######## block 1 ########
$ cat src/rtl/magphase_pkg.sv
// Shared constants and helpers for the CORDIC magnitude/phase consumer.
// Phase values are signed radians scaled by 2^28, magnitudes are Q.14.
// wrap_phase folds a raw phase difference back into (-pi, pi].
package magphase_pkg;

    localparam int PHASE_FRAC_BITS = 28;
    localparam int MAG_FRAC_BITS   = 14;

    localparam logic signed [63:0] PI_Q28     = 64'sd843314857;
    localparam logic signed [63:0] TWO_PI_Q28 = 64'sd1686629713;

    // Exactly -pi maps to +pi (minus one LSB, since 2*pi is odd here),
    // so the result interval is half-open at the negative end.
    function automatic logic signed [63:0] wrap_phase(input logic signed [63:0] raw);
        if (raw > PI_Q28) begin
            return raw - TWO_PI_Q28;
        end else if (raw <= -PI_Q28) begin
            return raw + TWO_PI_Q28;
        end else begin
            return raw;
        end
    endfunction

endpackage

$ cat src/rtl/magphase_result_fifo.sv
// Synchronous FIFO holding packed tracker results.
// Ports:
//   clk, rst     clock and asynchronous active-high reset
//   clr          synchronous flush (wins over push/pop)
//   push/wr_data write request; accepted when not full or when popping
//   pop          read request; ignored when empty
//   rd_data      head entry (register contents, stable until pop)
//   level        occupancy, full, empty
// DEPTH must be a power of two so the pointers wrap naturally.
module magphase_result_fifo #(
    parameter int WIDTH = 8,
    parameter int DEPTH = 4
) (
    input  logic                     clk,
    input  logic                     rst,
    input  logic                     clr,
    input  logic                     push,
    input  logic [WIDTH-1:0]         wr_data,
    input  logic                     pop,
    output logic [WIDTH-1:0]         rd_data,
    output logic [$clog2(DEPTH):0]   level,
    output logic                     full,
    output logic                     empty
);

    localparam int PTR_W = $clog2(DEPTH);

    logic [WIDTH-1:0] mem_q [DEPTH];
    logic [WIDTH-1:0] mem_d [DEPTH];
    logic [PTR_W-1:0] wr_ptr_q, wr_ptr_d;
    logic [PTR_W-1:0] rd_ptr_q, rd_ptr_d;
    logic [PTR_W:0]   count_q, count_d;
    logic             push_ok;
    logic             pop_ok;

    assign full    = (count_q == (PTR_W+1)'(DEPTH));
    assign empty   = (count_q == '0);
    assign level   = count_q;
    assign rd_data = mem_q[rd_ptr_q];

    // A push into a full FIFO still succeeds if the head leaves this cycle.
    always_comb begin
        pop_ok   = pop && !empty;
        push_ok  = push && (!full || pop_ok);
        mem_d    = mem_q;
        wr_ptr_d = wr_ptr_q;
        rd_ptr_d = rd_ptr_q;
        count_d  = count_q;
        if (clr) begin
            wr_ptr_d = '0;
            rd_ptr_d = '0;
            count_d  = '0;
        end else begin
            if (push_ok) begin
                mem_d[wr_ptr_q] = wr_data;
                wr_ptr_d        = wr_ptr_q + 1'b1;
            end
            if (pop_ok) begin
                rd_ptr_d = rd_ptr_q + 1'b1;
            end
            if (push_ok && !pop_ok) begin
                count_d = count_q + 1'b1;
            end else if (pop_ok && !push_ok) begin
                count_d = count_q - 1'b1;
            end
        end
    end

    always_ff @(posedge clk or posedge rst) begin
        if (rst) begin
            for (int i = 0; i < DEPTH; i++) begin
                mem_q[i] <= '0;
            end
            wr_ptr_q <= '0;
            rd_ptr_q <= '0;
            count_q  <= '0;
        end else begin
            mem_q    <= mem_d;
            wr_ptr_q <= wr_ptr_d;
            rd_ptr_q <= rd_ptr_d;
            count_q  <= count_d;
        end
    end

endmodule

$ cat src/rtl/magphase_phase_tracker.sv
// Phase tracker behind the CORDIC magnitude/phase engine.
// For each engine result it produces the wrapped phase difference to the
// previous sample and a running unwrapped phase, then queues the result in
// a small FIFO because the engine cannot be stalled.
// Ports:
//   clk, rst, clr            clock, async active-high reset, sync clear
//   in_valid/in_magnitude/in_phase   one result per CORDIC done pulse
//   out_valid/out_ready      FIFO head handshake
//   out_dphase, out_phase_unwrapped, out_magnitude, out_first   head entry
//   drop_count               saturating count of samples lost to a full FIFO
//   fifo_level               FIFO occupancy
//   squelch_count            (SQUELCH_MAG_EN only) saturating count of
//                            samples discarded for magnitude < MAG_THRESH
// Build option: define SQUELCH_MAG_EN to enable the low-magnitude squelch.
module magphase_phase_tracker
    import magphase_pkg::*;
#(
    parameter int INT_WIDTH    = 32,
    parameter int UNWRAP_WIDTH = 40,
    parameter int FIFO_DEPTH   = 4,
    parameter int MAG_THRESH   = 164
) (
    input  logic                          clk,
    input  logic                          rst,
    input  logic                          clr,
    input  logic                          in_valid,
    input  logic [INT_WIDTH-1:0]          in_magnitude,
    input  logic [INT_WIDTH-1:0]          in_phase,
    output logic                          out_valid,
    input  logic                          out_ready,
    output logic [INT_WIDTH-1:0]          out_dphase,
    output logic [UNWRAP_WIDTH-1:0]       out_phase_unwrapped,
    output logic [INT_WIDTH-1:0]          out_magnitude,
    output logic                          out_first,
    output logic [15:0]                   drop_count,
`ifdef SQUELCH_MAG_EN
    output logic [15:0]                   squelch_count,
`endif
    output logic [$clog2(FIFO_DEPTH):0]   fifo_level
);

    localparam int ENTRY_W = 1 + 2*INT_WIDTH + UNWRAP_WIDTH;
    localparam int EXT_W   = UNWRAP_WIDTH - INT_WIDTH;

    logic                    have_prev_q, have_prev_d;
    logic [INT_WIDTH-1:0]    prev_phase_q, prev_phase_d;

    logic                    s1_valid_q, s1_valid_d;
    logic                    s1_first_q, s1_first_d;
    logic [INT_WIDTH-1:0]    s1_mag_q, s1_mag_d;
    logic [INT_WIDTH-1:0]    s1_phase_q, s1_phase_d;
    logic [INT_WIDTH:0]      s1_raw_q, s1_raw_d;

    logic                    s2_valid_q, s2_valid_d;
    logic                    s2_first_q, s2_first_d;
    logic [INT_WIDTH-1:0]    s2_mag_q, s2_mag_d;
    logic [INT_WIDTH-1:0]    s2_dphase_q, s2_dphase_d;

    logic [UNWRAP_WIDTH-1:0] acc_q, acc_d;
    logic [15:0]             drop_count_q, drop_count_d;

    logic                    take;
    logic                    pop;
    logic                    drop;
    logic                    fifo_full;
    logic                    fifo_empty;
    logic [INT_WIDTH-1:0]    dphase_w;
    logic [ENTRY_W-1:0]      wr_entry;
    logic [ENTRY_W-1:0]      rd_entry;

`ifdef SQUELCH_MAG_EN
    localparam logic signed [INT_WIDTH-1:0] MAG_THRESH_S = INT_WIDTH'(MAG_THRESH);
    logic                    squelched;
    logic [15:0]             squelch_count_q, squelch_count_d;
`endif

    assign out_valid = !fifo_empty;
    assign pop       = out_valid && out_ready;
    // Entry lost only when full and nothing leaves in the same cycle.
    assign drop      = s2_valid_q && fifo_full && !pop;
    assign wr_entry  = {s2_first_q, s2_mag_q, s2_dphase_q, acc_q};

    assign {out_first, out_magnitude, out_dphase, out_phase_unwrapped} = rd_entry;
    assign drop_count = drop_count_q;

    // Stage 1 captures the sample and its raw difference; stage 2 wraps it
    // and updates the accumulator, whose value travels into the FIFO with
    // the stage-2 registers on the following edge.
    always_comb begin
`ifdef SQUELCH_MAG_EN
        squelched       = in_valid && !clr && ($signed(in_magnitude) < MAG_THRESH_S);
        take            = in_valid && !clr && !squelched;
        squelch_count_d = squelch_count_q;
        if (clr) begin
            squelch_count_d = '0;
        end else if (squelched && squelch_count_q != 16'hFFFF) begin
            squelch_count_d = squelch_count_q + 1'b1;
        end
`else
        take = in_valid && !clr;
`endif

        have_prev_d  = have_prev_q;
        prev_phase_d = prev_phase_q;
        s1_valid_d   = take;
        s1_first_d   = s1_first_q;
        s1_mag_d     = s1_mag_q;
        s1_phase_d   = s1_phase_q;
        s1_raw_d     = s1_raw_q;
        if (take) begin
            s1_first_d   = !have_prev_q;
            s1_mag_d     = in_magnitude;
            s1_phase_d   = in_phase;
            s1_raw_d     = {in_phase[INT_WIDTH-1], in_phase}
                         - {prev_phase_q[INT_WIDTH-1], prev_phase_q};
            have_prev_d  = 1'b1;
            prev_phase_d = in_phase;
        end

        dphase_w = s1_first_q ? '0 :
            INT_WIDTH'(wrap_phase({{(63-INT_WIDTH){s1_raw_q[INT_WIDTH]}}, s1_raw_q}));

        s2_valid_d  = s1_valid_q;
        s2_first_d  = s2_first_q;
        s2_mag_d    = s2_mag_q;
        s2_dphase_d = s2_dphase_q;
        acc_d       = acc_q;
        if (s1_valid_q) begin
            s2_first_d  = s1_first_q;
            s2_mag_d    = s1_mag_q;
            s2_dphase_d = dphase_w;
            if (s1_first_q) begin
                acc_d = {{EXT_W{s1_phase_q[INT_WIDTH-1]}}, s1_phase_q};
            end else begin
                acc_d = acc_q + {{EXT_W{dphase_w[INT_WIDTH-1]}}, dphase_w};
            end
        end

        drop_count_d = drop_count_q;
        if (drop && drop_count_q != 16'hFFFF) begin
            drop_count_d = drop_count_q + 1'b1;
        end

        if (clr) begin
            have_prev_d  = 1'b0;
            s1_valid_d   = 1'b0;
            s2_valid_d   = 1'b0;
            acc_d        = '0;
            drop_count_d = '0;
        end
    end

    always_ff @(posedge clk or posedge rst) begin
        if (rst) begin
            have_prev_q  <= 1'b0;
            prev_phase_q <= '0;
            s1_valid_q   <= 1'b0;
            s1_first_q   <= 1'b0;
            s1_mag_q     <= '0;
            s1_phase_q   <= '0;
            s1_raw_q     <= '0;
            s2_valid_q   <= 1'b0;
            s2_first_q   <= 1'b0;
            s2_mag_q     <= '0;
            s2_dphase_q  <= '0;
            acc_q        <= '0;
            drop_count_q <= '0;
        end else begin
            have_prev_q  <= have_prev_d;
            prev_phase_q <= prev_phase_d;
            s1_valid_q   <= s1_valid_d;
            s1_first_q   <= s1_first_d;
            s1_mag_q     <= s1_mag_d;
            s1_phase_q   <= s1_phase_d;
            s1_raw_q     <= s1_raw_d;
            s2_valid_q   <= s2_valid_d;
            s2_first_q   <= s2_first_d;
            s2_mag_q     <= s2_mag_d;
            s2_dphase_q  <= s2_dphase_d;
            acc_q        <= acc_d;
            drop_count_q <= drop_count_d;
        end
    end

`ifdef SQUELCH_MAG_EN
    always_ff @(posedge clk or posedge rst) begin
        if (rst) begin
            squelch_count_q <= '0;
        end else begin
            squelch_count_q <= squelch_count_d;
        end
    end

    assign squelch_count = squelch_count_q;
`endif

    magphase_result_fifo #(
        .WIDTH (ENTRY_W),
        .DEPTH (FIFO_DEPTH)
    ) u_fifo (
        .clk     (clk),
        .rst     (rst),
        .clr     (clr),
        .push    (s2_valid_q && !clr),
        .wr_data (wr_entry),
        .pop     (pop),
        .rd_data (rd_entry),
        .level   (fifo_level),
        .full    (fifo_full),
        .empty   (fifo_empty)
    );

endmodule

$ cat config.mk
export PLATFORM = sky130hd
export DESIGN_NAME = magphase_phase_tracker
export DESIGN_NICKNAME = d
export VERILOG_FILES = /design/src/rtl/magphase_pkg.sv /design/src/rtl/magphase_result_fifo.sv /design/src/rtl/magphase_phase_tracker.sv
export SDC_FILE = /design/constraint.sdc
export NUM_CORES = 1
export LEC_CHECK = 0
export CAP_MARGIN = 10
export CORE_UTILIZATION = 59
export DETAILED_ROUTE_END_ITERATION = 10
export GPL_ROUTABILITY_DRIVEN = 0
export GPL_TIMING_DRIVEN = 1
export PLACE_DENSITY = 0.79
export RECOVER_POWER = 50
export SETUP_SLACK_MARGIN = 0.02
export SYNTH_ARGS = -nofsm -noshare
export SYNTH_HDL_FRONTEND = slang
export SYNTH_SLANG_ARGS = --single-unit
export TNS_END_PERCENT = 5
$ cat constraint.sdc
create_clock -name clk -period 79 [get_ports clk]
set_clock_uncertainty 0.05 [all_clocks]
set_input_delay 23.7 -clock clk [delete_from_list [all_inputs] [get_ports clk]]
set_output_delay 23.7 -clock clk [all_outputs]
set_load 0.005 [all_outputs]
######## block 2 ########
===== config.mk =====
export PLATFORM = sky130hd
export DESIGN_NAME = seq_monitor_flat
export DESIGN_NICKNAME = d
export VERILOG_FILES = /design/src/rtl/seq_monitor_if.sv /design/src/rtl/seq_monitor.sv /design/src/flat_wrapper.sv
export SDC_FILE = /design/constraint.sdc
export NUM_CORES = 1
export LEC_CHECK = 0
export CORE_MARGIN = 2
export CORE_UTILIZATION = 46
export DETAILED_ROUTE_END_ITERATION = 7
export PLACE_DENSITY = 0.74
export SYNTH_ARGS = -nofsm -noshare
export SYNTH_HDL_FRONTEND = slang
export SYNTH_SLANG_ARGS = --single-unit

===== constraint.sdc =====
create_clock -name clk -period 2 [get_ports clk]
set_clock_uncertainty 0.2 [all_clocks]
set_input_delay 0.2 -clock clk [delete_from_list [all_inputs] [get_ports clk]]
set_output_delay 0.2 -clock clk [all_outputs]
set_load 0.05 [all_outputs]

===== src/rtl/seq_monitor_if.sv =====
// Observation bus between the sequence counter under test and seq_monitor.
// Optional error-history signals exist only when SEQMON_HIST_EN is defined.
interface seq_monitor_if #(
  parameter int CNT_W = 8,
  parameter int ERR_W = 4
);
  logic [2:0]       q_in;
  logic             valid;
  logic [7:0]       label_bcd;
  logic             locked;
  logic             err;
  logic [ERR_W-1:0] err_count;
  logic [CNT_W-1:0] cycle_count;
`ifdef SEQMON_HIST_EN
  logic [2:0]       err_got;
  logic [2:0]       err_exp;

  modport master (
    output q_in, valid,
    input  label_bcd, locked, err, err_count, cycle_count, err_got, err_exp
  );
  modport slave (
    input  q_in, valid,
    output label_bcd, locked, err, err_count, cycle_count, err_got, err_exp
  );
`else
  modport master (
    output q_in, valid,
    input  label_bcd, locked, err, err_count, cycle_count
  );
  modport slave (
    input  q_in, valid,
    output label_bcd, locked, err, err_count, cycle_count
  );
`endif
endinterface


===== src/rtl/seq_monitor.sv =====
// seq_monitor: checks the 001->111->000->010->011->001 counter sequence,
// labels each sample in BCD and reports lock, errors and completed cycles.
// Optional macro SEQMON_HIST_EN adds err_got/err_exp error-history capture.
//
// state    | meaning
// ---------+------------------------------------------------------------
// S_SEARCH | no trusted previous sample; next legal sample seeds prev
// S_SYNC   | counting consecutive correct transitions toward LOCK_LEN
// S_LOCKED | sequence tracked; 011->001 wraps increment cycle_count
module seq_monitor #(
  parameter int CNT_W    = 8,
  parameter int ERR_W    = 4,
  parameter int LOCK_LEN = 2
) (
  input  logic        clk,
  input  logic        rst,
  seq_monitor_if.slave mon
);

  typedef enum logic [1:0] {
    S_SEARCH = 2'd0,
    S_SYNC   = 2'd1,
    S_LOCKED = 2'd2
  } state_t;

  localparam logic [2:0] LOCK_TGT = 3'(LOCK_LEN);

  state_t           state_q, state_d;
  logic [2:0]       prev_q, prev_d;
  logic [2:0]       match_q, match_d;
  logic [7:0]       label_q, label_d;
  logic             locked_q, locked_d;
  logic             err_q, err_d;
  logic [ERR_W-1:0] err_cnt_q, err_cnt_d;
  logic [CNT_W-1:0] cyc_q, cyc_d;
`ifdef SEQMON_HIST_EN
  logic [2:0]       got_q, got_d;
  logic [2:0]       exp_q, exp_d;
`endif

  logic [2:0]       sample;
  logic             legal;
  logic             correct;
  logic [2:0]       expected;
  logic [ERR_W-1:0] err_cnt_inc;

  function automatic logic [2:0] succ(input logic [2:0] code);
    case (code)
      3'b001:  succ = 3'b111;
      3'b111:  succ = 3'b000;
      3'b000:  succ = 3'b010;
      3'b010:  succ = 3'b011;
      3'b011:  succ = 3'b001;
      default: succ = 3'b000;
    endcase
  endfunction

  function automatic logic [7:0] bcd_label(input logic [2:0] code);
    case (code)
      3'b001:  bcd_label = 8'h01;
      3'b111:  bcd_label = 8'h07;
      3'b000:  bcd_label = 8'h08;
      3'b010:  bcd_label = 8'h10;
      3'b011:  bcd_label = 8'h11;
      default: bcd_label = 8'hFF;
    endcase
  endfunction

  // Next-state and next-output computation for one sample.
  always_comb begin
    sample      = mon.q_in;
    legal       = (bcd_label(sample) != 8'hFF);
    expected    = succ(prev_q);
    correct     = (sample == expected);
    err_cnt_inc = (err_cnt_q == '1) ? err_cnt_q : err_cnt_q + ERR_W'(1);

    state_d   = state_q;
    prev_d    = prev_q;
    match_d   = match_q;
    label_d   = label_q;
    err_d     = 1'b0;
    err_cnt_d = err_cnt_q;
    cyc_d     = cyc_q;
`ifdef SEQMON_HIST_EN
    got_d     = got_q;
    exp_d     = exp_q;
`endif

    if (mon.valid) begin
      if (!legal) begin
        err_d     = 1'b1;
        err_cnt_d = err_cnt_inc;
        label_d   = 8'hFF;
        state_d   = S_SEARCH;
        match_d   = 3'd0;
`ifdef SEQMON_HIST_EN
        got_d     = sample;
        exp_d     = 3'b000;
`endif
      end else begin
        label_d = bcd_label(sample);
        prev_d  = sample;
        case (state_q)
          S_SEARCH: begin
            state_d = S_SYNC;
            match_d = 3'd0;
          end
          S_SYNC, S_LOCKED: begin
            if (correct) begin
              if (state_q == S_SYNC) begin
                match_d = match_q + 3'd1;
                if (match_q + 3'd1 == LOCK_TGT) state_d = S_LOCKED;
              end else if (prev_q == 3'b011 && sample == 3'b001) begin
                cyc_d = cyc_q + CNT_W'(1);
              end
            end else begin
              // A repeated value fails the successor test too: stuck counter.
              err_d     = 1'b1;
              err_cnt_d = err_cnt_inc;
              match_d   = 3'd0;
              state_d   = S_SYNC;
`ifdef SEQMON_HIST_EN
              got_d     = sample;
              exp_d     = expected;
`endif
            end
          end
          default: begin
            state_d = S_SEARCH;
            match_d = 3'd0;
          end
        endcase
      end
    end

    locked_d = (state_d == S_LOCKED);
  end

  // State and registered outputs, asynchronously cleared.
  always_ff @(posedge clk or posedge rst) begin
    if (rst) begin
      state_q   <= S_SEARCH;
      prev_q    <= 3'b000;
      match_q   <= 3'd0;
      label_q   <= 8'h00;
      locked_q  <= 1'b0;
      err_q     <= 1'b0;
      err_cnt_q <= '0;
      cyc_q     <= '0;
`ifdef SEQMON_HIST_EN
      got_q     <= 3'b000;
      exp_q     <= 3'b000;
`endif
    end else begin
      state_q   <= state_d;
      prev_q    <= prev_d;
      match_q   <= match_d;
      label_q   <= label_d;
      locked_q  <= locked_d;
      err_q     <= err_d;
      err_cnt_q <= err_cnt_d;
      cyc_q     <= cyc_d;
`ifdef SEQMON_HIST_EN
      got_q     <= got_d;
      exp_q     <= exp_d;
`endif
    end
  end

  assign mon.label_bcd   = label_q;
  assign mon.locked      = locked_q;
  assign mon.err         = err_q;
  assign mon.err_count   = err_cnt_q;
  assign mon.cycle_count = cyc_q;
`ifdef SEQMON_HIST_EN
  assign mon.err_got     = got_q;
  assign mon.err_exp     = exp_q;
`endif

endmodule


===== src/flat_wrapper.sv =====
// flat-port wrapper written by rule: the top's interface ports become plain ports
module seq_monitor_flat 
#(
  parameter int CNT_W    = 8,
  parameter int ERR_W    = 4,
  parameter int LOCK_LEN = 2
)
  (clk, rst, mon_q_in, mon_valid, mon_label_bcd, mon_locked, mon_err, mon_err_count, mon_cycle_count);
  seq_monitor_if #(.CNT_W(CNT_W), .ERR_W(ERR_W)) mon_i ();
  input  logic clk;
  input  logic rst;
  input wire logic [$bits(mon_i.q_in)-1:0] mon_q_in;
  input wire logic [$bits(mon_i.valid)-1:0] mon_valid;
  output wire logic [$bits(mon_i.label_bcd)-1:0] mon_label_bcd;
  output wire logic [$bits(mon_i.locked)-1:0] mon_locked;
  output wire logic [$bits(mon_i.err)-1:0] mon_err;
  output wire logic [$bits(mon_i.err_count)-1:0] mon_err_count;
  output wire logic [$bits(mon_i.cycle_count)-1:0] mon_cycle_count;
  assign mon_i.q_in = mon_q_in;
  assign mon_i.valid = mon_valid;
  assign mon_label_bcd = mon_i.label_bcd;
  assign mon_locked = mon_i.locked;
  assign mon_err = mon_i.err;
  assign mon_err_count = mon_i.err_count;
  assign mon_cycle_count = mon_i.cycle_count;
  seq_monitor #(.CNT_W(CNT_W), .ERR_W(ERR_W), .LOCK_LEN(LOCK_LEN)) u_core (.clk(clk), .rst(rst), .mon(mon_i));
endmodule

######## block 3 ########
==> src/rtl/fetch_pkg.sv <==
// Types and constants for the instruction-fetch front end.
package fetch_pkg;

  typedef struct packed {
    logic [31:0] pc;
    logic [31:0] instr;
  } fetch_entry_t;

  localparam logic [31:0] NOP_INSTR = 32'h0000_0013;

endpackage

==> src/rtl/memory_io.sv <==
// Memory-port request/response types shared by the core's memory clients.
package memory_io_pkg;

  typedef struct packed {
    logic [31:0] addr;
    logic [31:0] data;
    logic [3:0]  do_read;
    logic [3:0]  do_write;
    logic        valid;
  } memory_io_req;

  typedef struct packed {
    logic [31:0] addr;
    logic [31:0] data;
    logic        valid;
  } memory_io_rsp;

endpackage

==> src/rtl/fetch_queue.sv <==
// Prefetch FIFO of {pc, instr}; head is read straight from storage so a
// pushed entry is visible the cycle after its push.
module fetch_queue
  import fetch_pkg::*;
#(
  parameter int DEPTH = 4,
  parameter int CW    = $clog2(DEPTH) + 1
) (
  input  logic          clk,
  input  logic          reset,
  input  logic          flush,
  input  logic          push,
  input  fetch_entry_t  push_data,
  input  logic          pop,
  output logic          full,
  output logic          empty,
  output logic [CW-1:0] count,
  output fetch_entry_t  head
);

  localparam int AW = $clog2(DEPTH);

  fetch_entry_t  mem [DEPTH];
  logic [AW-1:0] wr_ptr, rd_ptr;
  logic          do_push, do_pop;

  assign full    = (count == CW'(DEPTH));
  assign empty   = (count == '0);
  assign do_push = push && !full;
  assign do_pop  = pop && !empty;
  assign head    = mem[rd_ptr];

  always_ff @(posedge clk) begin
    if (reset || flush) begin
      wr_ptr <= '0;
      rd_ptr <= '0;
      count  <= '0;
    end else begin
      if (do_push) begin
        mem[wr_ptr] <= push_data;
        wr_ptr      <= wr_ptr + AW'(1);
      end
      if (do_pop) rd_ptr <= rd_ptr + AW'(1);
      count <= count + CW'(do_push) - CW'(do_pop);
    end
  end

endmodule

==> src/rtl/fetch_unit.sv <==
// Pipelined instruction fetcher: credit-limited read issue, in-order response
// capture into a prefetch queue, redirect flush with stale-response discard.
module fetch_unit
  import fetch_pkg::*;
  import memory_io_pkg::*;
#(
  parameter int DEPTH           = 4,
  parameter int MAX_OUTSTANDING = 4
) (
  input  logic         clk,
  input  logic         reset,
  input  logic [31:0]  reset_pc,
  output memory_io_req inst_mem_req,
  input  memory_io_rsp inst_mem_rsp,
  output logic         inst_mem_req_ack,
  input  logic         redirect_valid,
  input  logic [31:0]  redirect_pc,
  output logic         instr_valid,
  output logic [31:0]  instr,
  output logic [31:0]  instr_pc,
  input  logic         instr_ready
);

  localparam int OW = $clog2(MAX_OUTSTANDING + 1);
  localparam int CW = $clog2(DEPTH) + 1;

  logic [31:0]   fetch_pc;
  logic [OW-1:0] outstanding, discard;
  logic [31:0]   in_use;
  logic          rsp_v, issue, q_push, q_pop, q_full, q_empty;
  logic [CW-1:0] q_count;
  fetch_entry_t  q_head, q_in;

  assign rsp_v            = inst_mem_rsp.valid;
  assign inst_mem_req_ack = rsp_v;

  // Reads in flight already own a queue slot, so a returning word always fits.
  assign in_use = 32'(outstanding) + 32'(q_count);
  assign issue  = !reset && !redirect_valid &&
                  (32'(outstanding) < MAX_OUTSTANDING) && (in_use < DEPTH);

  always_comb begin
    inst_mem_req         = '0;
    inst_mem_req.addr    = fetch_pc;
    inst_mem_req.valid   = issue;
    inst_mem_req.do_read = issue ? 4'hF : 4'h0;
  end

  assign q_in   = '{pc: inst_mem_rsp.addr, instr: inst_mem_rsp.data};
  assign q_push = rsp_v && (discard == '0) && !redirect_valid && !reset && !q_full;
  assign q_pop  = instr_valid && instr_ready && !redirect_valid;

  fetch_queue #(.DEPTH(DEPTH), .CW(CW)) u_queue (
    .clk       (clk),
    .reset     (reset),
    .flush     (redirect_valid),
    .push      (q_push),
    .push_data (q_in),
    .pop       (q_pop),
    .full      (q_full),
    .empty     (q_empty),
    .count     (q_count),
    .head      (q_head)
  );

  assign instr_valid = !q_empty;
  assign instr       = q_empty ? '0 : q_head.instr;
  assign instr_pc    = q_empty ? '0 : q_head.pc;

  always_ff @(posedge clk) begin
    if (reset) begin
      fetch_pc    <= reset_pc;
      outstanding <= '0;
      discard     <= '0;
    end else if (redirect_valid) begin
      // Everything still in flight after this edge is stale, whether or not
      // some of it was already marked for discard.
      fetch_pc    <= redirect_pc & ~32'h3;
      outstanding <= outstanding - OW'(rsp_v);
      discard     <= outstanding - OW'(rsp_v);
    end else begin
      if (issue) fetch_pc <= fetch_pc + 32'd4;
      outstanding <= outstanding + OW'(issue) - OW'(rsp_v);
      if (rsp_v && discard != '0) discard <= discard - OW'(1);
    end
  end

endmodule

==> config.mk <==
export PLATFORM = sky130hd
export DESIGN_NAME = fetch_unit
export DESIGN_NICKNAME = d
export VERILOG_FILES = /design/src/rtl/fetch_pkg.sv /design/src/rtl/memory_io.sv /design/src/rtl/fetch_queue.sv /design/src/rtl/fetch_unit.sv
export SDC_FILE = /design/constraint.sdc
export NUM_CORES = 1
export LEC_CHECK = 0
export CAP_MARGIN = 15
export CORE_MARGIN = 2
export CORE_UTILIZATION = 51
export DETAILED_ROUTE_END_ITERATION = 7
export HOLD_SLACK_MARGIN = 0.02
export PLACE_DENSITY = 0.87
export SYNTH_ARGS = -nofsm -noshare
export SYNTH_HDL_FRONTEND = slang
export SYNTH_SLANG_ARGS = --single-unit
==> constraint.sdc <==
create_clock -name clk -period 5.9 [get_ports clk]
set_input_delay 1.77 -clock clk [delete_from_list [all_inputs] [get_ports clk]]
set_output_delay 1.77 -clock clk [all_outputs]
set_load 0.01 [all_outputs]

==> gallery <==
Metal 1.
image #1
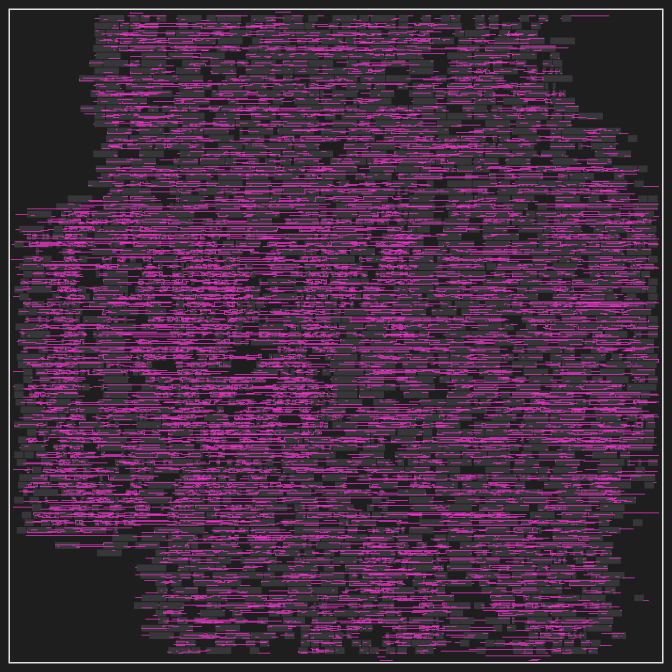
image #2
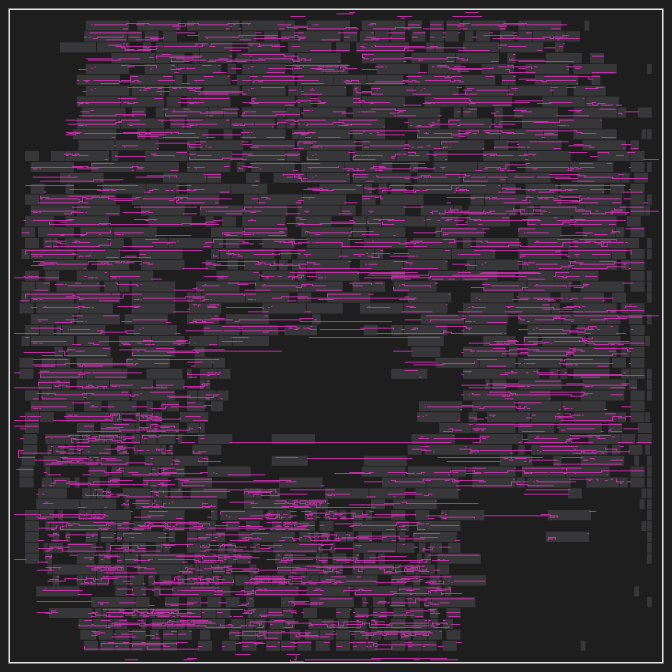
image #3
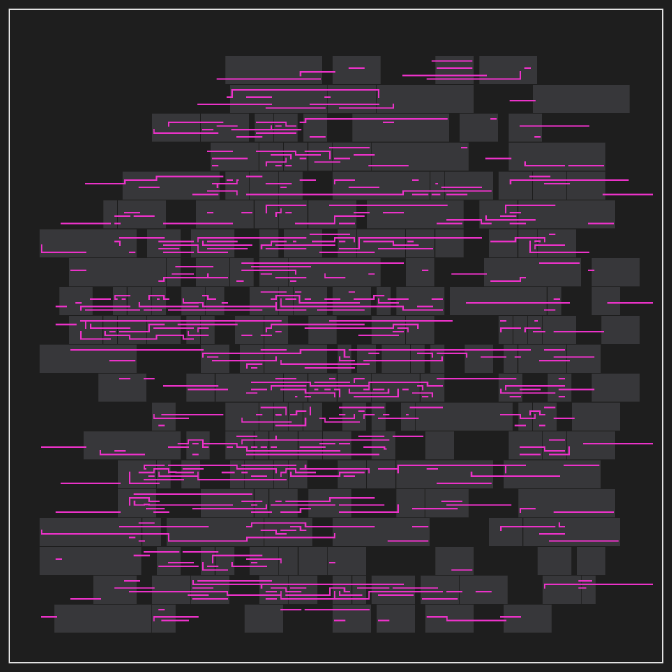
Block 1 is image #1.
Block 2 is image #3.
Block 3 is image #2.

**Block 1: signal wires on met4**

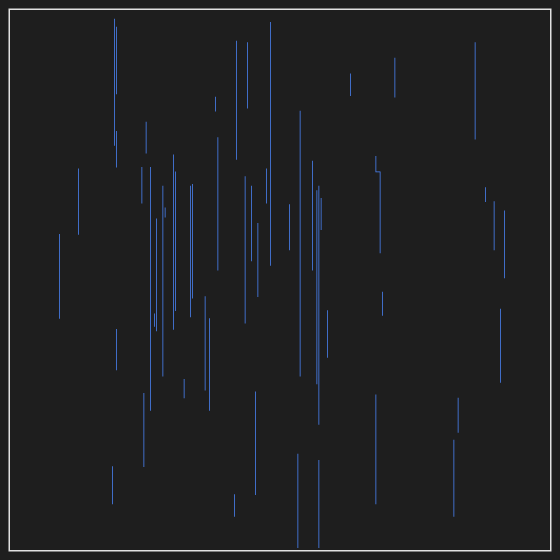
longest straight run: 116 um
share of all routed wire: 2.7%
nets with wire on the layer: 37
main direction: vertical

==> out/metrics.yaml, block 1 <==
outcome:
  outcome: "complete, but fails checks"
  violations: "capacitance limit, slew limit"
synthesis:
  ys.flops: 649
  synth.distinct_cells: 83
  yosys-stat-cells: 2625
  synthArstFlopShare: 1.000
  synth-edff-count: 0
worst_setup_path:
  setup.worst_path.end_class: "async pin"
  ff2ff_path_depth: 4
grt:
  grt_pass1_wl_um: 123300
cells_and_area:
  area_delta_synth_final_pct: 14.69
  mostFrequentLayoutCell: "dfrtp_1"
  layout_top_cells: "646 x dfrtp_1, 478 x mux2_2, 262 x nand2_1"
flow_run:
  drv_cap: 15
placed_design:
  dp.cells: 3378
pwr:
  vdd_drop_max_mv: 0.01525
final_timing:
  maxSlewViolCount: 1018
  fin_ws_ns: 47.82
  fin_setup_tns_ns: 0
die:
  core_area_um2: 53810
hold_path:
  hp-class: "register to register"
route:
  antenna_left: 0
clocking:
  cts_setup_buffers: 0
block 1: metal layers:
metal | vias to the layer above | routed length, um
li1 | 9768 | -
met1 | 11130 | 32220
met2 | 628 | 38370
met3 | 122 | 4075
met4 | 0 | 2079
met5 | - | 0
block 1: power by group through the flow:
stage | clock network (mW) | registers [mW] | logic (mW)
2_1_floorplan | 0 | 0.412 | 0.228
6_report | 0.338 | 0.446 | 0.323
5_1_grt | 0.358 | 0.454 | 0.348
3_3_place_gp | 0 | 0.444 | 0.312
4_1_cts | 0.343 | 0.444 | 0.323
3_5_place_dp | 0 | 0.450 | 0.320
block 1: cell families after synthesis:
family,count (synthesis),synth area share
mux,595,0.2446
buf+inv,221,0.02671
compound gates,423,0.08620
xor+xnor,105,0.02881
simple gates,550,0.07640
flops,649,0.5047
fa+ha+maj,82,0.03258
block 1: flip-flops by register name, indices dropped and copies added, names as in the netlist, 3 cells and up:
name,count
u_fifo.mem_q,420
acc_q,40
s1_raw_q,33
s1_mag_q,32
s1_phase_q,32
s2_dphase_q,32
s2_mag_q,32
drop_count,16
u_fifo.level,3
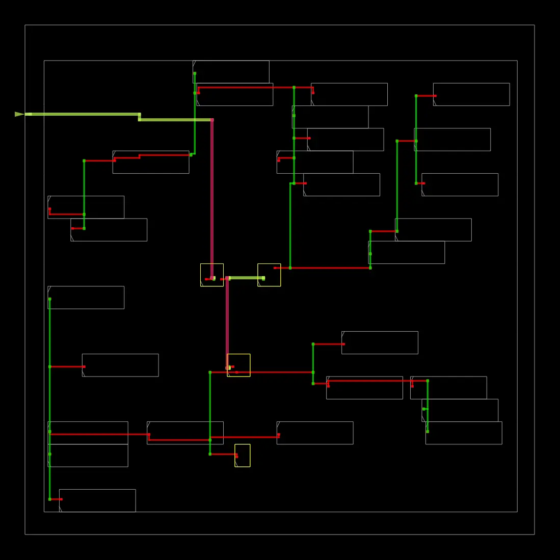
**Above:** block 2 (clock nets).
Clk power: 237 uW
clk sinks: 27
cts bufs inserted: 3
clk latency of the worst-skew pair: 0.32 ns

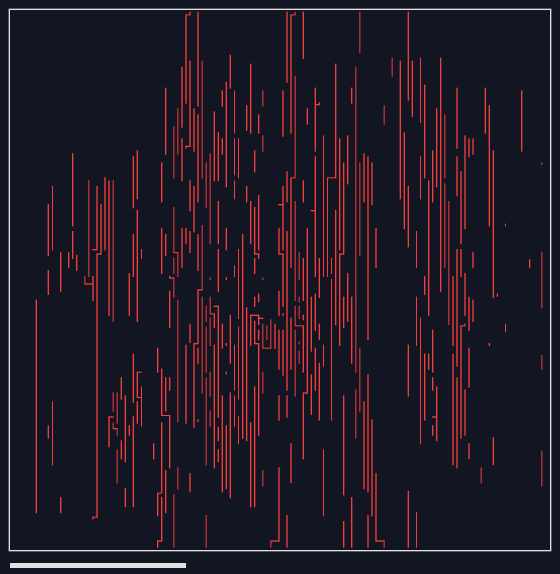
**Above:** block 2 (signal wires on met2).
Scale bar: 20 um.
main direction: vertical
nets with wire on the layer: 187

==> out/metrics.yaml, block 2 <==
cells_and_area:
  nNonClkBuffers: 52
  stdcell_count: 243
  regArea_um2: 678.2
worst_setup_path:
  cp-endpoint: "u_core.mon.locked$_DFF_PP0_"
  critical_path_peak_fanout: 3
  slowest_stage: "dfrtp_1"
  crit_arrival_ns: 2.07
final_timing:
  hold_slack_ns: 0.008730
  setup_violations: 1
  fin_ws_ns: -0.002465
  post-route-period-util: 1.001
hold_path:
  hp-class: "input pin to async pin"
pwr:
  finalPower_mw: 1.764
  p_per_area_nw_per_um2: 843.8
  comb_power_share: 0.459
outcome:
  violations: "setup timing"
  outcome: "complete, but fails checks"
clocking:
  cts_root_buf: "clkbuf_4"
  clk_pin_slew_ns: 0.15
synthesis:
  top_cell_area_share: 0.4455
  mux_share: 0.03218
  syn_area_um2: 1516
  yosys_warnings: 0
flow_run:
  drv_cap: 0
grt:
  antenna_found_initial: 0
placed_design:
  port_buffers: 27
die:
  io-pin-count: 28
block 2: layout by cell type (no fill, tap or decap), types with 4 or more instances in the layout:
cell type,n
a31oi_1,5
nor2_1,7
xnor2_1,6
a21oi_1,5
dfrtp_1,25
nand4_1,4
clkdlybuf4s50_1,14
nand2_1,16
dlymetal6s2s_1,11
inv_1,9
and3_1,5
ha_1,8
nor2b_1,5
buf_4,26
block 2: power groups by stage:
stage | registers, mW | logic (mW) | clock network, mW
global placement | 0.713 | 0.775 | 0
floorplan | 0.919 | 0.312 | 0
finish | 0.717 | 0.811 | 0.237
detailed placement | 0.721 | 0.794 | 0
global route | 0.733 | 0.865 | 0.265
CTS | 0.712 | 0.798 | 0.245
block 2: flip-flops by register name, summed over array words and instances (netlist names):
register and count:
u_core.match_q 3, u_core.mon.cycle_count 8, u_core.mon.err 1, u_core.mon.err_count 4
u_core.mon.label_bcd 5, u_core.mon.locked 1, u_core.prev_q 3, u_core.state_q 2
block 2: layer usage:
layer  track usage  share of wire  vias up
li1              -              -      628
met5             0              0        -
met1        0.2493           0.43      640
met3       0.02731          0.033       10
met4       0.06687          0.023        0
met2        0.3678           0.51       31
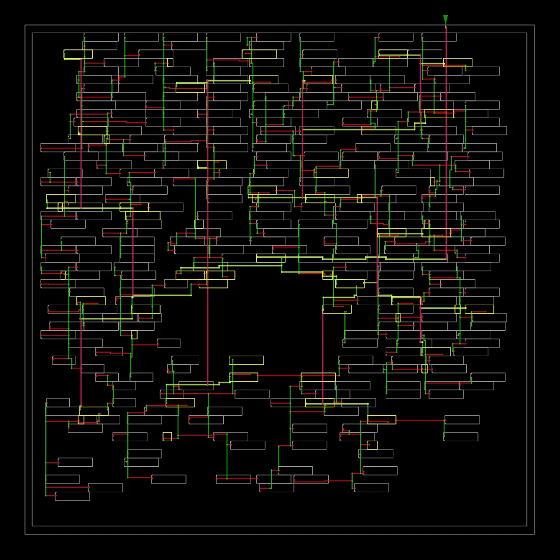
**Above:** block 3 (clock nets).
total of clock buffers placed in the layout: 34
clk latency of the worst-skew pair: 0.55 ns

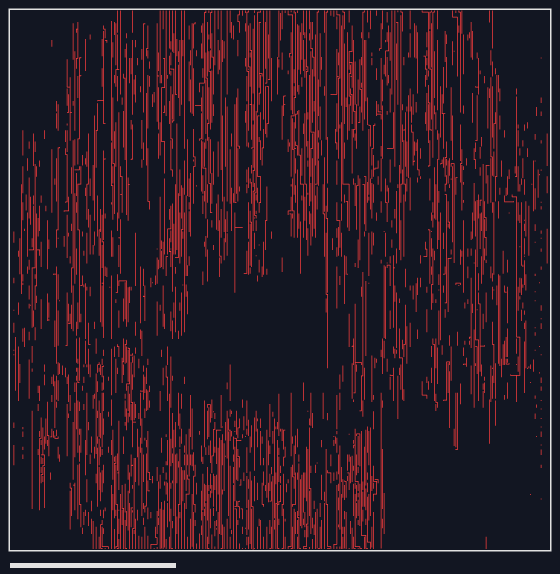
**Above:** block 3 (signal wires on met2).
Scale bar: 50 um.
share of all routed wire: 52%
main direction: vertical
longest straight run: 51.9 um
wire length on this layer: 14000 um
nets with wire on the layer: 1016

==> out/metrics.yaml, block 3 <==
clocking:
  cts_htree_levels: 1
cells_and_area:
  mostFrequentLayoutCell: "edfxtp_1"
outcome:
  outcome: "complete, no violations"
grt:
  grt_max_degree: 67
  top_usage_layer: "met2"
  gr-total-overflow: 0
  antenna_found_initial: 0
  grtUsageTotal: 0.2007
  grt_pass1_vias: 7443
die:
  die-area_um2: 26570
placed_design:
  gp_congestion: 0.8039
  pre_cts_ws_ns: 0.7963
route:
  drt-pass1-iter-count: 5
worst_setup_path:
  crit_arrival_ns: 3.32
hold_path:
  hold_depth: 2
  hold_path_end: "u_queue.rd_ptr[1]$_SDFFE_PP0P_"
final_timing:
  fin_setup_tns_ns: 0
-- block 3: final cells by class --
class                           instances  area [um^2]
Clock buffer                           34        787.0
Tap cell                              330        412.9
Fill cell                            1721         8487
Timing Repair Buffer                  247         2475
Inverter                               19        71.32
Sequential cell                       303         8956
Multi-Input combinational cell        384         3541
Clock inverter                         20        234.0
-- block 3: kinds of logic (layout without fill, tap and decap cells) --
logic type      Yosys count  after routing  share of synthesized area
fa+ha+maj                17             17                    0.01766
flops                   303            303                     0.6941
simple gates            162            162                    0.07463
xor+xnor                 30             30                    0.02038
buf+inv                  97            320                    0.04231
compound gates           71             71                    0.03552
other cells               1             36                  0.0002909
mux                      68             68                     0.1151
-- block 3: through the flow --
step | total power [mW] | std cells | hold slack [ns]
after global routing | 4.981 | 1337 | 0.5703
after detailed placement | 2.917 | 1282 | 0.5091
after global placement | 2.901 | 1282 | 0.4972
after floorplan | 2.702 | 784 | 0.4847
after CTS | 4.861 | 1336 | 0.5336
final | 4.819 | 1337 | 0.5250
-- block 3: critical path, delay by kind of cell --
kind,cells,cell delay (ns)
buffers and inverters,3,1.24
and+or+nand+nor,2,0.31

######## block 4 ########
**Block 4: met3 routing**

Scale bar: 100 um.
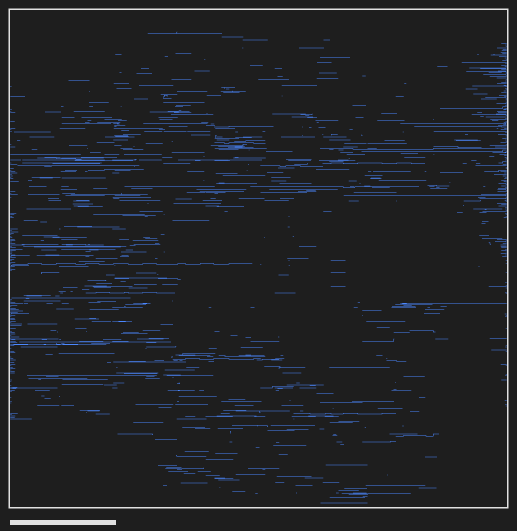

===== src/rtl/trace_pkg.sv =====
// Purpose: shared types for the commit trace buffer (record kinds, record layout, opcode constants).
// Latency: n/a (types and a pure classification helper only).
// Backpressure: n/a.
package trace_pkg;

  // Record payload width. The top-level XLEN parameter is expected to match.
  localparam int TRACE_XLEN = 32;

  // RV32 major opcode for all integer loads (lb/lh/lw/lbu/lhu).
  localparam logic [6:0] OPC_LOAD = 7'b0000011;

  typedef enum logic [1:0] {
    REC_NONE  = 2'd0,
    REC_REG   = 2'd1,
    REC_STORE = 2'd2,
    REC_LOAD  = 2'd3
  } rec_kind_e;

  typedef struct packed {
    rec_kind_e             kind;
    logic [TRACE_XLEN-1:0] pc;
    logic [31:0]           instr;
    logic [4:0]            rd;
    logic [TRACE_XLEN-1:0] data;
    logic [TRACE_XLEN-1:0] addr;
  } trace_rec_t;

  // Priority: a store flag wins over the opcode, a load wins over rd==x0.
  function automatic rec_kind_e classify(input logic        mem_wrt,
                                         input logic [31:0] instr,
                                         input logic [4:0]  rd);
    if (mem_wrt)                    return REC_STORE;
    else if (instr[6:0] == OPC_LOAD) return REC_LOAD;
    else if (rd == 5'd0)            return REC_NONE;
    else                            return REC_REG;
  endfunction

endpackage


===== src/rtl/trace_fifo.sv =====
// Purpose: synchronous FIFO of trace records with optional evict-oldest-on-full.
// Latency: 1 cycle push-to-visible; head is read straight from storage (no output register).
// Backpressure: pop is ignored when empty; push when full and not popping is dropped or evicts the head.
//
// Ports: clk_i/rstn_i clock and async active-low reset; push_i/wdata_i write side;
//        pop_i read side (gated internally by empty); rdata_o head entry (undefined when empty);
//        full_o/empty_o/count_o occupancy.
module trace_fifo
  import trace_pkg::*;
#(
  parameter int DEPTH     = 16,
  parameter bit OVERWRITE = 1'b0
) (
  input  logic                       clk_i,
  input  logic                       rstn_i,
  input  logic                       push_i,
  input  trace_rec_t                 wdata_i,
  input  logic                       pop_i,
  output trace_rec_t                 rdata_o,
  output logic                       full_o,
  output logic                       empty_o,
  output logic [$clog2(DEPTH+1)-1:0] count_o
);

  localparam int PTR_W    = $clog2(DEPTH);
  localparam int CNT_BITS = $clog2(DEPTH+1);

  trace_rec_t           mem_q [DEPTH];
  logic [PTR_W-1:0]     wr_ptr_q, wr_ptr_d;
  logic [PTR_W-1:0]     rd_ptr_q, rd_ptr_d;
  logic [CNT_BITS-1:0]  count_q, count_d;
  logic                 do_pop, do_write, evict;

  always_comb begin
    empty_o  = (count_q == '0);
    full_o   = (count_q == CNT_BITS'(DEPTH));
    do_pop   = pop_i & ~empty_o;
    // A full FIFO still accepts a write when the head leaves this cycle.
    do_write = push_i & (~full_o | do_pop | OVERWRITE);
    // Overwrite mode: the head is discarded to make room; occupancy is unchanged.
    evict    = push_i & full_o & ~do_pop & OVERWRITE;

    wr_ptr_d = wr_ptr_q;
    rd_ptr_d = rd_ptr_q;
    count_d  = count_q;
    // DEPTH is a power of two, so the pointers wrap naturally.
    if (do_write)        wr_ptr_d = wr_ptr_q + PTR_W'(1);
    if (do_pop || evict) rd_ptr_d = rd_ptr_q + PTR_W'(1);
    if (do_write && !do_pop && !full_o) count_d = count_q + CNT_BITS'(1);
    else if (do_pop && !do_write)       count_d = count_q - CNT_BITS'(1);
  end

  always_ff @(posedge clk_i or negedge rstn_i) begin
    if (!rstn_i) begin
      wr_ptr_q <= '0;
      rd_ptr_q <= '0;
      count_q  <= '0;
    end else begin
      wr_ptr_q <= wr_ptr_d;
      rd_ptr_q <= rd_ptr_d;
      count_q  <= count_d;
    end
  end

  // Storage needs no reset: nothing is read out while count is zero.
  always_ff @(posedge clk_i) begin
    if (do_write) mem_q[wr_ptr_q] <= wdata_i;
  end

  assign rdata_o = mem_q[rd_ptr_q];
  assign count_o = count_q;

endmodule


===== src/rtl/commit_trace_buffer.sv =====
// Purpose: classify retired instructions into trace records, buffer them, count stall/flush/drop events.
// Latency: 1 cycle from capture to rec_valid_o; counters update on the event edge.
// Backpressure: rec_valid_o/rec_ready_i handshake; when full, newest is dropped or oldest evicted (OVERWRITE).
//
// Ports: clk_i/rstn_i clock and async active-low reset; enable_i gates capture and counting;
//        commit_* retiring instruction; stall_i/flush_i pipeline events; rec_* head record and handshake;
//        count_o occupancy; dropped_o/stall_cnt_o/flush_cnt_o saturating statistics; skip_done_o warm-up over.
module commit_trace_buffer
  import trace_pkg::*;
#(
  parameter int XLEN      = 32,
  parameter int DEPTH     = 16,
  parameter int SKIP      = 3,
  parameter int OVERWRITE = 0,
  parameter int CNT_W     = 32
) (
  input  logic                       clk_i,
  input  logic                       rstn_i,
  input  logic                       enable_i,
  input  logic                       commit_valid_i,
  input  logic [XLEN-1:0]            commit_pc_i,
  input  logic [31:0]                commit_instr_i,
  input  logic [4:0]                 commit_rd_i,
  input  logic [XLEN-1:0]            commit_rd_data_i,
  input  logic [XLEN-1:0]            commit_mem_addr_i,
  input  logic [XLEN-1:0]            commit_mem_data_i,
  input  logic                       commit_mem_wrt_i,
  input  logic                       stall_i,
  input  logic                       flush_i,
  output logic                       rec_valid_o,
  input  logic                       rec_ready_i,
  output logic [1:0]                 rec_kind_o,
  output logic [XLEN-1:0]            rec_pc_o,
  output logic [31:0]                rec_instr_o,
  output logic [4:0]                 rec_rd_o,
  output logic [XLEN-1:0]            rec_data_o,
  output logic [XLEN-1:0]            rec_addr_o,
  output logic [$clog2(DEPTH+1)-1:0] count_o,
  output logic [CNT_W-1:0]           dropped_o,
  output logic [CNT_W-1:0]           stall_cnt_o,
  output logic [CNT_W-1:0]           flush_cnt_o,
  output logic                       skip_done_o
);

  localparam int               SKIP_W  = (SKIP > 0) ? $clog2(SKIP+1) : 1;
  localparam logic [CNT_W-1:0] CNT_MAX = {CNT_W{1'b1}};

  trace_rec_t                 cap_rec, fifo_rdata, head;
  logic                       fifo_full, fifo_empty;
  logic [$clog2(DEPTH+1)-1:0] fifo_count;
  logic                       capture, skip_done, push, pop_fire, drop_evt;

  logic [SKIP_W-1:0] skip_cnt_q, skip_cnt_d;
  logic [CNT_W-1:0]  dropped_q, dropped_d;
  logic [CNT_W-1:0]  stall_cnt_q, stall_cnt_d;
  logic [CNT_W-1:0]  flush_cnt_q, flush_cnt_d;

  // Build the record; fields that do not apply to a kind stay zero.
  always_comb begin
    cap_rec       = '0;
    cap_rec.kind  = classify(commit_mem_wrt_i, commit_instr_i, commit_rd_i);
    cap_rec.pc    = TRACE_XLEN'(commit_pc_i);
    cap_rec.instr = commit_instr_i;
    unique case (cap_rec.kind)
      REC_STORE: begin
        cap_rec.data = TRACE_XLEN'(commit_mem_data_i);
        cap_rec.addr = TRACE_XLEN'(commit_mem_addr_i);
      end
      REC_LOAD: begin
        cap_rec.rd   = commit_rd_i;
        cap_rec.data = TRACE_XLEN'(commit_rd_data_i);
        cap_rec.addr = TRACE_XLEN'(commit_mem_addr_i);
      end
      REC_REG: begin
        cap_rec.rd   = commit_rd_i;
        cap_rec.data = TRACE_XLEN'(commit_rd_data_i);
      end
      default: ;
    endcase
  end

  always_comb begin
    capture   = commit_valid_i & enable_i;
    skip_done = (skip_cnt_q == SKIP_W'(SKIP));
    push      = capture & skip_done;
    pop_fire  = rec_ready_i & ~fifo_empty;
    // Both full-FIFO policies lose one record when nothing leaves this cycle.
    drop_evt  = push & fifo_full & ~pop_fire;

    skip_cnt_d  = skip_cnt_q;
    dropped_d   = dropped_q;
    stall_cnt_d = stall_cnt_q;
    flush_cnt_d = flush_cnt_q;
    if (capture && !skip_done)                    skip_cnt_d  = skip_cnt_q + SKIP_W'(1);
    if (drop_evt && dropped_q != CNT_MAX)         dropped_d   = dropped_q + CNT_W'(1);
    if (stall_i && enable_i && stall_cnt_q != CNT_MAX) stall_cnt_d = stall_cnt_q + CNT_W'(1);
    if (flush_i && enable_i && flush_cnt_q != CNT_MAX) flush_cnt_d = flush_cnt_q + CNT_W'(1);
  end

  always_ff @(posedge clk_i or negedge rstn_i) begin
    if (!rstn_i) begin
      skip_cnt_q  <= '0;
      dropped_q   <= '0;
      stall_cnt_q <= '0;
      flush_cnt_q <= '0;
    end else begin
      skip_cnt_q  <= skip_cnt_d;
      dropped_q   <= dropped_d;
      stall_cnt_q <= stall_cnt_d;
      flush_cnt_q <= flush_cnt_d;
    end
  end

  trace_fifo #(
    .DEPTH     (DEPTH),
    .OVERWRITE (OVERWRITE != 0)
  ) u_fifo (
    .clk_i   (clk_i),
    .rstn_i  (rstn_i),
    .push_i  (push),
    .wdata_i (cap_rec),
    .pop_i   (rec_ready_i),
    .rdata_o (fifo_rdata),
    .full_o  (fifo_full),
    .empty_o (fifo_empty),
    .count_o (fifo_count)
  );

  // Storage is not reset, so the head is masked to zero whenever the FIFO is empty.
  assign head        = fifo_empty ? '0 : fifo_rdata;
  assign rec_valid_o = ~fifo_empty;
  assign rec_kind_o  = head.kind;
  assign rec_pc_o    = XLEN'(head.pc);
  assign rec_instr_o = head.instr;
  assign rec_rd_o    = head.rd;
  assign rec_data_o  = XLEN'(head.data);
  assign rec_addr_o  = XLEN'(head.addr);
  assign count_o     = fifo_count;
  assign dropped_o   = dropped_q;
  assign stall_cnt_o = stall_cnt_q;
  assign flush_cnt_o = flush_cnt_q;
  assign skip_done_o = skip_done;

endmodule


===== config.mk =====
export PLATFORM = sky130hd
export DESIGN_NAME = commit_trace_buffer
export DESIGN_NICKNAME = d
export VERILOG_FILES = /design/src/rtl/trace_pkg.sv /design/src/rtl/trace_fifo.sv /design/src/rtl/commit_trace_buffer.sv
export SDC_FILE = /design/constraint.sdc
export NUM_CORES = 2
export LEC_CHECK = 0
export CAP_MARGIN = 10
export CORE_UTILIZATION = 40
export DETAILED_ROUTE_END_ITERATION = 8
export PLACE_DENSITY = 0.65
export SLEW_MARGIN = 20
export SYNTH_ARGS = -nofsm -noshare
export SYNTH_HDL_FRONTEND = slang
export SYNTH_HIERARCHICAL = 1
export SYNTH_SLANG_ARGS = --single-unit

===== constraint.sdc =====
create_clock -name clk_i -period 13.9 [get_ports clk_i]
set_input_delay 2.78 -clock clk_i [delete_from_list [all_inputs] [get_ports clk_i]]
set_output_delay 2.78 -clock clk_i [all_outputs]
set_load 0.03 [all_outputs]

######## block 5 ########
[config.mk]
export PLATFORM = sky130hd
export DESIGN_NAME = io_intr_ctrl
export DESIGN_NICKNAME = d
export VERILOG_FILES = /design/src/rtl/bc_pkg.sv /design/src/rtl/io_port_hs.sv /design/src/rtl/io_intr_ctrl.sv
export SDC_FILE = /design/constraint.sdc
export NUM_CORES = 1
export LEC_CHECK = 0
export CAP_MARGIN = 10
export CORE_MARGIN = 3
export CORE_UTILIZATION = 35
export DETAILED_ROUTE_END_ITERATION = 7
export GPL_ROUTABILITY_DRIVEN = 0
export PLACE_DENSITY_LB_ADDON = 0.05
export SKIP_LAST_GASP = 1
export SLEW_MARGIN = 0
export SYNTH_ARGS = -nofsm -noshare
export SYNTH_HDL_FRONTEND = slang
export SYNTH_SLANG_ARGS = --single-unit
[constraint.sdc]
create_clock -name clk -period 1.25 [get_ports clk]
set_input_delay 0.125 -clock clk [delete_from_list [all_inputs] [get_ports clk]]
set_output_delay 0.125 -clock clk [all_outputs]
set_load 0.01 [all_outputs]
[src/rtl/bc_pkg.sv]
// Shared constants for the accumulator-CPU I/O and interrupt sequencer.
// Holds the io_op bit positions, the interrupt state encoding and the RT one-hot codes.
package bc_pkg;

    localparam int IO_INP = 5;
    localparam int IO_OUT = 4;
    localparam int IO_SKI = 3;
    localparam int IO_SKO = 2;
    localparam int IO_ION = 1;
    localparam int IO_IOF = 0;

    typedef enum logic [2:0] {
        ST_IDLE = 3'd0,
        ST_PEND = 3'd1,
        ST_RT0  = 3'd2,
        ST_RT1  = 3'd3,
        ST_RT2  = 3'd4
    } intr_state_t;

    localparam logic [2:0] RT_NONE = 3'b000;
    localparam logic [2:0] RT_0    = 3'b001;
    localparam logic [2:0] RT_1    = 3'b010;
    localparam logic [2:0] RT_2    = 3'b100;

endpackage

[src/rtl/io_port_hs.sv]
// One I/O direction: data register, ready flag and valid/ready handshake to the device.
// Latency: register and flag update on the clk edge after the event; hs_o is registered.
// Backpressure: input side refuses bytes while its flag is set; output side holds valid until the printer accepts.
module io_port_hs #(
    parameter int DATA_W = 8,
    parameter bit IS_IN  = 1'b1
) (
    input  logic              clk,
    input  logic              rst,
    input  logic              cpu_evt,
    input  logic [DATA_W-1:0] cpu_dat,
    input  logic              peer_vld,
    input  logic [DATA_W-1:0] peer_dat,
    input  logic              peer_rdy,
    output logic              hs_o,
    output logic [DATA_W-1:0] dat,
    output logic              flag
);

    localparam logic FLAG_RST = IS_IN ? 1'b0 : 1'b1;

    logic [DATA_W-1:0] dat_q, dat_d;
    logic              flag_q, flag_d;
    logic              pend_q, pend_d;
    logic              fire;

    always_comb begin
        dat_d  = dat_q;
        flag_d = flag_q;
        pend_d = pend_q;
        fire   = 1'b0;
        if (IS_IN) begin
            // A keyboard byte landing in the same cycle as INP keeps the flag set.
            fire = peer_vld & ~flag_q;
            if (cpu_evt) flag_d = 1'b0;
            if (fire) begin
                flag_d = 1'b1;
                dat_d  = peer_dat;
            end
        end else begin
            // OUT overrides a completing printer handshake.
            fire = pend_q & peer_rdy;
            if (fire) begin
                pend_d = 1'b0;
                flag_d = 1'b1;
            end
            if (cpu_evt) begin
                pend_d = 1'b1;
                flag_d = 1'b0;
                dat_d  = cpu_dat;
            end
        end
    end

    always_ff @(posedge clk) begin
        if (rst) begin
            dat_q  <= '0;
            flag_q <= FLAG_RST;
            pend_q <= 1'b0;
        end else begin
            dat_q  <= dat_d;
            flag_q <= flag_d;
            pend_q <= pend_d;
        end
    end

    assign hs_o = IS_IN ? ~flag_q : pend_q;
    assign dat  = dat_q;
    assign flag = flag_q;

endmodule

[src/rtl/io_intr_ctrl.sv]
// Register-I/O instruction executor and RT0-RT2 interrupt sequencer; vector selectable with INTR_VEC_EN.
// Latency: skip/ac_ld_inpr combinational in the io_exec cycle; flags, registers and rt update on the next clk edge.
// Backpressure: keyboard ready = ~FGI; printer byte stays valid until out_ready; OUT overwrites a pending byte.
module io_intr_ctrl
    import bc_pkg::*;
#(
    parameter int                DATA_W   = 8,
    parameter int                ADDR_W   = 12,
    parameter logic [ADDR_W-1:0] VEC_ADDR = '0
) (
    input  logic              clk,
    input  logic              rst,
    input  logic              instr_end,
    input  logic              fetch_t0,
    input  logic              io_exec,
    input  logic [5:0]        io_op,
    input  logic [DATA_W-1:0] ac_low,
    input  logic              in_valid,
    input  logic [DATA_W-1:0] in_data,
    output logic              in_ready,
    output logic              out_valid,
    output logic [DATA_W-1:0] out_data,
    input  logic              out_ready,
    output logic [DATA_W-1:0] inpr,
    output logic              ac_ld_inpr,
    output logic              skip,
    output logic              ien,
    output logic              fgi,
    output logic              fgo,
    output logic              r_flag,
    output logic              intr_cycle,
    output logic [2:0]        rt,
    output logic [ADDR_W-1:0] vec_addr
);

    logic do_inp, do_out, do_ski, do_sko, do_ion, do_iof;

    intr_state_t state_q, state_d;
    logic        r_q, r_d;
    logic        ien_q, ien_d;

    // Only the highest set io_op bit executes.
    always_comb begin
        do_inp = 1'b0;
        do_out = 1'b0;
        do_ski = 1'b0;
        do_sko = 1'b0;
        do_ion = 1'b0;
        do_iof = 1'b0;
        if (io_exec) begin
            if (io_op[IO_INP])      do_inp = 1'b1;
            else if (io_op[IO_OUT]) do_out = 1'b1;
            else if (io_op[IO_SKI]) do_ski = 1'b1;
            else if (io_op[IO_SKO]) do_sko = 1'b1;
            else if (io_op[IO_ION]) do_ion = 1'b1;
            else if (io_op[IO_IOF]) do_iof = 1'b1;
        end
    end

    io_port_hs #(.DATA_W(DATA_W), .IS_IN(1'b1)) u_kbd (
        .clk      (clk),
        .rst      (rst),
        .cpu_evt  (do_inp),
        .cpu_dat  ('0),
        .peer_vld (in_valid),
        .peer_dat (in_data),
        .peer_rdy (1'b1),
        .hs_o     (in_ready),
        .dat      (inpr),
        .flag     (fgi)
    );

    io_port_hs #(.DATA_W(DATA_W), .IS_IN(1'b0)) u_prn (
        .clk      (clk),
        .rst      (rst),
        .cpu_evt  (do_out),
        .cpu_dat  (ac_low),
        .peer_vld (1'b0),
        .peer_dat ('0),
        .peer_rdy (out_ready),
        .hs_o     (out_valid),
        .dat      (out_data),
        .flag     (fgo)
    );

    assign ac_ld_inpr = do_inp;
    assign skip       = (do_ski & fgi) | (do_sko & fgo);

    always_comb begin
        state_d = state_q;
        r_d     = r_q;
        ien_d   = ien_q;
        if (do_ion) ien_d = 1'b1;
        if (do_iof) ien_d = 1'b0;
        case (state_q)
            ST_IDLE: begin
                if (instr_end && ien_q && (fgi || fgo)) begin
                    state_d = ST_PEND;
                    r_d     = 1'b1;
                end
            end
            ST_PEND: if (fetch_t0) state_d = ST_RT0;
            ST_RT0:  state_d = ST_RT1;
            ST_RT1:  state_d = ST_RT2;
            ST_RT2: begin
                // Clearing IEN here outranks any stray ION.
                state_d = ST_IDLE;
                r_d     = 1'b0;
                ien_d   = 1'b0;
            end
            default: begin
                state_d = ST_IDLE;
                r_d     = 1'b0;
            end
        endcase
    end

    always_ff @(posedge clk) begin
        if (rst) begin
            state_q <= ST_IDLE;
            r_q     <= 1'b0;
            ien_q   <= 1'b0;
        end else begin
            state_q <= state_d;
            r_q     <= r_d;
            ien_q   <= ien_d;
        end
    end

    always_comb begin
        rt = RT_NONE;
        case (state_q)
            ST_RT0:  rt = RT_0;
            ST_RT1:  rt = RT_1;
            ST_RT2:  rt = RT_2;
            default: rt = RT_NONE;
        endcase
    end

    assign ien        = ien_q;
    assign r_flag     = r_q;
    assign intr_cycle = r_q;

`ifdef INTR_VEC_EN
    assign vec_addr = VEC_ADDR;
`else
    // Classic return slot at address 0; VEC_ADDR has no effect in this build.
    localparam logic [ADDR_W-1:0] VEC_NONE = VEC_ADDR & {ADDR_W{1'b0}};
    assign vec_addr = VEC_NONE;
`endif

endmodule

######## block 6 ########
## src/rtl/sp_if_ddr_arb_pkg.sv

```systemverilog
// Shared types and constants for the DDR command-channel arbiter.
// Command layout matches the DDR access block's wxr/area/addr/size fields.
package sp_if_ddr_arb_pkg;

   localparam int unsigned TIMEOUT_CYC_DEF = 1048576;
   localparam int unsigned GID_W           = 3;

   typedef struct packed {
      logic        wxr;
      logic [3:0]  area;
      logic [26:0] addr;
      logic [31:0] size;
   } ddr_cmd_t;

   typedef enum logic [1:0] {
      IDLE,
      ISSUE,
      BUSY
   } arb_state_t;

endpackage

```

## src/rtl/sp_if_rr_pick.sv

```systemverilog
// Combinational round-robin picker: first set request at or above ptr, with wrap.
// Kept generic so the stream arbiters can reuse it.
module sp_if_rr_pick #(
   parameter int unsigned NUM_REQ = 4,
   parameter int unsigned IDX_W   = $clog2(NUM_REQ)
) (
   input  logic [NUM_REQ-1:0] req,
   input  logic [IDX_W-1:0]   ptr,
   output logic [IDX_W-1:0]   gnt_idx,
   output logic               gnt_any
);

   always_comb begin
      int unsigned j;
      j       = 0;
      gnt_idx = '0;
      gnt_any = 1'b0;
      for (int unsigned k = 0; k < NUM_REQ; k++) begin
         j = {{(32-IDX_W){1'b0}}, ptr} + k;
         if (j >= NUM_REQ) j = j - NUM_REQ;
         if (!gnt_any && req[IDX_W'(j)]) begin
            gnt_any = 1'b1;
            gnt_idx = IDX_W'(j);
         end
      end
   end

endmodule

```

## src/rtl/sp_if_ddr_arb.sv

```systemverilog
// Round-robin arbiter sharing one DDR access command channel among NUM_REQ
// interface controllers; one queued request per requester, registered outputs.
module sp_if_ddr_arb
   import sp_if_ddr_arb_pkg::*;
#(
   parameter int unsigned NUM_REQ     = 4,
   parameter int unsigned TIMEOUT_CYC = TIMEOUT_CYC_DEF,
   parameter int unsigned TO_W        = 21
) (
   input  logic                  i_clk156m,
   input  logic                  i_arst_n,
   input  logic [NUM_REQ-1:0]    i_req_start,
   input  logic [NUM_REQ-1:0]    i_req_wxr,
   input  logic [NUM_REQ*4-1:0]  i_req_area,
   input  logic [NUM_REQ*27-1:0] i_req_addr,
   input  logic [NUM_REQ*32-1:0] i_req_size,
   output logic [NUM_REQ-1:0]    o_req_endp,
   output logic [NUM_REQ-1:0]    o_req_ovf,
   output logic                  o_ddr_wxr,
   output logic [3:0]            o_ddr_area,
   output logic [26:0]           o_ddr_addr,
   output logic [31:0]           o_ddr_size,
   output logic                  o_ddr_start,
   input  logic                  i_ddr_endp,
   output logic [GID_W-1:0]      o_grant_id,
   output logic                  o_grant_vld,
   output logic                  o_timeout,
   output logic                  o_busy
);

   localparam int unsigned IDX_W = $clog2(NUM_REQ);

   arb_state_t          state, state_nxt;
   logic [NUM_REQ-1:0]  pend, clr, endp_q, endp_nxt, ovf_q;
   ddr_cmd_t            cmd [NUM_REQ];
   ddr_cmd_t            ddr_q, ddr_nxt;
   logic [IDX_W-1:0]    ptr, ptr_nxt, gid, gid_nxt, pick_idx;
   logic                pick_any, take;
   logic                start_q, start_nxt, vld_q, vld_nxt, to_q, to_nxt;
   logic [TO_W-1:0]     cnt, cnt_nxt;

   sp_if_rr_pick #(.NUM_REQ(NUM_REQ), .IDX_W(IDX_W)) u_pick (
      .req     (pend),
      .ptr     (ptr),
      .gnt_idx (pick_idx),
      .gnt_any (pick_any)
   );

   assign clr = take ? (NUM_REQ'(1) << pick_idx) : '0;

   // A start landing on the cycle its pending entry is granted is accepted as a fresh request.
   always_ff @(posedge i_clk156m or negedge i_arst_n) begin
      if (!i_arst_n) begin
         pend  <= '0;
         ovf_q <= '0;
         for (int unsigned i = 0; i < NUM_REQ; i++) cmd[i] <= '0;
      end else begin
         for (int unsigned i = 0; i < NUM_REQ; i++) begin
            ovf_q[i] <= 1'b0;
            if (i_req_start[i] && (!pend[i] || clr[i])) begin
               pend[i] <= 1'b1;
               cmd[i]  <= {i_req_wxr[i], i_req_area[i*4 +: 4],
                           i_req_addr[i*27 +: 27], i_req_size[i*32 +: 32]};
            end else if (i_req_start[i]) begin
               ovf_q[i] <= 1'b1;
            end else if (clr[i]) begin
               pend[i] <= 1'b0;
            end
         end
      end
   end

   always_comb begin
      state_nxt = state;
      ddr_nxt   = ddr_q;
      gid_nxt   = gid;
      ptr_nxt   = ptr;
      cnt_nxt   = cnt;
      start_nxt = 1'b0;
      vld_nxt   = vld_q;
      endp_nxt  = '0;
      to_nxt    = 1'b0;
      take      = 1'b0;
      case (state)
         IDLE: begin
            vld_nxt = 1'b0;
            // Wait out the completion-pulse cycle so o_grant_vld drops between grants.
            if (pick_any && (endp_q == '0)) begin
               take      = 1'b1;
               ddr_nxt   = cmd[pick_idx];
               gid_nxt   = pick_idx;
               ptr_nxt   = (pick_idx == IDX_W'(NUM_REQ-1)) ? '0 : pick_idx + 1'b1;
               start_nxt = 1'b1;
               vld_nxt   = 1'b1;
               state_nxt = ISSUE;
            end
         end
         ISSUE: begin
            cnt_nxt   = '0;
            state_nxt = BUSY;
         end
         BUSY: begin
            if (i_ddr_endp) begin
               endp_nxt  = NUM_REQ'(1) << gid;
               state_nxt = IDLE;
            end else if (cnt == TO_W'(TIMEOUT_CYC-1)) begin
               endp_nxt  = NUM_REQ'(1) << gid;
               to_nxt    = 1'b1;
               state_nxt = IDLE;
            end else begin
               cnt_nxt = cnt + 1'b1;
            end
         end
         default: state_nxt = IDLE;
      endcase
   end

   always_ff @(posedge i_clk156m or negedge i_arst_n) begin
      if (!i_arst_n) begin
         state   <= IDLE;
         ddr_q   <= '0;
         gid     <= '0;
         ptr     <= '0;
         cnt     <= '0;
         start_q <= 1'b0;
         vld_q   <= 1'b0;
         endp_q  <= '0;
         to_q    <= 1'b0;
      end else begin
         state   <= state_nxt;
         ddr_q   <= ddr_nxt;
         gid     <= gid_nxt;
         ptr     <= ptr_nxt;
         cnt     <= cnt_nxt;
         start_q <= start_nxt;
         vld_q   <= vld_nxt;
         endp_q  <= endp_nxt;
         to_q    <= to_nxt;
      end
   end

   assign o_ddr_wxr   = ddr_q.wxr;
   assign o_ddr_area  = ddr_q.area;
   assign o_ddr_addr  = ddr_q.addr;
   assign o_ddr_size  = ddr_q.size;
   assign o_ddr_start = start_q;
   assign o_grant_id  = GID_W'(gid);
   assign o_grant_vld = vld_q;
   assign o_req_endp  = endp_q;
   assign o_req_ovf   = ovf_q;
   assign o_timeout   = to_q;
   assign o_busy      = (state != IDLE);

endmodule

```

## config.mk

```make
export PLATFORM = sky130hd
export DESIGN_NAME = sp_if_ddr_arb
export DESIGN_NICKNAME = d
export VERILOG_FILES = /design/src/rtl/sp_if_ddr_arb_pkg.sv /design/src/rtl/sp_if_rr_pick.sv /design/src/rtl/sp_if_ddr_arb.sv
export SDC_FILE = /design/constraint.sdc
export NUM_CORES = 1
export LEC_CHECK = 0
export CAP_MARGIN = 20
export CORE_UTILIZATION = 45
export DETAILED_ROUTE_END_ITERATION = 10
export PLACE_DENSITY = 0.83
export SYNTH_ARGS = -nofsm -noshare
export SYNTH_HDL_FRONTEND = slang
export SYNTH_HIERARCHICAL = 1
export SYNTH_SLANG_ARGS = --single-unit
```

## constraint.sdc

```tcl
create_clock -name i_clk156m -period 2.89 [get_ports i_clk156m]
set_input_delay 0.578 -clock i_clk156m [delete_from_list [all_inputs] [get_ports i_clk156m]]
set_output_delay 0.578 -clock i_clk156m [all_outputs]
set_load 0.005 [all_outputs]
```

######## block 7 ########
**config.mk**
```make
export PLATFORM = sky130hd
export DESIGN_NAME = mist1032isa_uart_transmitter
export DESIGN_NICKNAME = d
export VERILOG_FILES = /design/src/rtl/mist1032isa_uart_transmitter.sv
export SDC_FILE = /design/constraint.sdc
export NUM_CORES = 1
export LEC_CHECK = 0
export CORE_MARGIN = 3
export CORE_UTILIZATION = 45
export CTS_BUF_LIST = sky130_fd_sc_hd__clkbuf_4
export CTS_CLUSTER_DIAMETER = 30
export DETAILED_ROUTE_END_ITERATION = 8
export SETUP_SLACK_MARGIN = 0.2
export SYNTH_ARGS = -nofsm -noshare
export SYNTH_HDL_FRONTEND = slang
export SYNTH_SLANG_ARGS = --single-unit
```
**constraint.sdc**
```tcl
create_clock -name b_bd_clock -period 2.7 [get_ports b_bd_clock]
set_clock_uncertainty 0.05 [all_clocks]
set_input_delay 0.81 -clock b_bd_clock [delete_from_list [all_inputs] [get_ports b_bd_clock]]
set_output_delay 0.81 -clock b_bd_clock [all_outputs]
set_load 0.005 [all_outputs]
```
**src/rtl/mist1032isa_uart_transmitter.sv**
```systemverilog
// rtl/mist1032isa_uart_transmitter.sv - FIFO-buffered UART transmitter, 4 b_bd_clock cycles per bit
//
// Buffers bytes in a small circular FIFO and serialises each one onto oUART_TXD
// as start, 8 data bits (LSB first), optional parity, and 1 or 2 stop bits.
//
// Ports:
//   b_bd_clock  x4 baud tick clock
//   inRESET     asynchronous active-low reset
//   iTX_VALID   byte write request
//   iTX_DATA    byte to send
//   oTX_READY   FIFO not full; a write is taken on iTX_VALID && oTX_READY
//   oTX_BUSY    frame in progress or FIFO not empty
//   oTX_EMPTY   FIFO empty
//   oUART_TXD   registered serial line, idle high
module mist1032isa_uart_transmitter #(
    parameter int         FIFO_DEPTH_N = 2,
    parameter int         STOP_BITS    = 1,
    parameter logic [1:0] PARITY       = 2'h0
) (
    input  logic       b_bd_clock,
    input  logic       inRESET,
    input  logic       iTX_VALID,
    input  logic [7:0] iTX_DATA,
    output logic       oTX_READY,
    output logic       oTX_BUSY,
    output logic       oTX_EMPTY,
    output logic       oUART_TXD
);

    localparam int              PW       = FIFO_DEPTH_N + 1;
    localparam int              DEPTH    = 1 << FIFO_DEPTH_N;
    localparam logic [PW-1:0]   DEPTH_W  = PW'(DEPTH);
    localparam logic [PW-1:0]   LAST_W   = PW'(DEPTH - 1);
    localparam logic [PW-1:0]   ONE_W    = PW'(1);
    localparam bit              PAR_EN   = (PARITY == 2'd1) || (PARITY == 2'd2);
    localparam bit              PAR_ODD  = (PARITY == 2'd2);
    localparam bit              TWO_STOP = (STOP_BITS == 2);

    typedef enum logic [2:0] {
        ST_IDLE,
        ST_START,
        ST_DATA,
        ST_PARITY,
        ST_STOP
    } state_t;

    state_t          state_q, state_d;
    logic [1:0]      sub_q, sub_d;
    logic [2:0]      idx_q, idx_d;
    logic            stop_q, stop_d;
    logic [7:0]      shift_q, shift_d;
    logic            par_q, par_d;
    logic            txd_q, txd_d;
    logic [PW-1:0]   wptr_q, wptr_d;
    logic [PW-1:0]   rptr_q, rptr_d;
    logic [PW-1:0]   count_q, count_d;
    logic [7:0]      mem_q [DEPTH];
    logic [7:0]      mem_d [DEPTH];

    logic            push;
    logic            pop;
    logic [7:0]      head;

    assign head      = mem_q[rptr_q[FIFO_DEPTH_N-1:0]];
    assign oTX_READY = (count_q != DEPTH_W);
    assign oTX_EMPTY = (count_q == '0);
    assign oTX_BUSY  = (state_q != ST_IDLE) || !oTX_EMPTY;
    assign oUART_TXD = txd_q;

    // FIFO: pointers wrap at DEPTH-1; a write while full is dropped even if
    // the FSM pops in the same cycle, because oTX_READY reflects the old count.
    always_comb begin
        push    = iTX_VALID && oTX_READY;
        wptr_d  = wptr_q;
        rptr_d  = rptr_q;
        count_d = count_q;
        mem_d   = mem_q;
        if (push) begin
            mem_d[wptr_q[FIFO_DEPTH_N-1:0]] = iTX_DATA;
            wptr_d = (wptr_q == LAST_W) ? '0 : wptr_q + ONE_W;
        end
        if (pop) begin
            rptr_d = (rptr_q == LAST_W) ? '0 : rptr_q + ONE_W;
        end
        case ({push, pop})
            2'b10:   count_d = count_q + ONE_W;
            2'b01:   count_d = count_q - ONE_W;
            default: count_d = count_q;
        endcase
    end

    // Serialiser. sub counts the four ticks of each bit; every state acts on
    // sub == 3 and the natural wrap of sub restarts the next bit at 0.
    always_comb begin
        state_d = state_q;
        sub_d   = sub_q + 2'd1;
        idx_d   = idx_q;
        stop_d  = stop_q;
        shift_d = shift_q;
        par_d   = par_q;
        txd_d   = txd_q;
        pop     = 1'b0;

        case (state_q)
            ST_IDLE: begin
                txd_d = 1'b1;
                sub_d = 2'd0;
                if (count_q != '0) begin
                    pop     = 1'b1;
                    shift_d = head;
                    par_d   = PAR_ODD ? ~^head : ^head;
                    txd_d   = 1'b0;
                    state_d = ST_START;
                end
            end
            ST_START: begin
                if (sub_q == 2'd3) begin
                    txd_d   = shift_q[0];
                    idx_d   = 3'd0;
                    state_d = ST_DATA;
                end
            end
            ST_DATA: begin
                if (sub_q == 2'd3) begin
                    if (idx_q == 3'd7) begin
                        stop_d = 1'b0;
                        if (PAR_EN) begin
                            txd_d   = par_q;
                            state_d = ST_PARITY;
                        end else begin
                            txd_d   = 1'b1;
                            state_d = ST_STOP;
                        end
                    end else begin
                        shift_d = {1'b0, shift_q[7:1]};
                        txd_d   = shift_q[1];
                        idx_d   = idx_q + 3'd1;
                    end
                end
            end
            ST_PARITY: begin
                if (sub_q == 2'd3) begin
                    txd_d   = 1'b1;
                    stop_d  = 1'b0;
                    state_d = ST_STOP;
                end
            end
            ST_STOP: begin
                if (sub_q == 2'd3) begin
                    if (TWO_STOP && !stop_q) begin
                        stop_d = 1'b1;
                    end else if (count_q != '0) begin
                        // Back-to-back: the next start bit follows with no idle gap.
                        pop     = 1'b1;
                        shift_d = head;
                        par_d   = PAR_ODD ? ~^head : ^head;
                        txd_d   = 1'b0;
                        sub_d   = 2'd0;
                        state_d = ST_START;
                    end else begin
                        txd_d   = 1'b1;
                        state_d = ST_IDLE;
                    end
                end
            end
            default: begin
                txd_d   = 1'b1;
                state_d = ST_IDLE;
            end
        endcase
    end

    always_ff @(posedge b_bd_clock or negedge inRESET) begin
        if (!inRESET) begin
            state_q <= ST_IDLE;
            sub_q   <= 2'd0;
            idx_q   <= 3'd0;
            stop_q  <= 1'b0;
            shift_q <= 8'h00;
            par_q   <= 1'b0;
            txd_q   <= 1'b1;
            wptr_q  <= '0;
            rptr_q  <= '0;
            count_q <= '0;
            for (int i = 0; i < DEPTH; i++) begin
                mem_q[i] <= 8'h00;
            end
        end else begin
            state_q <= state_d;
            sub_q   <= sub_d;
            idx_q   <= idx_d;
            stop_q  <= stop_d;
            shift_q <= shift_d;
            par_q   <= par_d;
            txd_q   <= txd_d;
            wptr_q  <= wptr_d;
            rptr_q  <= rptr_d;
            count_q <= count_d;
            mem_q   <= mem_d;
        end
    end

endmodule

```
**Block 7: signal metal coverage by tile**

Scale bar: 20 um. The die is cut into 17 by 17 equal tiles; dark purple is low, yellow is high, scaled to the fullest tile. Values are wire area over tile area, all layers added.
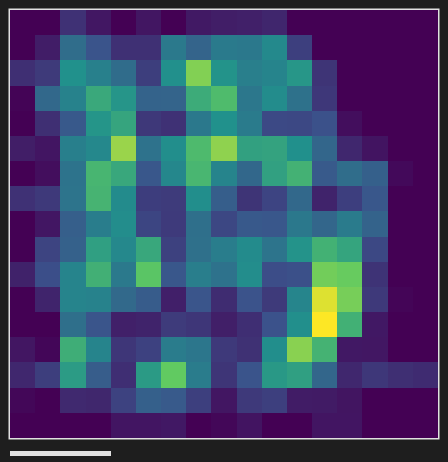
tiles over half the peak: 14%
nearly empty tiles: 24%
fullest tile: 0.43
mean over tiles: 0.11
emptiest ninth of the die: upper right

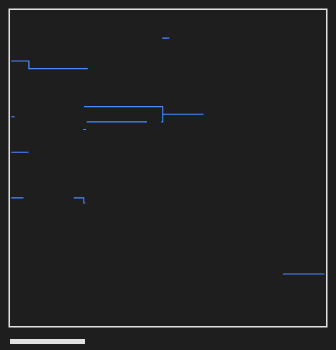
**Above:** block 7 (met3 routing).
Scale bar: 20 um.
share of all routed wire: 1.9%
nets with wire on the layer: 6
wire length on this layer: 99.0 um

==> out/metrics.yaml, block 7 <==
outcome:
  outcome: "complete, no violations"
placed_design:
  gp_congestion: 0.7177
  pre_cts_ws_ns: 0.08206
  dp_hpwl_um: 3554
cells_and_area:
  insertedDiodeCount: 0
  largest_cell_class: "sequential cells"
  layout.nonclk_buf_frac: 0.06148
  clock_area_frac: 0.04864
  mostFrequentLayoutCell: "dfrtp_1"
  nNonClkBuffers: 20
  regMostFlops: "mem_q"
  comb_area_um2: 1275
  logic_gates: 129
  seq_cells: 58
  top_regs: "mem_q x32, shift_q x8"
synthesis:
  synth_seq_share: 0.5209
  yosys-stat-cells: 203
  synthArstFlopShare: 1.000
  ys.flops: 58
  yosys_warnings: 0
  yosys.cell_count.top_type: "dfrtp_1"
  yosys.area.top_type: "dfrtp_1"
  common_cells: "57 x dfrtp_1, 48 x mux2_2, 10 x inv_1, 10 x nor2_1"
hold_path:
  hp-class: "input pin to async pin"
pwr:
  power_leader: "combinational cells"
  comb_power_share: 0.420
  p_sw_mw: 1.324
  p_seq_mw: 1.62
worst_setup_path:
  cpLargestDelayFamily: "flip-flops"
  setup.worst_path.end_class: "output port"
  crit_arrival_ns: 1.57
  path_buffers: 1
  reg2reg_setup_slack_ns: 0.44
  worstPathRequired_ns: 1.84
final_timing:
  slew_headroom: 0.5376
  worstMarginPinSlew_ns: 0.6936
  setup_violations: 0
  maxSlewViolCount: 0
  rsz0062_at_grt: "yes"
  hold_viol_final: 0
route:
  route.detailed.drc: 0
  viasPerCell: 5.273
  wire_per_inst_um: 16.60
clocking:
  cts_setup_buffers: 2
  ctsHoldBuffers: 0
  clk_pin_slew_ns: 0.11
  clkSinkCount: 58
die:
  rows: 28
  die_w_um: 84.73
  core_area_um2: 5956
  die_h_um: 84.73
flow_run:
  drv_cap: 0
[block 7: routing by layer]
metal	vias to the layer above	track usage	share of wire
li1	780	-	-
met1	826	0.2017	0.45
met2	12	0.2676	0.52
met3	6	0.03337	0.019
met4	0	0.07770	0.010
met5	-	0	0
[block 7: kinds of logic (layout without fill, tap and decap cells)]
group	after synthesis	in the layout	share of synthesized area
muxes	61	61	0.2786
DFF	58	58	0.5209
and+or+nand+nor	32	32	0.06191
AOI/OAI and AO/OA	23	23	0.05339
buffers and inverters	16	46	0.02827
adders and majority gates	10	10	0.04756
xor gates and xnor gates	3	3	0.009423
[block 7: how the worst max path moves through the flow]
stage | startpoint | to | slack (ns) | cells after the start
after CTS | state_q[1]$_DFFE_PN0P_ | oTX_BUSY | 0.11 | 4
after global routing | count_q[0]$_DFFE_PN0P_ | oTX_READY | 0.17 | 3
final | count_q[0]$_DFFE_PN0P_ | oTX_READY | 0.27 | 3
after global placement | iTX_VALID | count_q[2]$_DFFE_PN0P_ | 0.19 | 9
after detailed placement | iTX_VALID | count_q[2]$_DFFE_PN0P_ | 0.08 | 9
after floorplan | state_q[0]$_DFFE_PN0P_ | count_q[2]$_DFFE_PN0P_ | 0.50 | 9
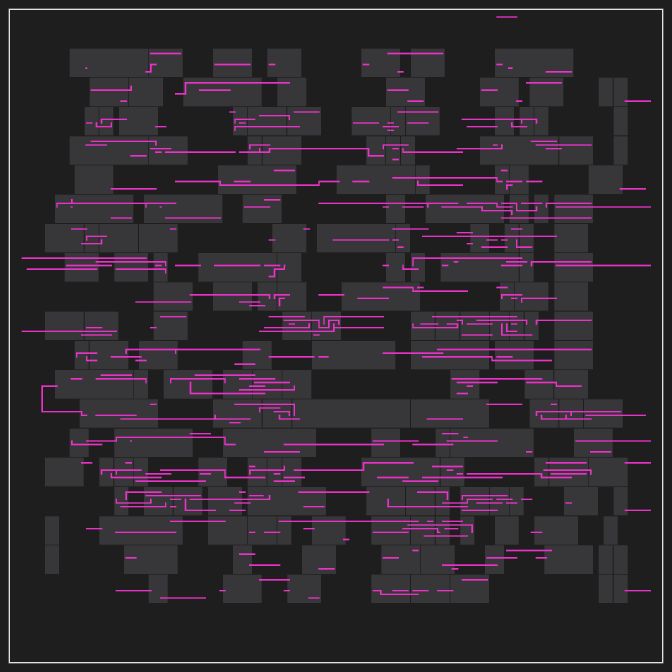
**Above:** block 5 (metal 1).
share of all routed wire: 40%
nets with wire on the layer: 181
wire length on this layer: 1020 um
main direction: horizontal

==> out/metrics.yaml, block 5 <==
worst_setup_path:
  cpLargestDelayFamily: "flip-flops"
  reg2reg_from: "u_kbd.flag$_SDFFE_PP0P_"
  worstPathCellList: "nor3b_2, clkbuf_2"
  cp-endpoint: "rt[2]"
  path_buffers: 1
  cp_num_cells: 2
  critPathLaunchType: "register"
clocking:
  ctsResizeCount: 44
  clkSinkCount: 24
  cts_setup_buffers: 1
  cts_tree: "yes"
  cts_root_buf: "clkbuf_4"
pwr:
  p_sw_uw: 370.8
  finalPower_mw: 1.654
  seqPwrFrac: 0.489
  netSwitchingFraction: 0.2241
  pg_clk_uw: 556
  p_int_mw: 1.284
final_timing:
  fmax_mhz: 819.3
  fin_skew_ns: 0.009551
  rsz0062_at_grt: "yes"
grt:
  top_usage_layer: "met2"
  use_met3: 0.02766
  grtUsageTotal: 0.1420
hold_path:
  min_from: "in_data[6]"
  hold_path_end: "u_kbd.dat[6]$_SDFFE_PP0P_"
synthesis:
  synth.distinct_cells: 26
  top_cell_area_share: 0.4593
  syn_avg_cell_area_um2: 8.645
  area_leaders: "dfxtp_1 46%, buf_4 11%, mux2i_1 7.7%, nand2_1 6.8%, nor2_1 5.0%"
  yosys-stat-cells: 121
  yosys_most_used_dff: "dfxtp_1"
  synth_seq_share: 0.4593
  common_cells: "24 x dfxtp_1, 19 x nand2_1, 15 x buf_4"
die:
  io-pin-count: 69
cells_and_area:
  area_delta_synth_final_pct: 61.12
  mostFrequentLayoutCell: "clkdlybuf4s50_1"
  drive_gt1_frac: 0.1467
  final_cell_area_um2: 1685
  final_util: 0.6008
  nets: 214
placed_design:
  dp_hpwl_um: 1988
  detailed_place.area_um2: 1653
route:
  route.detailed.drc: 0
  wire_per_inst_um: 11.76
  drt_iter0_drc: 23
outcome:
  outcome: "complete, no violations"
==> block 5: state kept, by name, indices dropped and copies added, names as in the netlist <==
| signal | flops |
|---|---|
| intr_cycle | 1 |
| state_q | 3 |
| u_prn.hs_o | 1 |
| ien | 1 |
| u_prn.flag | 1 |
| u_kbd.dat | 8 |
| u_kbd.flag | 1 |
| u_prn.dat | 8 |
==> block 5: layout make-up <==
| type | count | area, um^2 |
|---|---|---|
| Multi-Input combinational cell | 87 | 488.0 |
| Fill cell | 266 | 1120 |
| Clock inverter | 1 | 30.03 |
| Sequential cell | 24 | 488.0 |
| Inverter | 2 | 7.507 |
| Timing Repair Buffer | 67 | 610.6 |
| Tap cell | 31 | 38.79 |
| Clock buffer | 3 | 22.52 |
==> block 5: cell families after synthesis <==
kind of cell | count (synthesis) | synth area share
buf+inv | 21 | 0.1304
simple gates | 47 | 0.2069
flops | 24 | 0.4593
other cells | 1 | 0.003585
mux | 8 | 0.07656
compound gates | 20 | 0.1232
==> block 5: metal layers <==
metal / part of all wire / vias up
li1: - / 500
met1: 0.40 / 445
met2: 0.51 / 40
met3: 0.076 / 4
met4: 0.012 / 0
met5: 0 / -
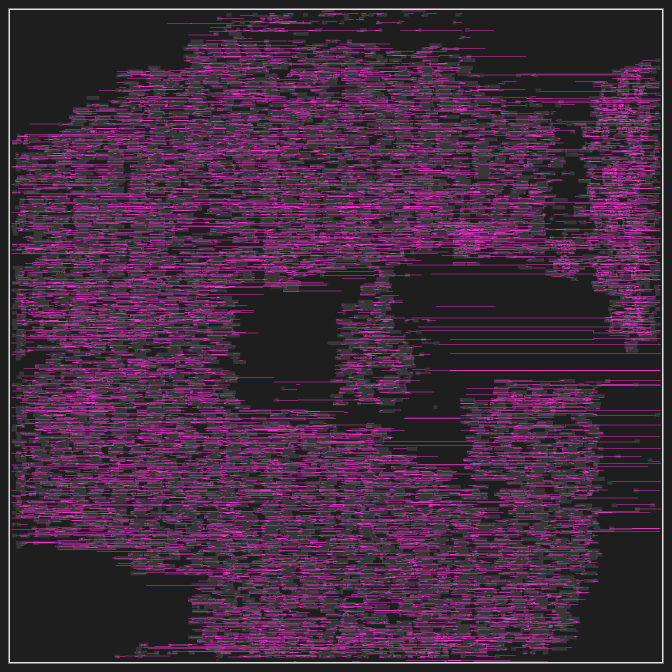
**Above:** block 4 (metal 1).
wire length on this layer: 90.5 mm
share of all routed wire: 43%
longest straight run: 223 um

## Picture notes: 'met3 routing' of block 4
share of all routed wire: 6.9%
longest straight run: 153 um
main direction: horizontal
wire length on this layer: 14500 um
nets with wire on the layer: 498

==> out/metrics.yaml, block 4 <==
synthesis:
  aoi_share: 0.02798
  syn_avg_cell_area_um2: 21.41
  synth-edff-count: 2160
clocking:
  numCtsBuffers: 223
  cts_setup_buffers: 0
worst_setup_path:
  startpoint: "u_fifo/rd_ptr_q[1]$_DFFE_PN0P_"
  path_buffers: 3
outcome:
  outcome: "complete, no violations"
route:
  viasPerCell: 5.591
final_timing:
  fin_ws_ns: 5.595
  fmax_mhz: 120.4
pwr:
  p_sw_mw: 6.416
cells_and_area:
  nNonClkBuffers: 490
die:
  core_area_um2: 217400
grt:
  grt_pass1_vias: 44120
==> block 4: sequential cells by signal, indices dropped and copies added, names as in the netlist <==
signal,cells
u_fifo/mem_q,2160
dropped_o,32
flush_cnt_o,32
stall_cnt_o,32
u_fifo/count_o,5
u_fifo/rd_ptr_q,4
u_fifo/wr_ptr_q,4
skip_cnt_q,2
==> block 4: per-layer routing <==
| metal | vias to the layer above | wire length (um) | share of wire | track usage |
|---|---|---|---|---|
| met2 | 1575 | 103400 | 0.49 | 0.3101 |
| met1 | 22900 | 90470 | 0.43 | 0.2687 |
| li1 | 18050 | - | - | - |
| met4 | 6 | 3499 | 0.017 | 0.04325 |
| met5 | - | 31 | 0.00015 | 0 |
| met3 | 245 | 14540 | 0.069 | 0.03454 |
==> block 4: power groups by stage <==
stage / clock network [mW] / logic [mW] / registers [mW]
6_report: 5.91 / 6.34 / 7.81
5_1_grt: 6.28 / 6.75 / 7.84
4_1_cts: 6.04 / 6.47 / 7.82
3_5_place_dp: 0 / 6.44 / 7.96
3_3_place_gp: 0 / 6.44 / 7.95
2_1_floorplan: 0 / 4.19 / 7.92
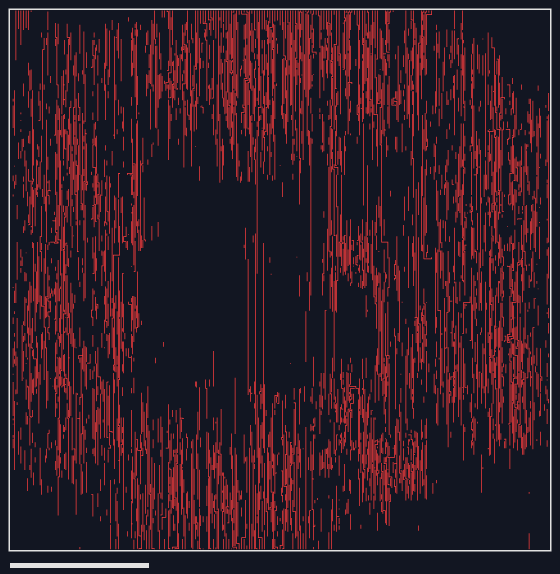
**Above:** block 6 (signal wires on met2).
Scale bar: 50 um.
nets with wire on the layer: 1543
share of all routed wire: 49%
main direction: vertical

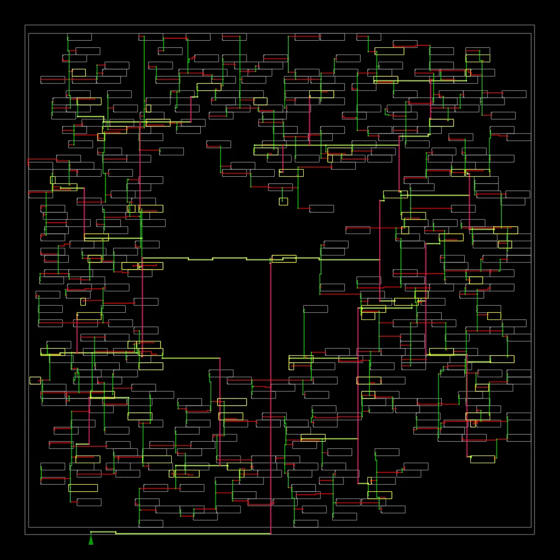
**Above:** block 6 (clock nets).
clk latency of the worst-skew pair: 0.53 ns
registers: 362
clk sinks: 362
cts bufs inserted: 41
Clk power: 5.42 mW

==> out/metrics.yaml, block 6 <==
synthesis:
  ys.flops: 362
  syn_area_um2: 16510
  synth.distinct_cells: 53
  adder_share: 0.003788
grt:
  gr-total-overflow: 0
final_timing:
  fmax_mhz: 376.2
  slew_headroom: 0.3141
worst_setup_path:
  reg2reg_setup_slack_ns: 0.23
  worstPathRequired_ns: 3.29
  cp-endpoint: "cmd[171]$_DFFE_PN0P_"
clocking:
  ctsResizeCount: 0
  cts_htree_levels: 2
  cts_root_buf: "clkbuf_16"
cells_and_area:
  area_delta_synth_final_pct: 32.84
  mostFrequentLayoutCell: "dfrtp_1"
outcome:
  outcome: "complete, no violations"
route:
  wire_per_inst_um: 21.96
  vias: 10450
die:
  die_w_um: 193.6
pwr:
  p_seq_mw: 9.06
==> block 6: area by class of cell <==
class,instances,area (um^2),share of cell area
Multi-Input combinational cell,673,7009,0.3195
Clock inverter,20,232.7,0.01061
Sequential cell,362,9059,0.4129
Timing Repair Buffer,369,3801,0.1733
Clock buffer,54,1206,0.05498
Antenna cell,3,7.507,0.0003422
Tap cell,461,576.8,0.02629
Inverter,12,45.04,0.002053
==> block 6: worst max-delay path, stage by stage (launching register included) <==
cell and delay (ns):
dfrtp_1 0.43, a21oi_1 0.16, o21ai_0 0.15, a21oi_4 0.24, inv_1 0.12, ha_1 0.21, a21boi_1 0.21, nand2b_4 0.36
buf_12 0.28, mux2_2 0.36
==> block 6: metal layers <==
metal	global-route usage	vias to the layer above	wire length, um
met5	0	-	0
met1	0.3003	5378	17480
met3	0.05840	77	3242
met2	0.3890	383	21030
met4	0.07674	0	1153
li1	-	4613	-
==> block 6: through the flow <==
stage,area (um^2),worst slack [ns],instances
floorplan,16520,0.06517,1108
global placement,20490,0.4111,1877
detailed placement,20490,0.3110,1877
CTS,21930,0.2535,1951
global route,21930,0.05104,1952
finish,21940,0.2316,1954


==> notes/layouts.md <==
Pictures saved along the way, in no particular order.

Signal wires on met2.
picture 1
Scale bar: 100 um.
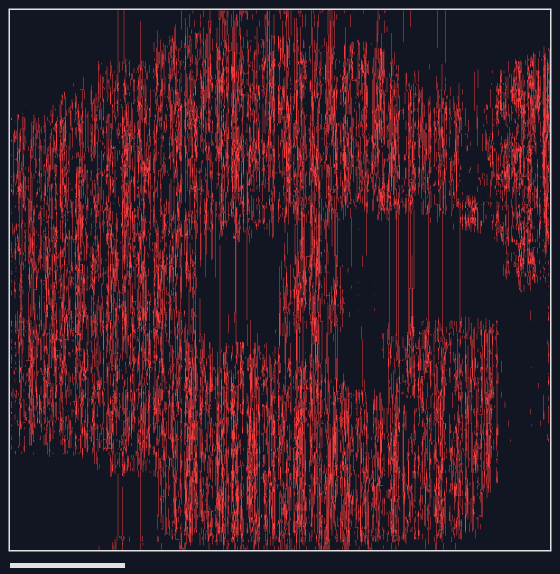
picture 2
Scale bar: 20 um.
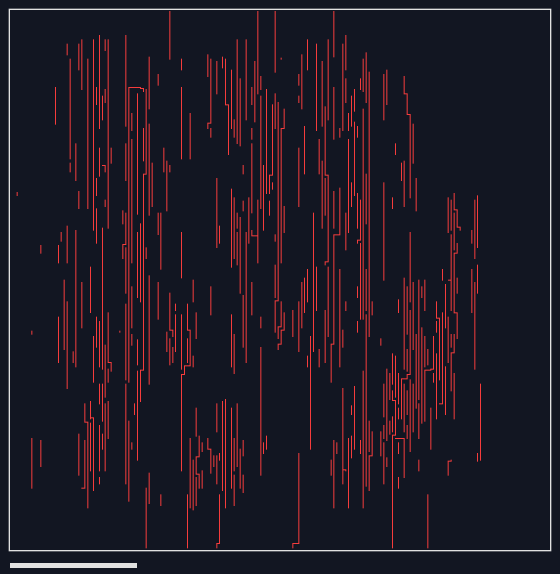
picture 3
Scale bar: 50 um.
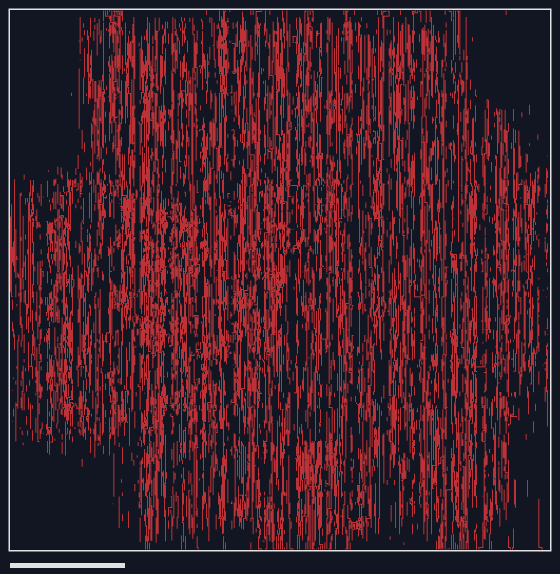
picture 4
Scale bar: 20 um.
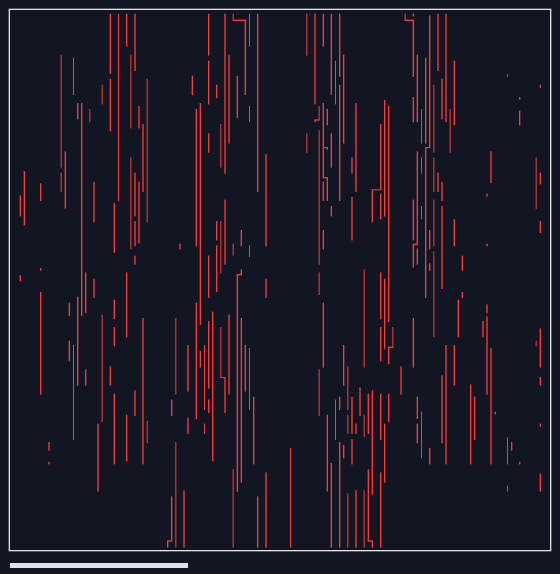
block 4: picture 1
block 5: picture 4
block 1: picture 3
block 7: picture 2
- largest die: picture 1

Key to picture 1:
longest straight run: 222 um
nets with wire on the layer: 4290
share of all routed wire: 49%


## Gallery

Met3 routing.
Plate I
Scale bar: 50 um.
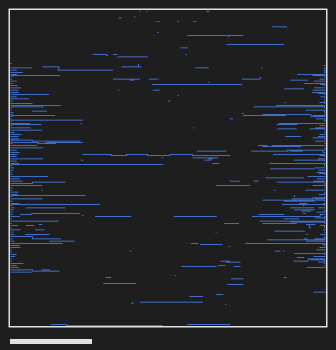
Plate II
Scale bar: 50 um.
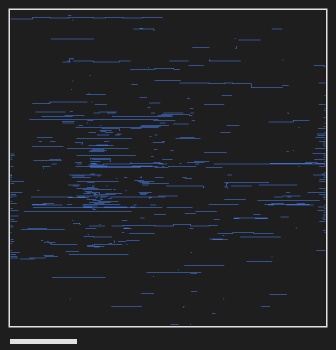
Plate III
Scale bar: 20 um.
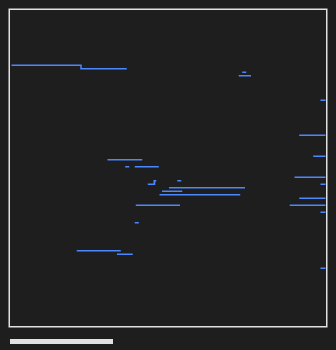
Plate IV
Scale bar: 20 um.
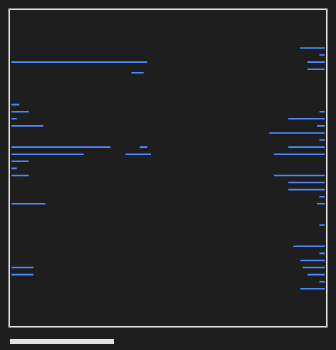
Plate V
Scale bar: 50 um.
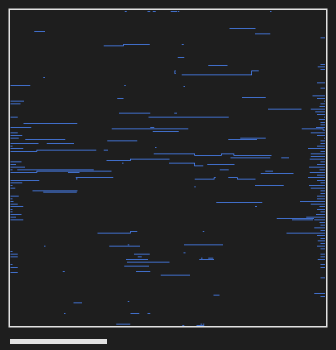
Plate III comes from block 2.
Plate I comes from block 6.
Plate V comes from block 3.
Plate IV comes from block 5.
Plate II comes from block 1.
- largest die: Plate II

Key to Plate IV:
share of all routed wire: 7.6%
main direction: horizontal
wire length on this layer: 192 um
longest straight run: 25.8 um
nets with wire on the layer: 38

Power and IR drop assume default switching activity.
